# block 1

==> block_1/placed.png <==
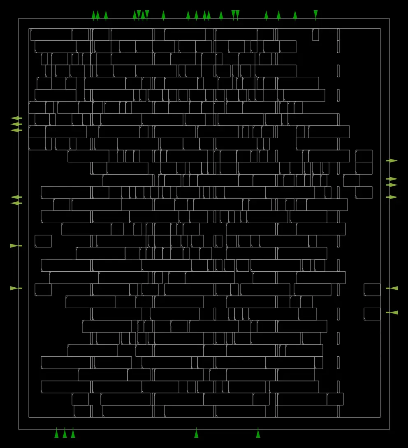

--- src/rtl/ps2_pkg.sv ---
// Shared types for the PS/2 event dispatcher: event record, state encoding
// and the routing rule that picks a consumer port from an event's flags.
package ps2_pkg;

  localparam int CODE_W = 5;
  localparam int FLAG_W = 3;

  typedef struct packed {
    logic [CODE_W-1:0] code;
    logic [FLAG_W-1:0] flags;
  } ps2_event_t;

  typedef enum logic [1:0] {
    IDLE   = 2'd0,
    PRES_A = 2'd1,
    PRES_B = 2'd2
  } ps2_state_e;

  // Plain data keys (no class flags) go to port A, everything else to port B.
  function automatic ps2_state_e routeEvent(input logic [FLAG_W-1:0] flags);
    return (flags == '0) ? PRES_A : PRES_B;
  endfunction

endpackage

--- src/rtl/ps2_event_ram.sv ---
// Event storage behind the head stage: synchronous write, asynchronous read.
// Holds DEPTH-1 entries; the controller owns all pointers.
module ps2_event_ram
  import ps2_pkg::*;
#(
  parameter int DEPTH = 8,
  parameter int AW    = 3
) (
  input  logic          clk,
  input  logic          we_i,
  input  logic [AW-1:0] waddr_i,
  input  ps2_event_t    wdata_i,
  input  logic [AW-1:0] raddr_i,
  output ps2_event_t    rdata_o
);

  ps2_event_t mem [DEPTH-1];

  always_ff @(posedge clk) begin
    if (we_i) mem[waddr_i] <= wdata_i;
  end

  assign rdata_o = mem[raddr_i];

endmodule

--- src/rtl/ps2_event_dispatcher.sv ---
// Buffers PS/2 key events and hands them out in order to a data port (A)
// or a command port (B), counting every event lost to overflow.
module ps2_event_dispatcher
  import ps2_pkg::*;
#(
  parameter int DEPTH = 8,
  parameter int AW    = 3
) (
  input  logic              clk,
  input  logic              rst_n,
  input  logic              ev_valid,
  input  logic [CODE_W-1:0] ev_code,
  input  logic [FLAG_W-1:0] ev_flags,
  input  logic              flush,
  output logic              a_valid,
  input  logic              a_ready,
  output logic              b_valid,
  input  logic              b_ready,
  output logic [CODE_W-1:0] out_code,
  output logic [FLAG_W-1:0] out_flags,
  output logic [AW:0]       count,
  output logic              overflow,
  output logic [7:0]        drop_cnt
);

  localparam logic [AW:0]   FULL = (AW+1)'(DEPTH);
  localparam logic [AW-1:0] LAST = AW'(DEPTH - 2);

  ps2_state_e    state_q;
  ps2_event_t    head_q;
  logic          aValid_q, bValid_q;
  logic [AW-1:0] wrPtr_q, rdPtr_q, bufCnt_q;
  logic [AW:0]   count_q;
  logic          overflow_q;
  logic [7:0]    dropCnt_q;

  ps2_event_t evIn, ramRdata, head_d;
  logic pop, accept, drop, bufEmpty, loadFromBuf, loadFromIn, loadHead, bufWrite;

  // The buffer wraps at DEPTH-1 entries, so the pointer compare is explicit.
  function automatic logic [AW-1:0] nextPtr(input logic [AW-1:0] p);
    return (p == LAST) ? '0 : p + AW'(1);
  endfunction

  assign evIn        = '{code: ev_code, flags: ev_flags};
  assign pop         = (state_q == PRES_A && a_ready) || (state_q == PRES_B && b_ready);
  assign accept      = ev_valid && (count_q != FULL);
  assign drop        = ev_valid && (count_q == FULL);
  assign bufEmpty    = (bufCnt_q == '0);
  assign loadFromBuf = pop && !bufEmpty;
  assign loadFromIn  = accept && ((state_q == IDLE) || (pop && bufEmpty));
  assign loadHead    = loadFromBuf || loadFromIn;
  assign head_d      = loadFromBuf ? ramRdata : evIn;
  assign bufWrite    = !flush && accept && !loadFromIn;

  ps2_event_ram #(.DEPTH(DEPTH), .AW(AW)) uRam (
    .clk     (clk),
    .we_i    (bufWrite),
    .waddr_i (wrPtr_q),
    .wdata_i (evIn),
    .raddr_i (rdPtr_q),
    .rdata_o (ramRdata)
  );

  always_ff @(posedge clk or negedge rst_n) begin
    if (!rst_n) begin
      state_q    <= IDLE;
      head_q     <= '0;
      aValid_q   <= 1'b0;
      bValid_q   <= 1'b0;
      wrPtr_q    <= '0;
      rdPtr_q    <= '0;
      bufCnt_q   <= '0;
      count_q    <= '0;
      overflow_q <= 1'b0;
      dropCnt_q  <= '0;
    end else if (flush) begin
      state_q    <= IDLE;
      aValid_q   <= 1'b0;
      bValid_q   <= 1'b0;
      wrPtr_q    <= '0;
      rdPtr_q    <= '0;
      bufCnt_q   <= '0;
      count_q    <= '0;
      overflow_q <= 1'b0;
      dropCnt_q  <= '0;
    end else begin
      if (loadHead) begin
        head_q   <= head_d;
        state_q  <= routeEvent(head_d.flags);
        aValid_q <= (routeEvent(head_d.flags) == PRES_A);
        bValid_q <= (routeEvent(head_d.flags) == PRES_B);
      end else if (pop) begin
        state_q  <= IDLE;
        aValid_q <= 1'b0;
        bValid_q <= 1'b0;
      end

      if (loadFromBuf) rdPtr_q <= nextPtr(rdPtr_q);
      if (bufWrite)    wrPtr_q <= nextPtr(wrPtr_q);

      case ({bufWrite, loadFromBuf})
        2'b10:   bufCnt_q <= bufCnt_q + AW'(1);
        2'b01:   bufCnt_q <= bufCnt_q - AW'(1);
        default: bufCnt_q <= bufCnt_q;
      endcase

      case ({accept, pop})
        2'b10:   count_q <= count_q + (AW+1)'(1);
        2'b01:   count_q <= count_q - (AW+1)'(1);
        default: count_q <= count_q;
      endcase

      // A pop on the same edge never frees room for an event seen while full.
      if (drop) begin
        overflow_q <= 1'b1;
        if (dropCnt_q != 8'hFF) dropCnt_q <= dropCnt_q + 8'd1;
      end
    end
  end

  assign a_valid   = aValid_q;
  assign b_valid   = bValid_q;
  assign out_code  = head_q.code;
  assign out_flags = head_q.flags;
  assign count     = count_q;
  assign overflow  = overflow_q;
  assign drop_cnt  = dropCnt_q;

endmodule

--- config.mk ---
export PLATFORM = sky130hd
export DESIGN_NAME = ps2_event_dispatcher
export DESIGN_NICKNAME = d
export VERILOG_FILES = /design/src/rtl/ps2_pkg.sv /design/src/rtl/ps2_event_ram.sv /design/src/rtl/ps2_event_dispatcher.sv
export SDC_FILE = /design/constraint.sdc
export NUM_CORES = 1
export LEC_CHECK = 0
export CAP_MARGIN = 40
export CORE_AREA = 2 2 81 90
export DETAILED_ROUTE_END_ITERATION = 6
export DIE_AREA = 0 0 83 92
export GPL_TIMING_DRIVEN = 0
export PLACE_DENSITY = 0.88
export RECOVER_POWER = 50
export SKIP_LAST_GASP = 1
export SLEW_MARGIN = 20
export SYNTH_ARGS = -nofsm -noshare
export SYNTH_HDL_FRONTEND = slang
export SYNTH_SLANG_ARGS = --single-unit
export TNS_END_PERCENT = 50
--- constraint.sdc ---
create_clock -name clk -period 6.5 [get_ports clk]
set_input_delay 0.975 -clock clk [delete_from_list [all_inputs] [get_ports clk]]
set_output_delay 0.975 -clock clk [all_outputs]
set_load 0.01 [all_outputs]
# block 2

===== src/rtl/seq_sub64_pkg.sv =====
// Shared state encoding, counter sizing and saturation limits for seq_sub64.
// The saturation limits are only consumed when SEQ_SUB64_SAT_EN is defined.
package seq_sub64_pkg;

    localparam int DEF_WIDTH   = 64;
    localparam int DEF_SLICE_W = 16;

    typedef enum logic [1:0] {
        IDLE = 2'd0,
        CALC = 2'd1,
        DONE = 2'd2
    } state_e;

    localparam logic [DEF_WIDTH-1:0] SAT_MAX = {1'b0, {(DEF_WIDTH-1){1'b1}}};
    localparam logic [DEF_WIDTH-1:0] SAT_MIN = {1'b1, {(DEF_WIDTH-1){1'b0}}};

    // Slice counter width; a single-slice build still needs one bit.
    function automatic int cnt_w(input int width, input int slice_w);
        int n;
        n = width / slice_w;
        return (n > 1) ? $clog2(n) : 1;
    endfunction

endpackage


===== src/rtl/csel_sub_slice.sv =====
// Combinational carry-select subtract slice: both borrow-in results are formed
// in parallel and the incoming borrow only drives the final select.
module csel_sub_slice #(
    parameter int SLICE_W = 16
) (
    input  logic [SLICE_W-1:0] x,
    input  logic [SLICE_W-1:0] y,
    input  logic               borrow_in,
    output logic [SLICE_W-1:0] diff,
    output logic               borrow_out
);

    logic [SLICE_W:0] sum_nb;
    logic [SLICE_W:0] sum_b;

    // x - y - bin == x + ~y + !bin; a carry out means no borrow.
    assign sum_nb = {1'b0, x} + {1'b0, ~y} + {{SLICE_W{1'b0}}, 1'b1};
    assign sum_b  = {1'b0, x} + {1'b0, ~y};

    assign diff       = borrow_in ? sum_b[SLICE_W-1:0] : sum_nb[SLICE_W-1:0];
    assign borrow_out = borrow_in ? ~sum_b[SLICE_W]    : ~sum_nb[SLICE_W];

endmodule


===== src/rtl/seq_sub64.sv =====
// Iterative handshaked signed subtractor d = a - b - bi, one slice per cycle.
// Define SEQ_SUB64_SAT_EN to saturate d on signed overflow and expose the sat port.
module seq_sub64
    import seq_sub64_pkg::*;
#(
    parameter int WIDTH   = DEF_WIDTH,
    parameter int SLICE_W = DEF_SLICE_W
) (
    input  logic                    clk,
    input  logic                    rst_n,
    input  logic                    in_valid,
    output logic                    in_ready,
    input  logic signed [WIDTH-1:0] a,
    input  logic signed [WIDTH-1:0] b,
    input  logic                    bi,
    output logic                    out_valid,
    input  logic                    out_ready,
    output logic signed [WIDTH-1:0] d,
    output logic                    bo,
    output logic                    ovf
`ifdef SEQ_SUB64_SAT_EN
    ,
    output logic                    sat
`endif
);

    localparam int             N    = WIDTH / SLICE_W;
    localparam int             CW   = cnt_w(WIDTH, SLICE_W);
    localparam logic [CW-1:0]  LAST = CW'(N - 1);

    state_e                   state_q, state_d;
    logic [CW-1:0]            cnt_q, cnt_d;
    logic                     borrow_q, borrow_d;
    logic signed [WIDTH-1:0]  a_q, a_d;
    logic signed [WIDTH-1:0]  b_q, b_d;
    logic signed [WIDTH-1:0]  d_q, d_d;
    logic                     bo_q, bo_d;
    logic                     ovf_q, ovf_d;
`ifdef SEQ_SUB64_SAT_EN
    logic                     sat_q, sat_d;
`endif

    logic [SLICE_W-1:0]       x_s, y_s, diff_s;
    logic                     borrow_s;
    logic signed [WIDTH-1:0]  d_full;
    logic                     ovf_fin;

`ifdef SEQ_SUB64_SAT_EN
    localparam logic [WIDTH-1:0] SAT_HI = WIDTH'(SAT_MAX >> (DEF_WIDTH - WIDTH));
    localparam logic [WIDTH-1:0] SAT_LO = WIDTH'(SAT_MIN >> (DEF_WIDTH - WIDTH));

    function automatic logic signed [WIDTH-1:0] saturate(
        input logic signed [WIDTH-1:0] val,
        input logic                    ovf_in,
        input logic                    a_neg
    );
        if (!ovf_in) return val;
        return a_neg ? SAT_LO : SAT_HI;
    endfunction
`endif

    assign x_s = a_q[cnt_q*SLICE_W +: SLICE_W];
    assign y_s = b_q[cnt_q*SLICE_W +: SLICE_W];

    csel_sub_slice #(
        .SLICE_W (SLICE_W)
    ) u_slice (
        .x          (x_s),
        .y          (y_s),
        .borrow_in  (borrow_q),
        .diff       (diff_s),
        .borrow_out (borrow_s)
    );

    always_comb begin
        d_full = d_q;
        d_full[cnt_q*SLICE_W +: SLICE_W] = diff_s;
    end

    // Only meaningful on the last slice, where d_full is the complete result.
    assign ovf_fin = (a_q[WIDTH-1] != b_q[WIDTH-1]) && (d_full[WIDTH-1] != a_q[WIDTH-1]);

    always_comb begin
        state_d  = state_q;
        cnt_d    = cnt_q;
        borrow_d = borrow_q;
        a_d      = a_q;
        b_d      = b_q;
        d_d      = d_q;
        bo_d     = bo_q;
        ovf_d    = ovf_q;
`ifdef SEQ_SUB64_SAT_EN
        sat_d    = sat_q;
`endif
        case (state_q)
            IDLE: begin
                if (in_valid) begin
                    a_d      = a;
                    b_d      = b;
                    borrow_d = bi;
                    cnt_d    = '0;
                    state_d  = CALC;
                end
            end
            CALC: begin
                d_d      = d_full;
                borrow_d = borrow_s;
                cnt_d    = cnt_q + 1'b1;
                if (cnt_q == LAST) begin
                    cnt_d   = '0;
                    bo_d    = borrow_s;
                    ovf_d   = ovf_fin;
                    state_d = DONE;
`ifdef SEQ_SUB64_SAT_EN
                    d_d     = saturate(d_full, ovf_fin, a_q[WIDTH-1]);
                    sat_d   = ovf_fin;
`endif
                end
            end
            DONE: begin
                if (out_ready) state_d = IDLE;
            end
            default: state_d = IDLE;
        endcase
    end

    always_ff @(posedge clk or negedge rst_n) begin
        if (!rst_n) begin
            state_q  <= IDLE;
            cnt_q    <= '0;
            borrow_q <= 1'b0;
            d_q      <= '0;
            bo_q     <= 1'b0;
            ovf_q    <= 1'b0;
`ifdef SEQ_SUB64_SAT_EN
            sat_q    <= 1'b0;
`endif
        end else begin
            state_q  <= state_d;
            cnt_q    <= cnt_d;
            borrow_q <= borrow_d;
            d_q      <= d_d;
            bo_q     <= bo_d;
            ovf_q    <= ovf_d;
`ifdef SEQ_SUB64_SAT_EN
            sat_q    <= sat_d;
`endif
        end
    end

    // Operands are only read after a capture, so they need no reset.
    always_ff @(posedge clk) begin
        a_q <= a_d;
        b_q <= b_d;
    end

    assign in_ready  = (state_q == IDLE);
    assign out_valid = (state_q == DONE);
    assign d         = d_q;
    assign bo        = bo_q;
    assign ovf       = ovf_q;
`ifdef SEQ_SUB64_SAT_EN
    assign sat       = sat_q;
`endif

endmodule

===== config.mk =====
export PLATFORM = sky130hd
export DESIGN_NAME = seq_sub64
export DESIGN_NICKNAME = d
export VERILOG_FILES = /design/src/rtl/seq_sub64_pkg.sv /design/src/rtl/csel_sub_slice.sv /design/src/rtl/seq_sub64.sv
export SDC_FILE = /design/constraint.sdc
export NUM_CORES = 1
export LEC_CHECK = 0
export CAP_MARGIN = 20
export CORE_MARGIN = 1
export CORE_UTILIZATION = 40
export CTS_BUF_LIST = sky130_fd_sc_hd__clkbuf_16
export DETAILED_ROUTE_END_ITERATION = 7
export MAX_ROUTING_LAYER = met4
export PLACE_DENSITY = 0.69
export SYNTH_ARGS = -nofsm -noshare
export SYNTH_HDL_FRONTEND = slang
export SYNTH_SLANG_ARGS = --single-unit

===== constraint.sdc =====
create_clock -name clk -period 4.5 [get_ports clk]
set_input_delay 1.35 -clock clk [delete_from_list [all_inputs] [get_ports clk]]
set_output_delay 1.35 -clock clk [all_outputs]
set_load 0.05 [all_outputs]

# block 3

## config.mk

```make
export PLATFORM = sky130hd
export DESIGN_NAME = core_acc_drain
export DESIGN_NICKNAME = d
export VERILOG_FILES = /design/src/rtl/core_acc_pkg.sv /design/src/rtl/core_acc_drain_fifo.sv /design/src/rtl/core_acc_drain.sv
export SDC_FILE = /design/constraint.sdc
export NUM_CORES = 1
export LEC_CHECK = 0
export CAP_MARGIN = 40
export CORE_MARGIN = 4
export CORE_UTILIZATION = 52
export CTS_CLUSTER_SIZE = 30
export DETAILED_ROUTE_END_ITERATION = 12
export GPL_ROUTABILITY_DRIVEN = 0
export HOLD_SLACK_MARGIN = 0.08
export PLACE_DENSITY = 0.76
export SKIP_LAST_GASP = 1
export SYNTH_ARGS = -nofsm -noshare
export SYNTH_HDL_FRONTEND = slang
export SYNTH_HIERARCHICAL = 1
export SYNTH_SLANG_ARGS = --single-unit
```

## constraint.sdc

```tcl
create_clock -name clk -period 3.68 [get_ports clk]
set_clock_uncertainty 0.15 [all_clocks]
set_input_delay 1.104 -clock clk [delete_from_list [all_inputs] [get_ports clk]]
set_output_delay 1.104 -clock clk [all_outputs]
set_load 0.01 [all_outputs]
```

## src/rtl/core_acc_pkg.sv

```systemverilog
// Shared defaults and saturation helpers for the accumulator drain path.
package core_acc_pkg;

    localparam int IDATA_BIT_DEF  = 16;
    localparam int ODATA_BIT_DEF  = 8;
    localparam int CDATA_BIT_DEF  = 8;
    localparam int FIFO_DEPTH_DEF = 4;

    // Signed range limits of a w-bit two's complement value.
    function automatic int sat_max(input int w);
        return (1 << (w - 1)) - 1;
    endfunction

    function automatic int sat_min(input int w);
        return -(1 << (w - 1));
    endfunction

endpackage

```

## src/rtl/core_acc_drain_fifo.sv

```systemverilog
// First-word-fall-through result FIFO: head entry is always visible on dout.
module core_acc_drain_fifo
    import core_acc_pkg::*;
#(
    parameter int DATA_W = ODATA_BIT_DEF,
    parameter int DEPTH  = FIFO_DEPTH_DEF,
    parameter int LVL_W  = $clog2(DEPTH) + 1
) (
    input  logic              clk,
    input  logic              rstn,
    input  logic              push,
    input  logic [DATA_W-1:0] din,
    input  logic              pop,
    output logic [DATA_W-1:0] dout,
    output logic              full,
    output logic              empty,
    output logic [LVL_W-1:0]  level
);

    localparam int PTR_W = $clog2(DEPTH);

    logic [DATA_W-1:0] mem_reg [DEPTH];
    logic [PTR_W-1:0]  wr_ptr_reg;
    logic [PTR_W-1:0]  rd_ptr_reg;
    logic [LVL_W-1:0]  level_reg;
    logic [LVL_W-1:0]  level_next;
    logic              pop_ok;
    logic              wr_ok;

    assign full   = (level_reg == LVL_W'(DEPTH));
    assign empty  = (level_reg == '0);
    assign pop_ok = pop & ~empty;
    // A pop in the same cycle frees the slot, so a push on full is still taken.
    assign wr_ok  = push & (~full | pop_ok);

    genvar gi;
    generate
        for (gi = 0; gi < DEPTH; gi++) begin : g_entry
            always_ff @(posedge clk or negedge rstn) begin
                if (!rstn) begin
                    mem_reg[gi] <= '0;
                end else if (wr_ok && (wr_ptr_reg == PTR_W'(gi))) begin
                    mem_reg[gi] <= din;
                end
            end
        end
    endgenerate

    always_comb begin
        level_next = level_reg;
        case ({wr_ok, pop_ok})
            2'b10:   level_next = level_reg + LVL_W'(1);
            2'b01:   level_next = level_reg - LVL_W'(1);
            default: level_next = level_reg;
        endcase
    end

    always_ff @(posedge clk or negedge rstn) begin
        if (!rstn) begin
            wr_ptr_reg <= '0;
            rd_ptr_reg <= '0;
            level_reg  <= '0;
        end else begin
            if (wr_ok)  wr_ptr_reg <= wr_ptr_reg + PTR_W'(1);
            if (pop_ok) rd_ptr_reg <= rd_ptr_reg + PTR_W'(1);
            level_reg <= level_next;
        end
    end

    assign dout  = empty ? '0 : mem_reg[rd_ptr_reg];
    assign level = level_reg;

endmodule

```

## src/rtl/core_acc_drain.sv

```systemverilog
// Requantizes accumulator psums (shift + saturate) and drains them through a FWFT FIFO.
// Build option: define CORE_ACC_DRAIN_ROUND_EN for round-half-up instead of truncation.
module core_acc_drain
    import core_acc_pkg::*;
#(
    parameter int IDATA_BIT  = IDATA_BIT_DEF,
    parameter int ODATA_BIT  = ODATA_BIT_DEF,
    parameter int CDATA_BIT  = CDATA_BIT_DEF,
    parameter int FIFO_DEPTH = FIFO_DEPTH_DEF
) (
    input  logic                          clk,
    input  logic                          rstn,
    input  logic [CDATA_BIT-1:0]          cfg_shift,
    input  logic                          cfg_clr_flag,
    input  logic [IDATA_BIT-1:0]          idata,
    input  logic                          idata_valid,
    output logic [ODATA_BIT-1:0]          odata,
    output logic                          odata_valid,
    input  logic                          odata_ready,
    output logic [$clog2(FIFO_DEPTH):0]   fifo_level,
    output logic                          drop_flag,
    output logic                          sat_flag
);

    localparam int EXT_W = IDATA_BIT + 1;
    localparam int SH_W  = $clog2(IDATA_BIT + 1);
    localparam logic signed [EXT_W-1:0] SAT_HI = EXT_W'(sat_max(ODATA_BIT));
    localparam logic signed [EXT_W-1:0] SAT_LO = EXT_W'(sat_min(ODATA_BIT));

    logic [SH_W-1:0]         sh;
    logic signed [EXT_W-1:0] ext;
    logic signed [EXT_W-1:0] rnd_add;
    logic signed [EXT_W-1:0] summed;
    logic signed [EXT_W-1:0] shifted;
    logic [ODATA_BIT-1:0]    q_reg;
    logic [ODATA_BIT-1:0]    q_next;
    logic                    q_valid_reg;
    logic                    clip;
    logic                    sat_flag_reg;
    logic                    sat_flag_next;
    logic                    drop_flag_reg;
    logic                    drop_flag_next;
    logic                    fifo_full;
    logic                    fifo_empty;
    logic                    pop;

    // Shifts past the input width all collapse to a full-width shift (0 or -1).
    always_comb begin
        sh = cfg_shift[SH_W-1:0];
        if (int'(cfg_shift) >= IDATA_BIT) sh = SH_W'(IDATA_BIT);
    end

    always_comb begin
        ext     = {idata[IDATA_BIT-1], idata};
        rnd_add = '0;
`ifdef CORE_ACC_DRAIN_ROUND_EN
        if (sh != '0) rnd_add = {{(EXT_W-1){1'b0}}, 1'b1} << (sh - SH_W'(1));
`endif
        summed  = ext + rnd_add;
        shifted = summed >>> sh;
        clip    = 1'b0;
        q_next  = shifted[ODATA_BIT-1:0];
        if (shifted > SAT_HI) begin
            q_next = SAT_HI[ODATA_BIT-1:0];
            clip   = 1'b1;
        end else if (shifted < SAT_LO) begin
            q_next = SAT_LO[ODATA_BIT-1:0];
            clip   = 1'b1;
        end
    end

    assign pop = odata_valid & odata_ready;

    // A set event in the clear cycle keeps the flag high.
    always_comb begin
        sat_flag_next  = (idata_valid & clip) | (sat_flag_reg & ~cfg_clr_flag);
        drop_flag_next = (q_valid_reg & fifo_full & ~pop) | (drop_flag_reg & ~cfg_clr_flag);
    end

    always_ff @(posedge clk or negedge rstn) begin
        if (!rstn) begin
            q_reg         <= '0;
            q_valid_reg   <= 1'b0;
            sat_flag_reg  <= 1'b0;
            drop_flag_reg <= 1'b0;
        end else begin
            if (idata_valid) q_reg <= q_next;
            q_valid_reg   <= idata_valid;
            sat_flag_reg  <= sat_flag_next;
            drop_flag_reg <= drop_flag_next;
        end
    end

    core_acc_drain_fifo #(
        .DATA_W (ODATA_BIT),
        .DEPTH  (FIFO_DEPTH)
    ) u_fifo (
        .clk   (clk),
        .rstn  (rstn),
        .push  (q_valid_reg),
        .din   (q_reg),
        .pop   (pop),
        .dout  (odata),
        .full  (fifo_full),
        .empty (fifo_empty),
        .level (fifo_level)
    );

    assign odata_valid = ~fifo_empty;
    assign sat_flag    = sat_flag_reg;
    assign drop_flag   = drop_flag_reg;

endmodule

```

# block 4

$ cat src/rtl/dcache_pkg.sv
// Shared types for the dcache miss-status holding table: bus commands,
// entry states, and the per-entry record.
`ifndef DCACHE_BLOCK_SIZE
`define DCACHE_BLOCK_SIZE 64
`endif

package dcache_pkg;

  localparam int DCACHE_BLOCK_BITS = `DCACHE_BLOCK_SIZE;
  localparam int MSHR_AGE_W        = 4;

  typedef enum logic [1:0] {
    BUS_NONE  = 2'h0,
    BUS_LOAD  = 2'h1,
    BUS_STORE = 2'h2
  } BUS_COMMAND;

  typedef enum logic [1:0] {
    MSHR_FREE  = 2'h0,
    MSHR_ISSUE = 2'h1,
    MSHR_WAIT  = 2'h2
  } MSHR_STATE;

  typedef struct packed {
    MSHR_STATE                    state;
    BUS_COMMAND                   command;
    logic [63:0]                  addr;
    logic [DCACHE_BLOCK_BITS-1:0] data;
    logic [3:0]                   mem_tag;
    logic [MSHR_AGE_W-1:0]        age;
  } mshr_entry_t;

  // Block address: the byte offset within an 8-byte block is dropped.
  function automatic logic [63:0] block_addr(input logic [63:0] a);
    return {a[63:3], 3'b000};
  endfunction

endpackage

$ cat src/rtl/dcache_mshr_pick.sv
// Selects one candidate entry: the one with the largest age value, ties
// going to the lowest index. With all ages equal this is a plain
// lowest-index priority pick.
module dcache_mshr_pick #(
  parameter int N     = 4,
  parameter int AGE_W = 4
) (
  input  logic [N-1:0]         cand,
  input  logic [N*AGE_W-1:0]   ages,
  output logic                 found,
  output logic [$clog2(N)-1:0] idx
);

  localparam int IDX_W = $clog2(N);

  logic [AGE_W-1:0] best_age;

  // Scan upward; only a strictly older candidate displaces the current pick.
  always_comb begin
    found    = 1'b0;
    idx      = '0;
    best_age = '0;
    for (int i = 0; i < N; i++) begin
      if (cand[i] && (!found || (ages[i*AGE_W +: AGE_W] > best_age))) begin
        found    = 1'b1;
        idx      = IDX_W'(i);
        best_age = ages[i*AGE_W +: AGE_W];
      end
    end
  end

endmodule

$ cat src/rtl/dcache_mshr.sv
// Miss-status holding table between the dcache controller and data memory.
// Holds block fetches and dirty-victim writebacks, issues the oldest pending
// one per cycle, retries rejected issues and routes returning load data
// back to the controller as a one-cycle fill.
module dcache_mshr
  import dcache_pkg::*;
#(
  parameter int NUM_ENTRIES = 4,
  parameter int BLOCK_BITS  = DCACHE_BLOCK_BITS
) (
  input  logic                  clock,
  input  logic                  reset,
  input  logic                  req_valid,
  input  BUS_COMMAND            req_command,
  input  logic [63:0]           req_addr,
  input  logic [BLOCK_BITS-1:0] req_data,
  output logic                  req_ready,
  output logic                  req_dup,
  output BUS_COMMAND            proc2Dmem_command,
  output logic [63:0]           proc2Dmem_addr,
  output logic [BLOCK_BITS-1:0] proc2Dmem_data,
  input  logic [3:0]            Dmem2proc_response,
  input  logic [3:0]            Dmem2proc_tag,
  input  logic [BLOCK_BITS-1:0] Dmem2proc_data,
  output logic                  fill_valid,
  output logic [63:0]           fill_addr,
  output logic [BLOCK_BITS-1:0] fill_data,
  output logic                  busy
);

  localparam int IDX_W = $clog2(NUM_ENTRIES);
  localparam logic [MSHR_AGE_W-1:0] AGE_MAX = '1;

  mshr_entry_t tbl [NUM_ENTRIES];

  logic [63:0]                       req_blk;
  logic [NUM_ENTRIES-1:0]            free_vec, issue_vec, ld_hit, st_hit;
  logic [NUM_ENTRIES*MSHR_AGE_W-1:0] issue_ages, zero_ages;
  logic                              alloc_found, iss_found, comp_found;
  logic [IDX_W-1:0]                  alloc_idx, iss_idx, comp_idx;
  logic                              dup, conflict, do_alloc, iss_accept;

  logic                  fill_vld_p1;
  logic [63:0]           fill_addr_p1;
  logic [BLOCK_BITS-1:0] fill_data_p1;

  assign req_blk   = block_addr(req_addr);
  assign zero_ages = '0;

  // Per-entry decode of start-of-cycle state: free/issue masks, address
  // hits against the offered request, and the completion tag match.
  always_comb begin
    free_vec   = '0;
    issue_vec  = '0;
    ld_hit     = '0;
    st_hit     = '0;
    issue_ages = '0;
    comp_found = 1'b0;
    comp_idx   = '0;
    for (int i = 0; i < NUM_ENTRIES; i++) begin
      free_vec[i]  = (tbl[i].state == MSHR_FREE);
      issue_vec[i] = (tbl[i].state == MSHR_ISSUE);
      ld_hit[i]    = !free_vec[i] && (tbl[i].command == BUS_LOAD) && (tbl[i].addr == req_blk);
      st_hit[i]    = !free_vec[i] && (tbl[i].command == BUS_STORE) && (tbl[i].addr == req_blk);
      issue_ages[i*MSHR_AGE_W +: MSHR_AGE_W] = tbl[i].age;
      // An entry issuing this cycle is still ISSUE, so a response tag equal
      // to the completion tag can only match the older WAIT entry.
      if ((Dmem2proc_tag != 4'd0) && (tbl[i].state == MSHR_WAIT) &&
          (tbl[i].mem_tag == Dmem2proc_tag)) begin
        comp_found = 1'b1;
        comp_idx   = IDX_W'(i);
      end
    end
  end

  dcache_mshr_pick #(.N(NUM_ENTRIES), .AGE_W(MSHR_AGE_W)) u_alloc_pick (
    .cand  (free_vec),
    .ages  (zero_ages),
    .found (alloc_found),
    .idx   (alloc_idx)
  );

  dcache_mshr_pick #(.N(NUM_ENTRIES), .AGE_W(MSHR_AGE_W)) u_issue_pick (
    .cand  (issue_vec),
    .ages  (issue_ages),
    .found (iss_found),
    .idx   (iss_idx)
  );

  // Request handshake: duplicate loads merge even when full; any ordering
  // hazard against an outstanding store (or a store over a pending load) stalls.
  always_comb begin
    dup       = req_valid && (req_command == BUS_LOAD) && (|ld_hit);
    conflict  = (|st_hit) || ((req_command == BUS_STORE) && (|ld_hit));
    req_ready = dup || ((req_command != BUS_NONE) && !conflict && alloc_found);
    req_dup   = dup;
    do_alloc  = req_valid && req_ready && !dup;
  end

  // Bus drive comes purely from table state, so a fresh allocation waits a cycle.
  always_comb begin
    proc2Dmem_command = BUS_NONE;
    proc2Dmem_addr    = '0;
    proc2Dmem_data    = '0;
    iss_accept        = 1'b0;
    if (iss_found) begin
      proc2Dmem_command = tbl[iss_idx].command;
      proc2Dmem_addr    = tbl[iss_idx].addr;
      proc2Dmem_data    = tbl[iss_idx].data;
      iss_accept        = (Dmem2proc_response != 4'd0);
    end
  end

  assign busy = ~(&free_vec);

  // Table update: allocation, issue acceptance and completion touch disjoint
  // entries (FREE, ISSUE, WAIT respectively) so all apply in the same cycle.
  always_ff @(posedge clock or negedge reset) begin
    if (!reset) begin
      for (int i = 0; i < NUM_ENTRIES; i++) tbl[i] <= '0;
    end else begin
      for (int i = 0; i < NUM_ENTRIES; i++) begin
        if (do_alloc && (alloc_idx == IDX_W'(i))) begin
          tbl[i].state   <= MSHR_ISSUE;
          tbl[i].command <= req_command;
          tbl[i].addr    <= req_blk;
          tbl[i].data    <= (req_command == BUS_STORE) ? req_data : '0;
          tbl[i].mem_tag <= 4'd0;
          tbl[i].age     <= '0;
        end else begin
          // Ages saturate; a tie between saturated entries resolves by index.
          if (do_alloc && !free_vec[i] && (tbl[i].age != AGE_MAX))
            tbl[i].age <= tbl[i].age + MSHR_AGE_W'(1);
          if (iss_accept && (iss_idx == IDX_W'(i))) begin
            if (tbl[i].command == BUS_LOAD) begin
              tbl[i].state   <= MSHR_WAIT;
              tbl[i].mem_tag <= Dmem2proc_response;
            end else begin
              tbl[i].state <= MSHR_FREE;
            end
          end
          if (comp_found && (comp_idx == IDX_W'(i)))
            tbl[i].state <= MSHR_FREE;
        end
      end
    end
  end

  // Stage p1: completion data registered into a one-cycle fill.
  always_ff @(posedge clock or negedge reset) begin
    if (!reset) begin
      fill_vld_p1  <= 1'b0;
      fill_addr_p1 <= '0;
      fill_data_p1 <= '0;
    end else begin
      fill_vld_p1 <= comp_found;
      if (comp_found) begin
        fill_addr_p1 <= tbl[comp_idx].addr;
        fill_data_p1 <= Dmem2proc_data;
      end
    end
  end

  assign fill_valid = fill_vld_p1;
  assign fill_addr  = fill_addr_p1;
  assign fill_data  = fill_data_p1;

endmodule

$ cat config.mk
export PLATFORM = sky130hd
export DESIGN_NAME = dcache_mshr
export DESIGN_NICKNAME = d
export VERILOG_FILES = /design/src/rtl/dcache_pkg.sv /design/src/rtl/dcache_mshr_pick.sv /design/src/rtl/dcache_mshr.sv
export SDC_FILE = /design/constraint.sdc
export NUM_CORES = 2
export LEC_CHECK = 0
export CORE_ASPECT_RATIO = 1.4
export CORE_MARGIN = 3
export CORE_UTILIZATION = 56
export DETAILED_ROUTE_END_ITERATION = 6
export GPL_ROUTABILITY_DRIVEN = 0
export PLACE_DENSITY = 0.81
export SLEW_MARGIN = 5
export SYNTH_ARGS = -nofsm -noshare
export SYNTH_HDL_FRONTEND = slang
export SYNTH_SLANG_ARGS = --single-unit
$ cat constraint.sdc
create_clock -name clock -period 10.28 [get_ports clock]
set_clock_uncertainty 0.1 [all_clocks]
set_input_delay 2.056 -clock clock [delete_from_list [all_inputs] [get_ports clock]]
set_output_delay 2.056 -clock clock [all_outputs]
set_load 0.02 [all_outputs]
==> block_4/placed.png <==
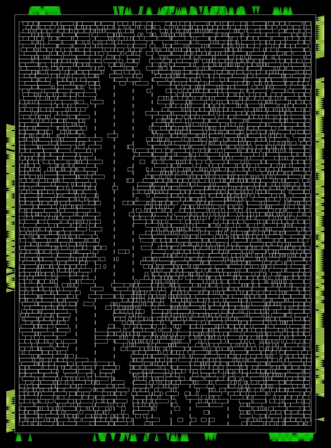
Core Footprint: 62430 sq um
final non-filler cell total: 4433
fraction of area in registers: 39.44%

==> notes.md, block 4 <==
Physical design

The report shows a maximum critical-path fanout of 44. Ranked by flip-flop count, first place goes to tbl. Cell internal power was estimated by the tool at 9394 uW. The fraction of met2 tracks used by global routing stands at 51.61%. The data arrival time at the worst-slack endpoint stands at 7590 ps. The tap cell count stands at 825.

The final hold violation count stands at 0. The worst hold-check slack stands at 391.5 ps. Per the GRT log, the top usage layer is met2. The reported max-cap violation count stands at 0.

The total placed instance area stands at 40310 sq um. The combined area of the multi-input logic cells stands at 17210 sq um. The run finished with clean final reports. After layout, the buffer instance count without clock buffers stands at 512. On the critical path, the stage with the largest delay is an instance of sky130_fd_sc_hd__clkdlybuf4s50_1. The clock net in this run drives a total of 674 sinks. Pin placement for this block handled 467 I/O pins. The insertion delay to the later sink of the worst-skew pair stands at 610 ps.

The number of buffers on the longest clock path stands at 3. The routed design uses 51230 um of met2 wire. The via count of the first global-routing pass came to 27900. The launch point of the worst register-to-register path is recorded as tbl[559]. Of the total synthesized cell area, the portion taken by AND, OR, NAND and NOR gates is 9.696%.

Buffers added to address setup during post-CTS repair amount to 0. The final timing report lists a max-slew violation count of 0. The count of inserted antenna diode cells stands at 12. The tally of filler cells in the layout stands at 4650. met1 track demand over resource after global routing is 37.46%. Timing would allow up to 102.6 MHz. The number of gates given a new drive strength after cts stands at 0.
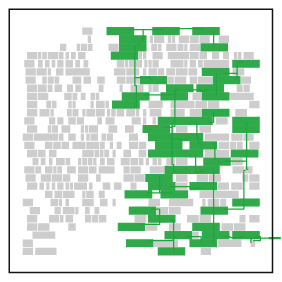
(block_3/port_trees.png)
Scale: 3 px per um.
- green: `rstn` (bits 1; direction input; edge right; end cells 50; buffers 2; wire 324 um)
Buffers on Ports: 42
number of top-level pins: 43

==> block_3/pinout.png <==
Scale: 6 px per um. Pins as bars across the die edge, other pins in gray.
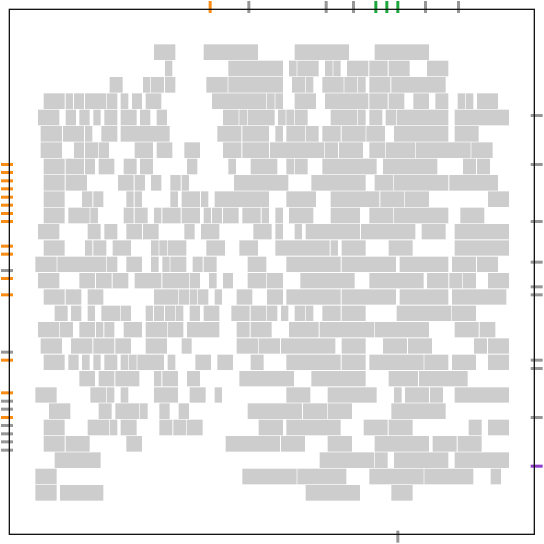
- green: `fifo_level` (pins 3; direction output; edge top)
- orange: `idata` (pins 16; direction input; edge 15 left, 1 top)
- purple: `rstn` (pins 1; direction input; edge right)
- all pins by edge: 23 left, 10 right, 9 top, 1 bottom
width of the die: 87.28 um
overall die height: 87.28 um

==> notes.md, block 3 <==
Physical design

Counting endpoints that fail hold in the final report gives 0. The count of cells in the finished layout, fillers not included, comes to 446. Per the OpenROAD floorplan log, the area of the core is 6026 sq um. The area taken by flip-flops and latches stands at 1251 sq um.

The total congestion overflow stands at 0. The worst path required time stands at 3730 ps. Together, buffers and inverters on the worst path number 1. The critical path goes through clkdlybuf4s50_1 > or4_4 > a2111o_1 > o211ai_2 > a32o_2 > nand4_2 > o31a_1 > o221ai_1. The peak clock frequency supported by timing stands at 285.2 MHz.

The final worst slack stands at 173.4 ps. The cell area that synthesis handed to floorplanning was 3268 sq um. The total length of routed met2 wires stands at 3696 um. By count the netlist is led by 50 x sky130_fd_sc_hd__dfrtp_1, 32 x sky130_fd_sc_hd__mux2_2, 22 x sky130_fd_sc_hd__nand2_1. In the final layout, the fill cell count is 494.

Per the skew report, the later register of the worst-skew pair sees a clock latency of 290 ps. The total routed wirelength stands at 7360 um. The complex-gate fraction of the synthesized area stands at 16.35%. The tally of clock buffers in the finished layout stands at 7. TritonCTS built the clock tree. The type recorded for the worst min-delay path is reg2reg. Per the post-CTS timing run, clock transition at the registers of the reported paths is 80 ps. The cell sitting at the root of the clock tree is a sky130_fd_sc_hd__clkbuf_8. The run finished with clean final reports. The total power consumption of the routed design stands at 2385 uW.

Summed over all cells, the static leakage comes to 0.001688 uW. The number of placed instances, taps included, is 439. Among all stages on the critical path, the largest delay is contributed by sky130_fd_sc_hd__or4_4. Logic depth along the worst register-to-register path is recorded as 11.

The total power divided by cell area stands at 600.4 nW/um^2.
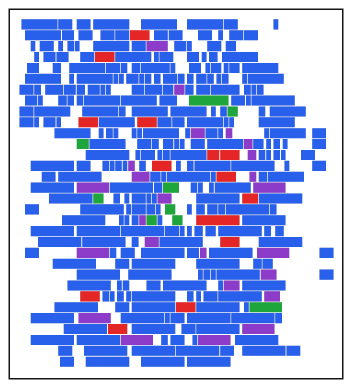
(block_1/sizing.png)
Scale: 4 px per um.
- red: x6 and larger (cells 14)
- blue: x1 and smaller (cells 298)
- green: x3 and x4 (cells 9)
- purple: x2 (cells 24)
Buffers, non-clock: 53
crit path setup slack, layout: 3172 ps

## Picture notes: block_1/placed.png
Well Taps: 85
final non-filler cell total: 430
fill cell total of the finished layout: 458

==> notes.md, block 1 <==
Physical design

STA lists the maximum fanout along the critical path as 9. The total of flip-flops plus latches after synthesis stands at 88. Clock network power for this build is 369 uW. The portion of synthesized cell area occupied by the leading cell type stands at 42.94%.

The count of flip-flops with a built-in enable after synthesis stands at 56. The flow ran to the end, but the final reports show violations. The final reports fail on max-capacitance violations, max-slew violations. Setup repair after global routing left no endpoint under its margin. In the power breakdown, the internal column shows 836.2 uW. The CTS log lists the clock sinks for this run as 88. The most common logic cells in the final layout are 56 x sky130_fd_sc_hd__edfxtp_1, 32 x sky130_fd_sc_hd__dfrtp_1, 31 x sky130_fd_sc_hd__nand2_1, 27 x sky130_fd_sc_hd__nor2_1, 24 x sky130_fd_sc_hd__clkdlybuf4s50_1.

Looking at the setup timing report, the critical path kind is in2reg. The synthesized instance count stands at 291. The leakage power stands at 0.001688 uW. The reported max-cap violation count stands at 1. The final number of max-transition violations stands at 33. The vias per cell stands at 5.681.

The startpoint identified for the worst hold timing path is out_flags[0]. In the hold report, the worst path ends at out_flags[0].
==> block_2/sizing.png <==
Scale: 3 px per um.
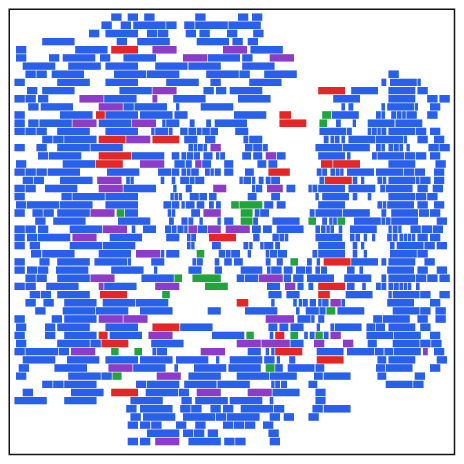
- blue: x1 and smaller (cells 707)
- red: x6 and larger (cells 26)
- purple: x2 (cells 50)
- green: x3 and x4 (cells 23)
Buffers, non-clock: 214
crit path setup slack, layout: 212.3 ps

==> notes.md, block 2 <==
Physical design

The fraction of met2 tracks used by global routing stands at 31.49%. Across all stage logs, warnings added up to 31. The combined area of the multi-input logic cells stands at 2751 sq um.

The number of optimization iterations in the first detailed-route pass stands at 5. The die is 147.9 um tall. Of all the cell area in the finished design, non-clock buffers hold 18.40%. The share of total power dissipated in the clock network is 15.7%. For this run, the script counts the antenna cells in the layout as 0.

The tightest min-delay check is of the reg2reg type. Entering global routing, the biggest net connects 60 pins. The worst IR drop on VDD stands at 0.4076 mV. The number of distinct library cells after synthesis stands at 58. Summed over all routing layers, the global router reports a total usage of 19.57%.

Sequential cells make up 48.84% of the cell area. The reg2reg setup slack stands at 210 ps. In the detailed route, the total length drawn on met2 is 9808 um.

The flow ran to the end, and the final reports show no timing, DRC or antenna violations. The fraction of registers with async set or reset after synthesis stands at 35.68%. For this run, the slowest stage of the critical path takes 590 ps.

The via count of the first global-routing pass stands at 5768. The final weighted congestion of routability-driven global placement stands at 0.8455. The first global-routing pass estimated 30800 um of wire.

The length in cells of the worst reg-to-reg path stands at 12. The power in the clock group stands at 1490 uW. STA lists the endpoint of the worst register-to-register path as ovf. The flow measured a signed area growth from synthesis to layout of 35.21%. The number of nets in the layout stands at 950. The proportion of total power due to net switching stands at 45.78%. The routed wirelength on the met1 layer is recorded as 8552 um.

# block 5

===== src/rtl/safety_supervisor.sv =====
// ---------------------------------------------------------------------------
// safety_supervisor : per-CPU overheat filter with hysteresis plus drive FSM
// Rev 1.0 - initial release
// ---------------------------------------------------------------------------
`default_nettype none

module safety_supervisor #(
  parameter int NUM_CPUS        = 4,
  parameter int OVERHEAT_CYCLES = 4,
  parameter int COOL_CYCLES     = 8,
  parameter int FUEL_W          = 8,
  parameter int FUEL_RESERVE    = 16
) (
  input  logic                clk,
  input  logic                reset,
  input  logic [NUM_CPUS-1:0] cpu_overheated,
  input  logic                arrived,
  input  logic                gas_tank_empty,
  input  logic [FUEL_W-1:0]   fuel_level,
  input  logic                start,
  input  logic                resume,
  output logic [NUM_CPUS-1:0] shut_off_computer,
  output logic                keep_driving,
  output logic                low_fuel_warn,
  output logic [1:0]          drive_state
);

  localparam int CNT_MAX = (OVERHEAT_CYCLES > COOL_CYCLES) ? OVERHEAT_CYCLES : COOL_CYCLES;
  localparam int CNT_W   = $clog2(CNT_MAX + 1);
  localparam logic [CNT_W-1:0]  HEAT_LAST     = CNT_W'(OVERHEAT_CYCLES - 1);
  localparam logic [CNT_W-1:0]  COOL_LAST     = CNT_W'(COOL_CYCLES - 1);
  localparam logic [FUEL_W-1:0] RESERVE_LEVEL = FUEL_W'(FUEL_RESERVE);

  typedef enum logic [1:0] {
    IDLE    = 2'd0,
    DRIVING = 2'd1,
    RESERVE = 2'd2,
    HALTED  = 2'd3
  } drive_t;

  // Each CPU has one active counter at a time: heat while running, cool while shut.
  for (genvar i = 0; i < NUM_CPUS; i++) begin : g_cpu
    logic [CNT_W-1:0] r_heat_cnt;
    logic [CNT_W-1:0] r_cool_cnt;
    logic             r_shut;

    always_ff @(posedge clk) begin
      if (reset) begin
        r_heat_cnt <= '0;
        r_cool_cnt <= '0;
        r_shut     <= 1'b0;
      end else if (!r_shut) begin
        r_cool_cnt <= '0;
        if (!cpu_overheated[i]) begin
          r_heat_cnt <= '0;
        end else if (r_heat_cnt >= HEAT_LAST) begin
          r_heat_cnt <= '0;
          r_shut     <= 1'b1;
        end else begin
          r_heat_cnt <= r_heat_cnt + 1'b1;
        end
      end else begin
        r_heat_cnt <= '0;
        if (cpu_overheated[i]) begin
          r_cool_cnt <= '0;
        end else if (r_cool_cnt >= COOL_LAST) begin
          r_cool_cnt <= '0;
          r_shut     <= 1'b0;
        end else begin
          r_cool_cnt <= r_cool_cnt + 1'b1;
        end
      end
    end

    assign shut_off_computer[i] = r_shut;
  end

  logic   all_down;
  logic   fuel_low;
  drive_t r_state;
  drive_t next_state;

  assign all_down = &shut_off_computer;
  assign fuel_low = (fuel_level <= RESERVE_LEVEL);

  always_comb begin
    next_state = r_state;
    case (r_state)
      IDLE: begin
        if (start && !arrived && !gas_tank_empty && !all_down)
          next_state = fuel_low ? RESERVE : DRIVING;
      end
      DRIVING: begin
        if (gas_tank_empty || all_down) next_state = HALTED;
        else if (arrived)               next_state = IDLE;
        else if (fuel_low)              next_state = RESERVE;
      end
      RESERVE: begin
        if (gas_tank_empty || all_down) next_state = HALTED;
        else if (arrived)               next_state = IDLE;
        else if (!fuel_low)             next_state = DRIVING;
      end
      HALTED: begin
        if (resume && !gas_tank_empty && !all_down) next_state = IDLE;
      end
      default: next_state = IDLE;
    endcase
  end

  // Moore outputs are registered alongside the state from the same next value.
  always_ff @(posedge clk) begin
    if (reset) begin
      r_state       <= IDLE;
      keep_driving  <= 1'b0;
      low_fuel_warn <= 1'b0;
    end else begin
      r_state       <= next_state;
      keep_driving  <= (next_state == DRIVING) || (next_state == RESERVE);
      low_fuel_warn <= (next_state == RESERVE);
    end
  end

  assign drive_state = r_state;

endmodule

`default_nettype wire


===== config.mk =====
export PLATFORM = sky130hd
export DESIGN_NAME = safety_supervisor
export DESIGN_NICKNAME = d
export VERILOG_FILES = /design/src/rtl/safety_supervisor.sv
export SDC_FILE = /design/constraint.sdc
export NUM_CORES = 1
export LEC_CHECK = 0
export ABC_AREA = 1
export CORE_ASPECT_RATIO = 2
export CORE_MARGIN = 1
export CORE_UTILIZATION = 46
export DETAILED_ROUTE_END_ITERATION = 7
export PLACE_DENSITY = 0.74
export SLEW_MARGIN = 40
export SYNTH_ARGS = -nofsm -noshare
export SYNTH_HDL_FRONTEND = slang
export SYNTH_SLANG_ARGS = --single-unit

===== constraint.sdc =====
create_clock -name clk -period 1.35 [get_ports clk]
set_clock_uncertainty 0.05 [all_clocks]
set_input_delay 0.2025 -clock clk [delete_from_list [all_inputs] [get_ports clk]]
set_output_delay 0.2025 -clock clk [all_outputs]
set_load 0.01 [all_outputs]

# block 6

`src/rtl/guess_round_ctrl.sv`:
```
// rtl/guess_round_ctrl.sv - round sequencer for the guessing game (optional hints via GUESS_HINT_EN)
module guess_round_ctrl #(
  parameter int T_LVL1 = 30,
  parameter int T_LVL2 = 60,
  parameter int T_LVL3 = 90,
  parameter int ROUNDS = 5
) (
  input  logic       clk,
  input  logic       restart_n,
  input  logic       tick_1hz,
  input  logic       confirm,
  input  logic [9:0] guess,
  input  logic [1:0] level,
  input  logic [9:0] target,
  input  logic       target_valid,
  output logic       new_target,
  output logic [6:0] timer,
  output logic [2:0] round,
  output logic [2:0] incorrect_guesses,
  output logic       guess_correct,
  output logic       guess_wrong,
  output logic       timeout,
  output logic       busy
`ifdef GUESS_HINT_EN
  ,
  output logic       hint_high,
  output logic       hint_low
`endif
);

  typedef enum logic [2:0] {
    S_IDLE,
    S_REQ,
    S_PLAY,
    S_CHECK,
    S_DONE
  } state_t;

  localparam logic [6:0] BUDGET1 = 7'(T_LVL1);
  localparam logic [6:0] BUDGET2 = 7'(T_LVL2);
  localparam logic [6:0] BUDGET3 = 7'(T_LVL3);
  localparam logic [2:0] ROUNDS_W = 3'(ROUNDS);

  state_t     state, state_nx;
  logic [1:0] level_q;
  logic [9:0] target_q, target_nx;
  logic [9:0] guess_q, guess_nx;
  logic [6:0] timer_nx;
  logic [2:0] round_nx, incorrect_nx;
  logic       timeout_nx;
  logic       correct_nx, wrong_nx;
  logic       level_chg;
  logic       hit;
  logic [2:0] round_inc, incorrect_inc;
  logic [6:0] budget;
  logic [9:0] limit;

  assign level_chg     = (level != level_q);
  assign hit           = (guess_q == target_q);
  assign round_inc     = (round == 3'd7) ? 3'd7 : round + 3'd1;
  assign incorrect_inc = (incorrect_guesses == 3'd7) ? 3'd7 : incorrect_guesses + 3'd1;

  // Timer budget for the incoming level and guess range limit for the active level
  always_comb begin
    budget = 7'd0;
    limit  = 10'd0;
    case (level)
      2'd1:    budget = BUDGET1;
      2'd2:    budget = BUDGET2;
      2'd3:    budget = BUDGET3;
      default: budget = 7'd0;
    endcase
    case (level_q)
      2'd1:    limit = 10'd9;
      2'd2:    limit = 10'd99;
      2'd3:    limit = 10'd999;
      default: limit = 10'd0;
    endcase
  end

  // State and datapath register; busy/new_target are registered from the next state
  always_ff @(posedge clk or negedge restart_n) begin
    if (!restart_n) begin
      state             <= S_IDLE;
      level_q           <= 2'd0;
      target_q          <= 10'd0;
      guess_q           <= 10'd0;
      timer             <= 7'd0;
      round             <= 3'd0;
      incorrect_guesses <= 3'd0;
      timeout           <= 1'b0;
      guess_correct     <= 1'b0;
      guess_wrong       <= 1'b0;
      new_target        <= 1'b0;
      busy              <= 1'b0;
    end else begin
      state             <= state_nx;
      level_q           <= level;
      target_q          <= target_nx;
      guess_q           <= guess_nx;
      timer             <= timer_nx;
      round             <= round_nx;
      incorrect_guesses <= incorrect_nx;
      timeout           <= timeout_nx;
      guess_correct     <= correct_nx;
      guess_wrong       <= wrong_nx;
      new_target        <= (state_nx == S_REQ);
      busy              <= (state_nx == S_REQ) || (state_nx == S_PLAY) || (state_nx == S_CHECK);
    end
  end

  // Next-state and counter update; a level change overrides every other event
  always_comb begin
    state_nx     = state;
    target_nx    = target_q;
    guess_nx     = guess_q;
    timer_nx     = timer;
    round_nx     = round;
    incorrect_nx = incorrect_guesses;
    timeout_nx   = timeout;
    correct_nx   = 1'b0;
    wrong_nx     = 1'b0;
    if (level_chg) begin
      if (level != 2'd0) begin
        state_nx     = S_REQ;
        timer_nx     = budget;
        round_nx     = 3'd0;
        incorrect_nx = 3'd0;
        timeout_nx   = 1'b0;
      end else begin
        state_nx = S_IDLE;
      end
    end else begin
      if (tick_1hz && (timer != 7'd0) &&
          ((state == S_REQ) || (state == S_PLAY) || (state == S_CHECK))) begin
        timer_nx = timer - 7'd1;
      end
      case (state)
        S_REQ: begin
          if (target_valid) begin
            target_nx = target;
            state_nx  = S_PLAY;
          end
        end
        S_PLAY: begin
          if (timer == 7'd0) begin
            state_nx   = S_DONE;
            timeout_nx = 1'b1;
          end else if (confirm && (guess <= limit)) begin
            guess_nx = guess;
            state_nx = S_CHECK;
          end
        end
        S_CHECK: begin
          if (hit) begin
            correct_nx = 1'b1;
            round_nx   = round_inc;
          end else begin
            wrong_nx     = 1'b1;
            incorrect_nx = incorrect_inc;
          end
          if (timer == 7'd0) begin
            state_nx   = S_DONE;
            timeout_nx = 1'b1;
          end else if (hit && (round_inc == ROUNDS_W)) begin
            state_nx = S_DONE;
          end else if (hit) begin
            state_nx = S_REQ;
          end else begin
            state_nx = S_PLAY;
          end
        end
        default: state_nx = state;
      endcase
    end
  end

`ifdef GUESS_HINT_EN
  // Direction hints, updated in CHECK and cleared by any level change
  always_ff @(posedge clk or negedge restart_n) begin
    if (!restart_n) begin
      hint_high <= 1'b0;
      hint_low  <= 1'b0;
    end else if (level_chg) begin
      hint_high <= 1'b0;
      hint_low  <= 1'b0;
    end else if (state == S_CHECK) begin
      hint_high <= (guess_q > target_q);
      hint_low  <= (guess_q < target_q);
    end
  end
`endif

endmodule

```
`config.mk`:
```
export PLATFORM = sky130hd
export DESIGN_NAME = guess_round_ctrl
export DESIGN_NICKNAME = d
export VERILOG_FILES = /design/src/rtl/guess_round_ctrl.sv
export SDC_FILE = /design/constraint.sdc
export NUM_CORES = 1
export LEC_CHECK = 0
export CORE_MARGIN = 2
export CORE_UTILIZATION = 56
export DETAILED_ROUTE_END_ITERATION = 10
export GPL_ROUTABILITY_DRIVEN = 0
export PLACE_DENSITY = 0.85
export SLEW_MARGIN = 20
export SYNTH_ARGS = -nofsm -noshare
export SYNTH_HDL_FRONTEND = slang
export SYNTH_SLANG_ARGS = --single-unit
```
`constraint.sdc`:
```
create_clock -name clk -period 4.4 [get_ports clk]
set_input_delay 0.44 -clock clk [delete_from_list [all_inputs] [get_ports clk]]
set_output_delay 0.44 -clock clk [all_outputs]
set_load 0.03 [all_outputs]
```
# block 7

<file path="src/rtl/dense_pkg.sv">
// rtl/dense_pkg.sv - shared types and width helpers for the time-multiplexed dense layer
package dense_pkg;

    typedef enum logic [2:0] {
        ST_IDLE,
        ST_MAC,
        ST_BIAS,
        ST_OUT,
        ST_DONE
    } state_t;

    // Operand widths as multiples of WIDTH: inputs, full products, accumulators
    localparam int IN_MULT   = 2;
    localparam int PROD_MULT = 3;
    localparam int ACC_MULT  = 4;

    function automatic int acc_w(input int width);
        return ACC_MULT * width;
    endfunction

    function automatic int addr_w(input int depth);
        return (depth > 1) ? $clog2(depth) : 1;
    endfunction

endpackage

</file>
<file path="src/rtl/dense_layer_tm_if.sv">
// rtl/dense_layer_tm_if.sv - memory read ports and result stream of the dense layer
interface dense_layer_tm_if
    import dense_pkg::*;
#(
    parameter int WIDTH   = 8,
    parameter int LANES   = 4,
    parameter int IN_SIZE = 196,
    parameter int GROUPS  = 8
) ();

    localparam int IAW = addr_w(IN_SIZE);
    localparam int WAW = addr_w(GROUPS * IN_SIZE);
    localparam int GAW = addr_w(GROUPS);

    logic        [IAW-1:0]             in_addr;
    logic signed [IN_MULT*WIDTH-1:0]   in_data;
    logic        [WAW-1:0]             w_addr;
    logic        [LANES*WIDTH-1:0]     w_data;
    logic        [GAW-1:0]             b_addr;
    logic        [LANES*WIDTH-1:0]     b_data;
    logic                              out_valid;
    logic                              out_ready;
    logic        [GAW-1:0]             out_group;
    logic        [LANES*ACC_MULT*WIDTH-1:0] out_data;

    modport master (
        output in_addr, w_addr, b_addr, out_valid, out_group, out_data,
        input  in_data, w_data, b_data, out_ready
    );

    modport slave (
        input  in_addr, w_addr, b_addr, out_valid, out_group, out_data,
        output in_data, w_data, b_data, out_ready
    );

endinterface

</file>
<file path="src/rtl/mac_lane.sv">
// rtl/mac_lane.sv - one signed multiply-accumulate neuron lane with bias, ReLU and shift
module mac_lane
    import dense_pkg::*;
#(
    parameter int WIDTH = 8,
    parameter int RELU  = 1,
    parameter int SHIFT = 0
) (
    input  logic                              clk,
    input  logic                              reset_n,
    input  logic                              clr,
    input  logic                              en,
    input  logic                              ld,
    input  logic signed [IN_MULT*WIDTH-1:0]   x,
    input  logic signed [WIDTH-1:0]           w,
    input  logic signed [WIDTH-1:0]           b,
    output logic signed [ACC_MULT*WIDTH-1:0]  y
);

    localparam int AW = acc_w(WIDTH);
    localparam int PW = PROD_MULT * WIDTH;

    logic signed [AW-1:0] acc;
    logic signed [PW-1:0] prod;
    logic signed [AW-1:0] biased;
    logic signed [AW-1:0] rect;

    // Operands are widened before the multiply so the full product survives
    assign prod   = PW'(x) * PW'(w);
    assign biased = acc + AW'(b);
    assign rect   = ((RELU != 0) && (biased < 0)) ? '0 : biased;

    always_ff @(posedge clk or negedge reset_n) begin
        if (!reset_n) begin
            acc <= '0;
            y   <= '0;
        end else begin
            if (clr) begin
                acc <= '0;
            end else if (en) begin
                acc <= acc + AW'(prod);
            end
            if (ld) begin
                y <= rect >>> SHIFT;
            end
        end
    end

endmodule

</file>
<file path="src/rtl/dense_layer_tm.sv">
// rtl/dense_layer_tm.sv - time-multiplexed dense layer, LANES neurons per pass over the input
module dense_layer_tm
    import dense_pkg::*;
#(
    parameter int NEURON_NB = 32,
    parameter int IN_SIZE   = 196,
    parameter int WIDTH     = 8,
    parameter int LANES     = 4,
    parameter int RELU      = 1,
    parameter int SHIFT     = 0
) (
    input  logic              clk,
    input  logic              reset_n,
    input  logic              start,
    output logic              busy,
    output logic              layer_done,
    dense_layer_tm_if.master  bus
);

    localparam int GROUPS = NEURON_NB / LANES;
    localparam int AW     = acc_w(WIDTH);
    localparam int WAW    = addr_w(GROUPS * IN_SIZE);
    localparam int GAW    = addr_w(GROUPS);
    localparam int JW     = addr_w(IN_SIZE + 1);

    state_t                 state;
    logic [JW-1:0]          j;
    logic [GAW-1:0]         g;
    logic                   lane_clr;
    logic                   lane_en;
    logic                   lane_ld;
    logic [LANES*AW-1:0]    lane_y;

    // Cycle 0 of MAC only issues the first read, so it doubles as the clear slot
    assign lane_clr = (state == ST_MAC) && (j == '0);
    assign lane_en  = (state == ST_MAC) && (j != '0);
    assign lane_ld  = (state == ST_BIAS);
    assign bus.out_data = lane_y;

    always_ff @(posedge clk or negedge reset_n) begin
        if (!reset_n) begin
            state         <= ST_IDLE;
            j             <= '0;
            g             <= '0;
            busy          <= 1'b0;
            layer_done    <= 1'b0;
            bus.out_valid <= 1'b0;
            bus.out_group <= '0;
            bus.in_addr   <= '0;
            bus.w_addr    <= '0;
            bus.b_addr    <= '0;
        end else begin
            case (state)
                ST_IDLE: begin
                    if (start) begin
                        state       <= ST_MAC;
                        busy        <= 1'b1;
                        layer_done  <= 1'b0;
                        j           <= '0;
                        g           <= '0;
                        bus.in_addr <= '0;
                        bus.w_addr  <= '0;
                        bus.b_addr  <= '0;
                    end
                end
                ST_MAC: begin
                    if (j < JW'(IN_SIZE - 1)) begin
                        bus.in_addr <= bus.in_addr + 1'b1;
                        bus.w_addr  <= bus.w_addr + WAW'(1);
                    end
                    if (j == JW'(IN_SIZE)) begin
                        state <= ST_BIAS;
                        j     <= '0;
                    end else begin
                        j <= j + JW'(1);
                    end
                end
                ST_BIAS: begin
                    state         <= ST_OUT;
                    bus.out_valid <= 1'b1;
                    bus.out_group <= g;
                end
                ST_OUT: begin
                    if (bus.out_ready) begin
                        bus.out_valid <= 1'b0;
                        if (g == GAW'(GROUPS - 1)) begin
                            state <= ST_DONE;
                        end else begin
                            // Weight address simply continues: g*IN_SIZE+IN_SIZE-1 -> (g+1)*IN_SIZE
                            state       <= ST_MAC;
                            g           <= g + GAW'(1);
                            bus.b_addr  <= g + GAW'(1);
                            bus.in_addr <= '0;
                            bus.w_addr  <= bus.w_addr + WAW'(1);
                            j           <= '0;
                        end
                    end
                end
                ST_DONE: begin
                    state      <= ST_IDLE;
                    busy       <= 1'b0;
                    layer_done <= 1'b1;
                end
                default: state <= ST_IDLE;
            endcase
        end
    end

    for (genvar k = 0; k < LANES; k++) begin : g_lane
        mac_lane #(
            .WIDTH (WIDTH),
            .RELU  (RELU),
            .SHIFT (SHIFT)
        ) u_lane (
            .clk     (clk),
            .reset_n (reset_n),
            .clr     (lane_clr),
            .en      (lane_en),
            .ld      (lane_ld),
            .x       (bus.in_data),
            .w       (bus.w_data[k*WIDTH +: WIDTH]),
            .b       (bus.b_data[k*WIDTH +: WIDTH]),
            .y       (lane_y[k*AW +: AW])
        );
    end

endmodule

</file>
<file path="src/flat_wrapper.sv">
// flat-port wrapper written by rule: the top's interface ports become plain ports
module dense_layer_tm_flat import dense_pkg::*;
#(
    parameter int NEURON_NB = 32,
    parameter int IN_SIZE   = 196,
    parameter int WIDTH     = 8,
    parameter int LANES     = 4,
    parameter int RELU      = 1,
    parameter int SHIFT     = 0
)
  (clk, reset_n, start, busy, layer_done, bus_in_addr, bus_w_addr, bus_b_addr, bus_out_valid, bus_out_group, bus_out_data, bus_in_data, bus_w_data, bus_b_data, bus_out_ready);
  dense_layer_tm_if #(.WIDTH(WIDTH), .LANES(LANES), .IN_SIZE(IN_SIZE), .GROUPS((2))) bus_i ();
  input  logic clk;
  input  logic reset_n;
  input  logic start;
  output logic busy;
  output logic layer_done;
  output wire logic [$bits(bus_i.in_addr)-1:0] bus_in_addr;
  output wire logic [$bits(bus_i.w_addr)-1:0] bus_w_addr;
  output wire logic [$bits(bus_i.b_addr)-1:0] bus_b_addr;
  output wire logic [$bits(bus_i.out_valid)-1:0] bus_out_valid;
  output wire logic [$bits(bus_i.out_group)-1:0] bus_out_group;
  output wire logic [$bits(bus_i.out_data)-1:0] bus_out_data;
  input wire logic [$bits(bus_i.in_data)-1:0] bus_in_data;
  input wire logic [$bits(bus_i.w_data)-1:0] bus_w_data;
  input wire logic [$bits(bus_i.b_data)-1:0] bus_b_data;
  input wire logic [$bits(bus_i.out_ready)-1:0] bus_out_ready;
  assign bus_in_addr = bus_i.in_addr;
  assign bus_w_addr = bus_i.w_addr;
  assign bus_b_addr = bus_i.b_addr;
  assign bus_out_valid = bus_i.out_valid;
  assign bus_out_group = bus_i.out_group;
  assign bus_out_data = bus_i.out_data;
  assign bus_i.in_data = bus_in_data;
  assign bus_i.w_data = bus_w_data;
  assign bus_i.b_data = bus_b_data;
  assign bus_i.out_ready = bus_out_ready;
  dense_layer_tm #(.NEURON_NB(NEURON_NB), .IN_SIZE(IN_SIZE), .WIDTH(WIDTH), .LANES(LANES), .RELU(RELU), .SHIFT(SHIFT)) u_core (.clk(clk), .reset_n(reset_n), .start(start), .busy(busy), .layer_done(layer_done), .bus(bus_i));
endmodule
</file>
<file path="config.mk">
export PLATFORM = sky130hd
export DESIGN_NAME = dense_layer_tm_flat
export DESIGN_NICKNAME = d
export VERILOG_FILES = /design/src/rtl/dense_pkg.sv /design/src/rtl/dense_layer_tm_if.sv /design/src/rtl/mac_lane.sv /design/src/rtl/dense_layer_tm.sv /design/src/flat_wrapper.sv
export SDC_FILE = /design/constraint.sdc
export NUM_CORES = 2
export LEC_CHECK = 0
export CORE_MARGIN = 2
export CORE_UTILIZATION = 40
export CTS_CLUSTER_DIAMETER = 200
export DETAILED_ROUTE_END_ITERATION = 10
export PLACE_DENSITY = 0.61
export SLEW_MARGIN = 5
export SYNTH_ARGS = -nofsm -noshare
export SYNTH_HDL_FRONTEND = slang
export SYNTH_SLANG_ARGS = --single-unit
</file>
<file path="constraint.sdc">
create_clock -name clk -period 6.3 [get_ports clk]
set_input_delay 1.575 -clock clk [delete_from_list [all_inputs] [get_ports clk]]
set_output_delay 1.575 -clock clk [all_outputs]
set_load 0.005 [all_outputs]
</file>
# block 8

--- config.mk ---
export PLATFORM = sky130hd
export DESIGN_NAME = processor
export DESIGN_NICKNAME = d
export VERILOG_FILES = /design/src/rtl/processor_pkg.sv /design/src/rtl/processor_alu.sv /design/src/rtl/processor.sv
export SDC_FILE = /design/constraint.sdc
export NUM_CORES = 1
export LEC_CHECK = 0
export ABC_AREA = 1
export CAP_MARGIN = 20
export CORE_ASPECT_RATIO = 0.6
export CORE_MARGIN = 4
export CORE_UTILIZATION = 38
export CTS_BUF_LIST = sky130_fd_sc_hd__clkbuf_8
export DETAILED_ROUTE_END_ITERATION = 16
export SKIP_CTS_REPAIR_TIMING = 1
export SYNTH_ARGS = -nofsm -noshare
export SYNTH_HDL_FRONTEND = slang
export SYNTH_SLANG_ARGS = --single-unit
--- constraint.sdc ---
create_clock -name clock -period 19.3 [get_ports clock]
set_clock_uncertainty 0.05 [all_clocks]
set_input_delay 3.86 -clock clock [delete_from_list [all_inputs] [get_ports clock]]
set_output_delay 3.86 -clock clock [all_outputs]
set_load 0.005 [all_outputs]
--- src/rtl/processor_pkg.sv ---
// ============================================================================
// Module      : processor_pkg
// Description : Shared definitions for the multicycle processor: opcode and
//               ALU-op encodings, FSM state type, overflow status codes,
//               special register indices and an immediate sign-extender.
// Revision    : 1.0 - initial release
// ============================================================================
`default_nettype none

package processor_pkg;

    // Primary opcodes, instruction bits [31:27]
    localparam logic [4:0] c_OP_RTYPE = 5'b00000;
    localparam logic [4:0] c_OP_J     = 5'b00001;
    localparam logic [4:0] c_OP_BNE   = 5'b00010;
    localparam logic [4:0] c_OP_JAL   = 5'b00011;
    localparam logic [4:0] c_OP_JR    = 5'b00100;
    localparam logic [4:0] c_OP_ADDI  = 5'b00101;
    localparam logic [4:0] c_OP_BLT   = 5'b00110;
    localparam logic [4:0] c_OP_SW    = 5'b00111;
    localparam logic [4:0] c_OP_LW    = 5'b01000;
    localparam logic [4:0] c_OP_SETX  = 5'b10101;
    localparam logic [4:0] c_OP_BEX   = 5'b10110;

    // R-type ALU operations, instruction bits [6:2]
    localparam logic [4:0] c_ALU_ADD  = 5'b00000;
    localparam logic [4:0] c_ALU_SUB  = 5'b00001;
    localparam logic [4:0] c_ALU_AND  = 5'b00010;
    localparam logic [4:0] c_ALU_OR   = 5'b00011;
    localparam logic [4:0] c_ALU_SLL  = 5'b00100;
    localparam logic [4:0] c_ALU_SRA  = 5'b00101;

    // Values written to the status register when an arithmetic op overflows
    localparam logic [31:0] c_OVF_ADD  = 32'd1;
    localparam logic [31:0] c_OVF_ADDI = 32'd2;
    localparam logic [31:0] c_OVF_SUB  = 32'd3;

    // Special register indices
    localparam logic [4:0] c_RSTATUS = 5'd30;
    localparam logic [4:0] c_RRA     = 5'd31;

    typedef enum logic [2:0] {
        S_FETCH     = 3'd0,
        S_DECODE    = 3'd1,
        S_EXECUTE   = 3'd2,
        S_MEMORY    = 3'd3,
        S_WRITEBACK = 3'd4
    } state_t;

    function automatic logic [31:0] signExtend17(input logic [16:0] imm);
        return {{15{imm[16]}}, imm};
    endfunction

endpackage

`default_nettype wire

--- src/rtl/processor_alu.sv ---
// ============================================================================
// Module      : processor_alu
// Description : 32-bit combinational ALU. add/sub report signed overflow;
//               and/or/sll/sra never overflow; unknown ops yield zero.
//   i_operandA, i_operandB : 32-bit operands
//   i_op                   : 5-bit operation select
//   i_shamt                : 5-bit shift amount (applied to operand A)
//   o_result               : 32-bit result
//   o_overflow             : signed overflow of add/sub
// Revision    : 1.0 - initial release
// ============================================================================
`default_nettype none

module processor_alu
    import processor_pkg::*;
(
    input  logic [31:0] i_operandA,
    input  logic [31:0] i_operandB,
    input  logic [4:0]  i_op,
    input  logic [4:0]  i_shamt,
    output logic [31:0] o_result,
    output logic        o_overflow
);

    logic [31:0] w_sum;
    logic [31:0] w_diff;

    assign w_sum  = i_operandA + i_operandB;
    assign w_diff = i_operandA - i_operandB;

    always_comb begin
        o_result   = '0;
        o_overflow = 1'b0;
        case (i_op)
            c_ALU_ADD: begin
                o_result   = w_sum;
                // Same-sign operands producing an opposite-sign sum
                o_overflow = (i_operandA[31] == i_operandB[31]) &&
                             (w_sum[31] != i_operandA[31]);
            end
            c_ALU_SUB: begin
                o_result   = w_diff;
                o_overflow = (i_operandA[31] != i_operandB[31]) &&
                             (w_diff[31] != i_operandA[31]);
            end
            c_ALU_AND: o_result = i_operandA & i_operandB;
            c_ALU_OR:  o_result = i_operandA | i_operandB;
            c_ALU_SLL: o_result = i_operandA << i_shamt;
            c_ALU_SRA: o_result = $signed(i_operandA) >>> i_shamt;
            default:   o_result = '0;
        endcase
    end

endmodule

`default_nettype wire

--- src/rtl/processor.sv ---
// ============================================================================
// Module      : processor
// Description : Five-state multicycle processor (FETCH, DECODE, EXECUTE,
//               MEMORY, WRITEBACK). Instruction ROM, data RAM and register
//               file are external.
//   clock, reset                 : clock, async active-high reset
//   address_imem / q_imem        : ROM word address (PC) / registered data
//   ctrl_writeEnable, ctrl_writeReg, data_writeReg : regfile write port
//   ctrl_readRegA/B, data_readRegA/B               : regfile read ports
//   wren, address_dmem, data / q_dmem : RAM write port / registered data
// Revision    : 1.0 - initial release
// ============================================================================
`default_nettype none

module processor
    import processor_pkg::*;
(
    input  logic        clock,
    input  logic        reset,
    output logic [31:0] address_imem,
    input  logic [31:0] q_imem,
    output logic        ctrl_writeEnable,
    output logic [4:0]  ctrl_writeReg,
    output logic [4:0]  ctrl_readRegA,
    output logic [4:0]  ctrl_readRegB,
    output logic [31:0] data_writeReg,
    input  logic [31:0] data_readRegA,
    input  logic [31:0] data_readRegB,
    output logic        wren,
    output logic [31:0] address_dmem,
    output logic [31:0] data,
    input  logic [31:0] q_dmem
);

    state_t      r_state;
    state_t      w_nextState;

    logic [31:0] r_pc;
    logic [31:0] r_ir;

    // Decisions captured at the end of EXECUTE
    logic [31:0] r_nextPc;
    logic        r_wbEn;
    logic [4:0]  r_wbReg;
    logic [31:0] r_wbData;
    logic        r_isLw;
    logic        r_isSw;
    logic [31:0] r_addrDmem;
    logic [31:0] r_dataDmem;

    // Regfile write index/data hold their last values outside WRITEBACK
    logic [4:0]  r_wbRegHold;
    logic [31:0] r_wbDataHold;

    // Instruction fields
    logic [4:0]  w_opcode;
    logic [4:0]  w_rd;
    logic [4:0]  w_rs;
    logic [4:0]  w_rt;
    logic [4:0]  w_shamt;
    logic [4:0]  w_aluop;
    logic [31:0] w_imm;
    logic [31:0] w_target;
    logic [31:0] w_pcPlus1;

    logic [31:0] w_aluB;
    logic [4:0]  w_aluOp;
    logic [31:0] w_aluResult;
    logic        w_aluOverflow;

    logic [31:0] w_nextPc;
    logic        w_wbEn;
    logic [4:0]  w_wbReg;
    logic [31:0] w_wbData;
    logic        w_isLw;
    logic        w_isSw;
    logic [31:0] w_wbFinal;

    assign w_opcode  = r_ir[31:27];
    assign w_rd      = r_ir[26:22];
    assign w_rs      = r_ir[21:17];
    assign w_rt      = r_ir[16:12];
    assign w_shamt   = r_ir[11:7];
    assign w_aluop   = r_ir[6:2];
    assign w_imm     = signExtend17(r_ir[16:0]);
    assign w_target  = {5'b0, r_ir[26:0]};
    assign w_pcPlus1 = r_pc + 32'd1;

    // ------------------------------------------------------------------
    // FSM
    // ------------------------------------------------------------------
    always_ff @(posedge clock or posedge reset) begin
        if (reset) begin
            r_state <= S_FETCH;
        end else begin
            r_state <= w_nextState;
        end
    end

    always_comb begin
        w_nextState = S_FETCH;
        case (r_state)
            S_FETCH:     w_nextState = S_DECODE;
            S_DECODE:    w_nextState = S_EXECUTE;
            S_EXECUTE:   w_nextState = S_MEMORY;
            S_MEMORY:    w_nextState = S_WRITEBACK;
            S_WRITEBACK: w_nextState = S_FETCH;
            default:     w_nextState = S_FETCH;
        endcase
    end

    // ------------------------------------------------------------------
    // Register read indices, driven from IR
    // ------------------------------------------------------------------
    always_comb begin
        ctrl_readRegA = w_rs;
        if (w_opcode == c_OP_JR) begin
            ctrl_readRegA = w_rd;
        end else if (w_opcode == c_OP_BEX) begin
            ctrl_readRegA = c_RSTATUS;
        end

        ctrl_readRegB = w_rt;
        if (w_opcode == c_OP_SW || w_opcode == c_OP_BNE || w_opcode == c_OP_BLT) begin
            ctrl_readRegB = w_rd;
        end
    end

    // ------------------------------------------------------------------
    // ALU: R-type uses aluop/rt; addi, lw and sw add the immediate
    // ------------------------------------------------------------------
    assign w_aluB  = (w_opcode == c_OP_RTYPE) ? data_readRegB : w_imm;
    assign w_aluOp = (w_opcode == c_OP_RTYPE) ? w_aluop : c_ALU_ADD;

    processor_alu u_alu (
        .i_operandA (data_readRegA),
        .i_operandB (w_aluB),
        .i_op       (w_aluOp),
        .i_shamt    (w_shamt),
        .o_result   (w_aluResult),
        .o_overflow (w_aluOverflow)
    );

    // ------------------------------------------------------------------
    // EXECUTE decisions: next PC and pending register write
    // ------------------------------------------------------------------
    always_comb begin
        w_nextPc = w_pcPlus1;
        w_wbEn   = 1'b0;
        w_wbReg  = w_rd;
        w_wbData = w_aluResult;
        w_isLw   = 1'b0;
        w_isSw   = 1'b0;
        case (w_opcode)
            c_OP_RTYPE: begin
                // aluops beyond sra are no-ops and write nothing
                if (w_aluop <= c_ALU_SRA) begin
                    w_wbEn = 1'b1;
                    if (w_aluOverflow) begin
                        w_wbReg  = c_RSTATUS;
                        w_wbData = (w_aluop == c_ALU_SUB) ? c_OVF_SUB : c_OVF_ADD;
                    end
                end
            end
            c_OP_ADDI: begin
                w_wbEn = 1'b1;
                if (w_aluOverflow) begin
                    w_wbReg  = c_RSTATUS;
                    w_wbData = c_OVF_ADDI;
                end
            end
            c_OP_SW: w_isSw = 1'b1;
            c_OP_LW: begin
                w_isLw = 1'b1;
                w_wbEn = 1'b1;
            end
            c_OP_J: w_nextPc = w_target;
            c_OP_BNE: begin
                if (data_readRegB != data_readRegA) begin
                    w_nextPc = w_pcPlus1 + w_imm;
                end
            end
            c_OP_JAL: begin
                w_wbEn   = 1'b1;
                w_wbReg  = c_RRA;
                w_wbData = w_pcPlus1;
                w_nextPc = w_target;
            end
            c_OP_JR: w_nextPc = data_readRegA;
            c_OP_BLT: begin
                if ($signed(data_readRegB) < $signed(data_readRegA)) begin
                    w_nextPc = w_pcPlus1 + w_imm;
                end
            end
            c_OP_SETX: begin
                w_wbEn   = 1'b1;
                w_wbReg  = c_RSTATUS;
                w_wbData = w_target;
            end
            c_OP_BEX: begin
                if (data_readRegA != 32'd0) begin
                    w_nextPc = w_target;
                end
            end
            default: ;
        endcase
        // r0 is hard-wired zero: never strobe a write to it
        if (w_wbReg == 5'd0) begin
            w_wbEn = 1'b0;
        end
    end

    // ------------------------------------------------------------------
    // Sequential state
    // ------------------------------------------------------------------
    always_ff @(posedge clock or posedge reset) begin
        if (reset) begin
            r_ir <= '0;
        end else if (r_state == S_DECODE) begin
            r_ir <= q_imem;
        end
    end

    always_ff @(posedge clock or posedge reset) begin
        if (reset) begin
            r_nextPc   <= '0;
            r_wbEn     <= 1'b0;
            r_wbReg    <= '0;
            r_wbData   <= '0;
            r_isLw     <= 1'b0;
            r_isSw     <= 1'b0;
            r_addrDmem <= '0;
            r_dataDmem <= '0;
        end else if (r_state == S_EXECUTE) begin
            r_nextPc <= w_nextPc;
            r_wbEn   <= w_wbEn;
            r_wbReg  <= w_wbReg;
            r_wbData <= w_wbData;
            r_isLw   <= w_isLw;
            r_isSw   <= w_isSw;
            if (w_isLw || w_isSw) begin
                r_addrDmem <= w_aluResult;
            end
            if (w_isSw) begin
                r_dataDmem <= data_readRegB;
            end
        end
    end

    always_ff @(posedge clock or posedge reset) begin
        if (reset) begin
            r_pc         <= '0;
            r_wbRegHold  <= '0;
            r_wbDataHold <= '0;
        end else if (r_state == S_WRITEBACK) begin
            r_pc         <= r_nextPc;
            r_wbRegHold  <= r_wbReg;
            r_wbDataHold <= w_wbFinal;
        end
    end

    // ------------------------------------------------------------------
    // Outputs
    // ------------------------------------------------------------------
    // Loaded data is only valid during WRITEBACK, one edge after MEMORY
    assign w_wbFinal        = r_isLw ? q_dmem : r_wbData;

    assign address_imem     = r_pc;
    assign ctrl_writeEnable = (r_state == S_WRITEBACK) && r_wbEn;
    assign ctrl_writeReg    = (r_state == S_WRITEBACK) ? r_wbReg : r_wbRegHold;
    assign data_writeReg    = (r_state == S_WRITEBACK) ? w_wbFinal : r_wbDataHold;
    assign wren             = (r_state == S_MEMORY) && r_isSw;
    assign address_dmem     = r_addrDmem;
    assign data             = r_dataDmem;

endmodule

`default_nettype wire

==> block_5/layers.png <==
Scale: 8 px per um. Only two layers are drawn.
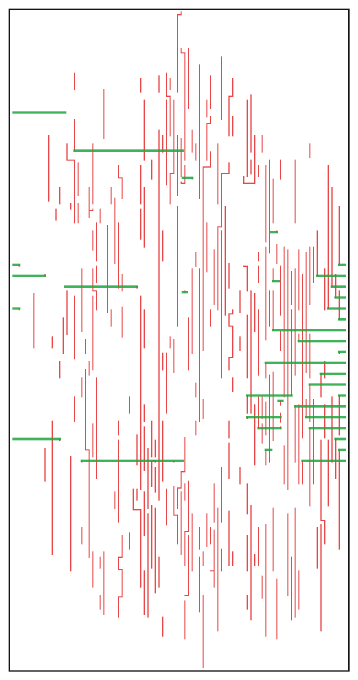
- green: M3 (wire length 134 um)
- red: M2 (wire length 1580 um)

==> notes.md, block 5 <==
Physical design

The run finished, with violations left. The final reports fail on negative setup slack. Global routing consumed, on the met3 layer, 4.783% of the routing resources. After layout, the worst setup slack is -60.16 ps.

Among all stages on the critical path, the largest delay is contributed by sky130_fd_sc_hd__dfxtp_2. STA lists the endpoint of the worst register-to-register path as keep_driving. The STA report counts the stages on the worst setup path as 7. The initial standard-cell utilization of the core stands at 49.50%. Yosys reports the multiplexer fraction of the synthesized area as 0%.

Ranked by total area, the top cell class in this layout is registers. Yosys shows that the main logic family after synthesis is simple AND/OR/NAND/NOR gates. STA classifies the critical path endpoint as a register. In this run the vertical extent of the chip is 82.53 um. Before any placement, the netlist area is recorded as 1491 sq um.

The cell count listed in synth_stat.txt stands at 173. The capture point of the critical path was reported as keep_driving. 118 cells are multi-input combinational gates. Endpoints with negative setup slack in the final report add up to 1. The area of the synthesized netlist per yosys stat stands at 1491 sq um. The proportion of cell area spent on the clock network stands at 3.924%. Per STA, the worst path accumulates the most delay in the family simple AND/OR/NAND/NOR gates.

The final antenna-violating net count stands at 0. The remaining routing DRC violations stands at 0.
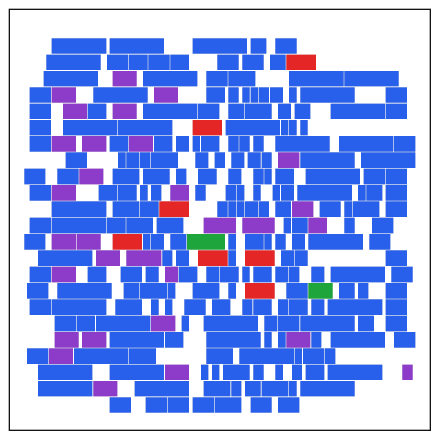
(block_6/sizing.png)
Scale: 6 px per um.
- purple: x2 (cells 30)
- green: x3 and x4 (cells 2)
- blue: x1 and smaller (cells 229)
- red: x6 and larger (cells 7)

==> notes.md, block 6 <==
Physical design

The global router reports that the layer with the highest usage is met2. The number of nets in the layout stands at 312. By area, the combinational part of the netlist is dominated by simple AND/OR/NAND/NOR gates.

The post-synthesis sequential area ratio stands at 44.22%. On met1, the global router reports a usage of 27.69%. The number of buffers and inverters on the critical path stands at 1. The number of antenna diodes in the final layout is 0.

The largest incremental delay on the critical path stands at 520 ps. The largest net degree at the start of global routing stands at 44. The share of cell area taken by muxes after synthesis stands at 10.08%.

The sequential cell area share stands at 35.76%. In this run the vertical extent of the chip is 69.92 um.

Once layout is complete, the utilization of the core stands at 73.64%. The peak clock frequency supported by timing stands at 411.7 MHz.

The flow ran to the end, and the final reports show no timing, DRC or antenna violations. Counting buffers and inverters, the worst setup path is 6 cells deep. Yosys reported a register bit count of 43. The number of ordinary and repair buffers in the finished layout stands at 44.

The number of buffers on the longest clock path stands at 2. The number of buffers inserted to repair setup after CTS stands at 0. The count of input and output buffers stands at 44.
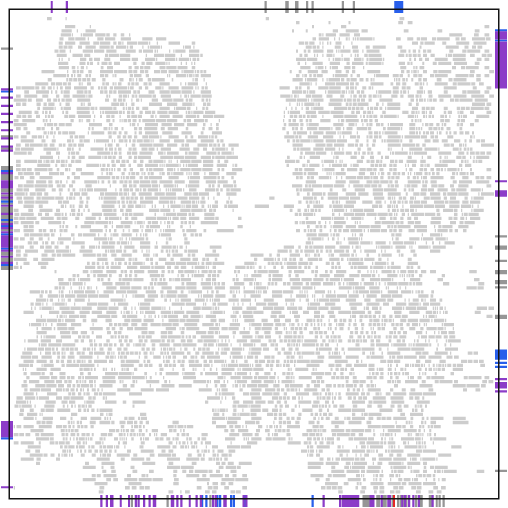
(block_7/pinout.png)
Scale: 1.5 px per um. Pins as bars across the die edge, other pins in gray.
- red: `busy` (pins 1; direction output; edge bottom)
- blue: `bus_b_data` (pins 32; direction input; edge 9 left, 9 right, 8 bottom, 6 top)
- purple: `bus_out_data` (pins 128; direction output; edge 51 bottom, 39 left, 36 right, 2 top)
- all pins by edge: 86 bottom, 74 left, 57 right, 17 top
Buffers on Ports: 229
width of the die: 325.3 um
overall die height: 325.3 um

==> notes.md, block 7 <==
Physical design

The data required time reported for the critical path is 6770 ps. The length in cells of the worst reg-to-reg path stands at 19. For reference, simple AND, OR, NAND and NOR cells occupy 12.73% of the area reported after synthesis. The met1 global-route usage stands at 29.03%. The post-synthesis sequential area ratio stands at 17.39%. The via count of the first global-routing pass stands at 33830.

The flow ran to the end, and the final reports show no timing, DRC or antenna violations. By instance count, the leading cell after synthesis is sky130_fd_sc_hd__fa_1. After synthesis the netlist holds a flip-flop and latch count of 287. The last timing report of the flow puts the setup violation total at 0. The number of ordinary and repair buffers in the finished layout stands at 815.

The number of CTS-inserted buffers stands at 38. Among all cell classes, the greatest summed area belongs to combinational gates. Among all stages on the critical path, the largest delay is contributed by sky130_fd_sc_hd__fa_1. After filler insertion, the fill cell instance count of the layout stands at 9341. Of all nets on the critical path, the largest fanout is 4.
==> block_8/port_trees.png <==
Scale: 1 px per um.
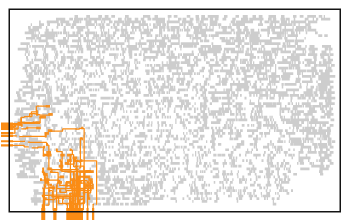
- orange: `data_readRegB` (bits 32; direction input; edge 23 bottom, 9 left; end cells 80; buffers 32; wire 2030 um)

==> notes.md, block 8 <==
Physical design

The total of flip-flops plus latches after synthesis stands at 240. The global routing report lists met1 layer usage as 58.14%. At the floorplan stage, the core utilization is reported as 38.57%.

Total global-route track usage over all layers is 37.23%. The stat command in Yosys gives a chip area of 23580 sq um. The run finished with clean final reports.

The shortest clock period the worst path allows after layout stands at 9135 ps. For the worst setup path, the data required time is 15390 ps. Along the critical path, the tally of buffer and inverter instances is 2. Synthesis produced a netlist with a net count of 4055. Per the placement report, the placed cell count is 4744.

The remaining routing DRC violations stands at 0. The kind of cell with the highest combined delay along the critical path is buffers and inverters. Buffers outside the clock tree occupy 11.24% of the routed design's cell area.

According to the timing report, the arrival time at the worst endpoint equals 5220 ps. In the final report, the number of endpoints failing setup comes to 0. The final timing report lists a max-slew violation count of 0. Among all flip-flop cells after synthesis, the most frequent one is sky130_fd_sc_hd__dfrtp_1. OpenSTA lists the critical path startpoint as q_dmem[30].

The post-synthesis sequential area ratio stands at 25.47%. In the post-synthesis netlist, the cell with the most instances is sky130_fd_sc_hd__nand2_1. The length in cells of the worst reg-to-reg path stands at 16. In the setup report, the worst path falls into the class in2out. The highest fanout seen on the critical path stands at 2.


==> notes/layouts.md <==
Pictures saved along the way, in no particular order.

Routed metal, one color a layer.
picture 1
Scale: 3 px per um. Only two layers are drawn.
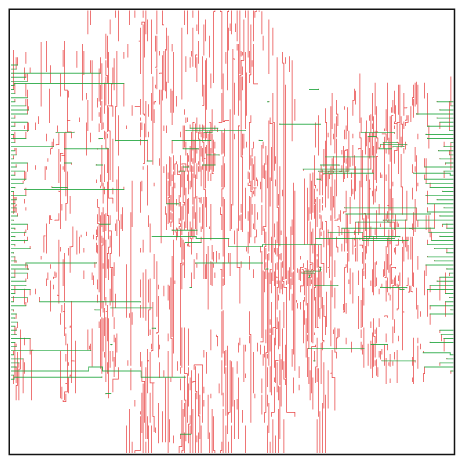
picture 2
Scale: 4 px per um. Only two layers are drawn.
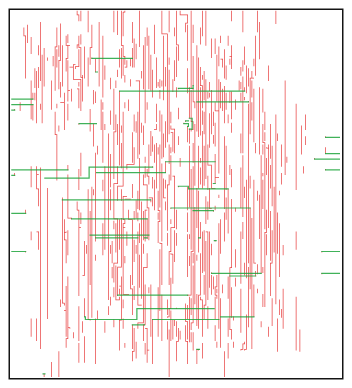
picture 3
Scale: 1.5 px per um. Only two layers are drawn.
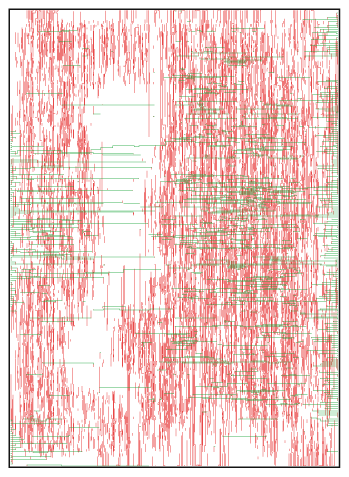
picture 4
Scale: 2 px per um. Only two layers are drawn.
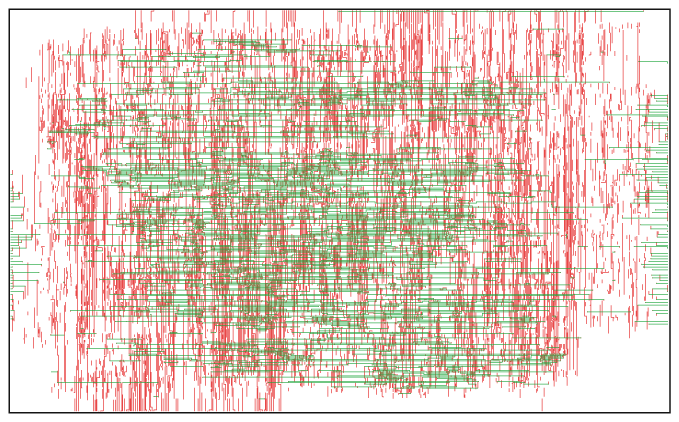
picture 5
Scale: 1.5 px per um. Only two layers are drawn.
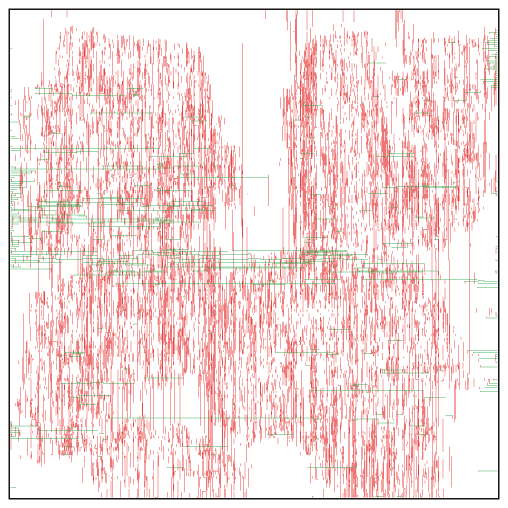
picture 6
Scale: 6 px per um. Only two layers are drawn.
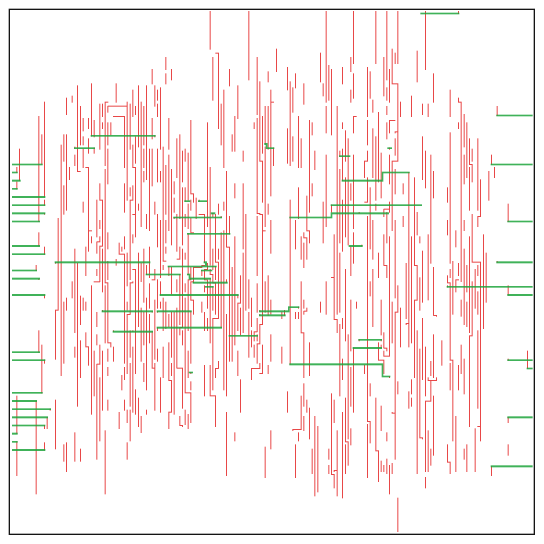
- largest die: picture 5
Picture 6 is block 3.
Picture 4 is block 8.
Picture 2 is block 1.
Picture 5 is block 7.
Picture 1 is block 2.
Picture 3 is block 4.


## Gallery

Drive-strength map.
(a)
Scale: 1.5 px per um.
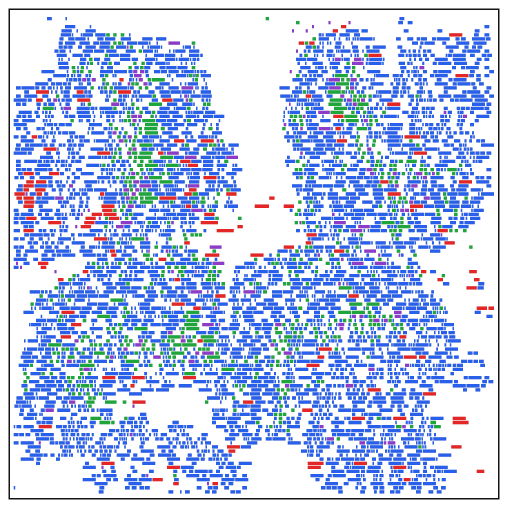
(b)
Scale: 6 px per um.
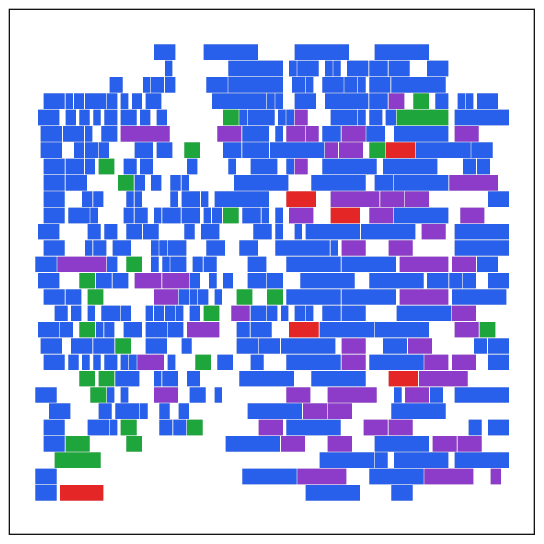
(c)
Scale: 8 px per um.
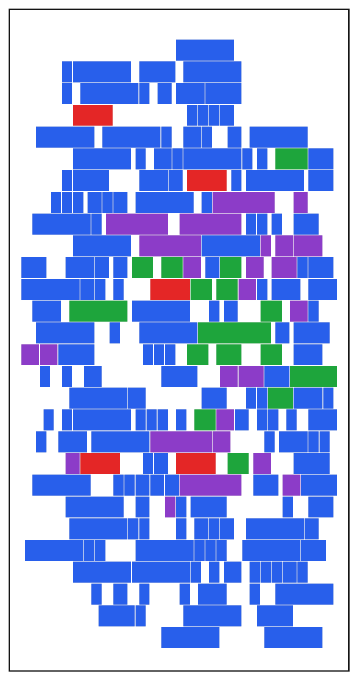
(d)
Scale: 2 px per um.
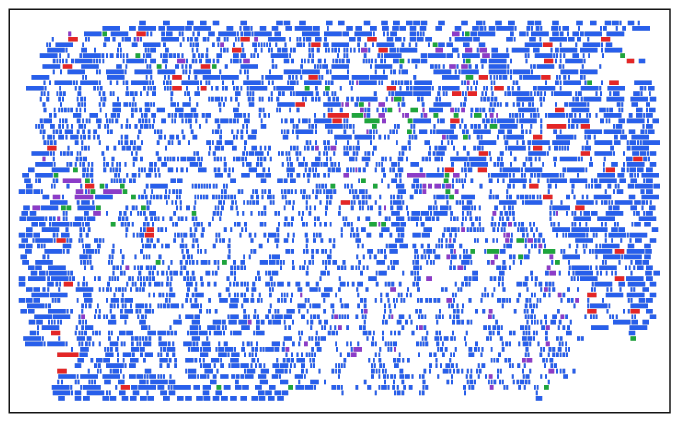
(e)
Scale: 1.5 px per um.
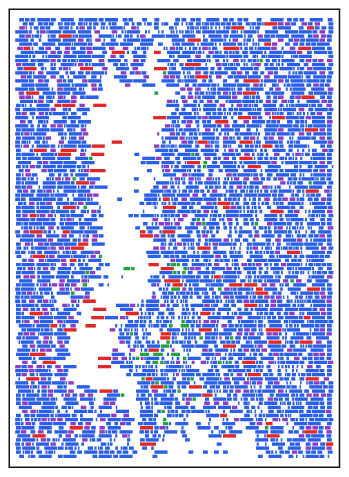
| picture | from |
|---|---|
| (e) | block 4 |
| (b) | block 3 |
| (d) | block 8 |
| (a) | block 7 |
| (c) | block 5 |
Of these, most cells: (a)

Key to (b):
- red: x6 and larger (cells 6)
- blue: x1 and smaller (cells 284)
- purple: x2 (cells 55)
- green: x3 and x4 (cells 26)

No activity file was given, so power comes from the tool's default toggle rates.
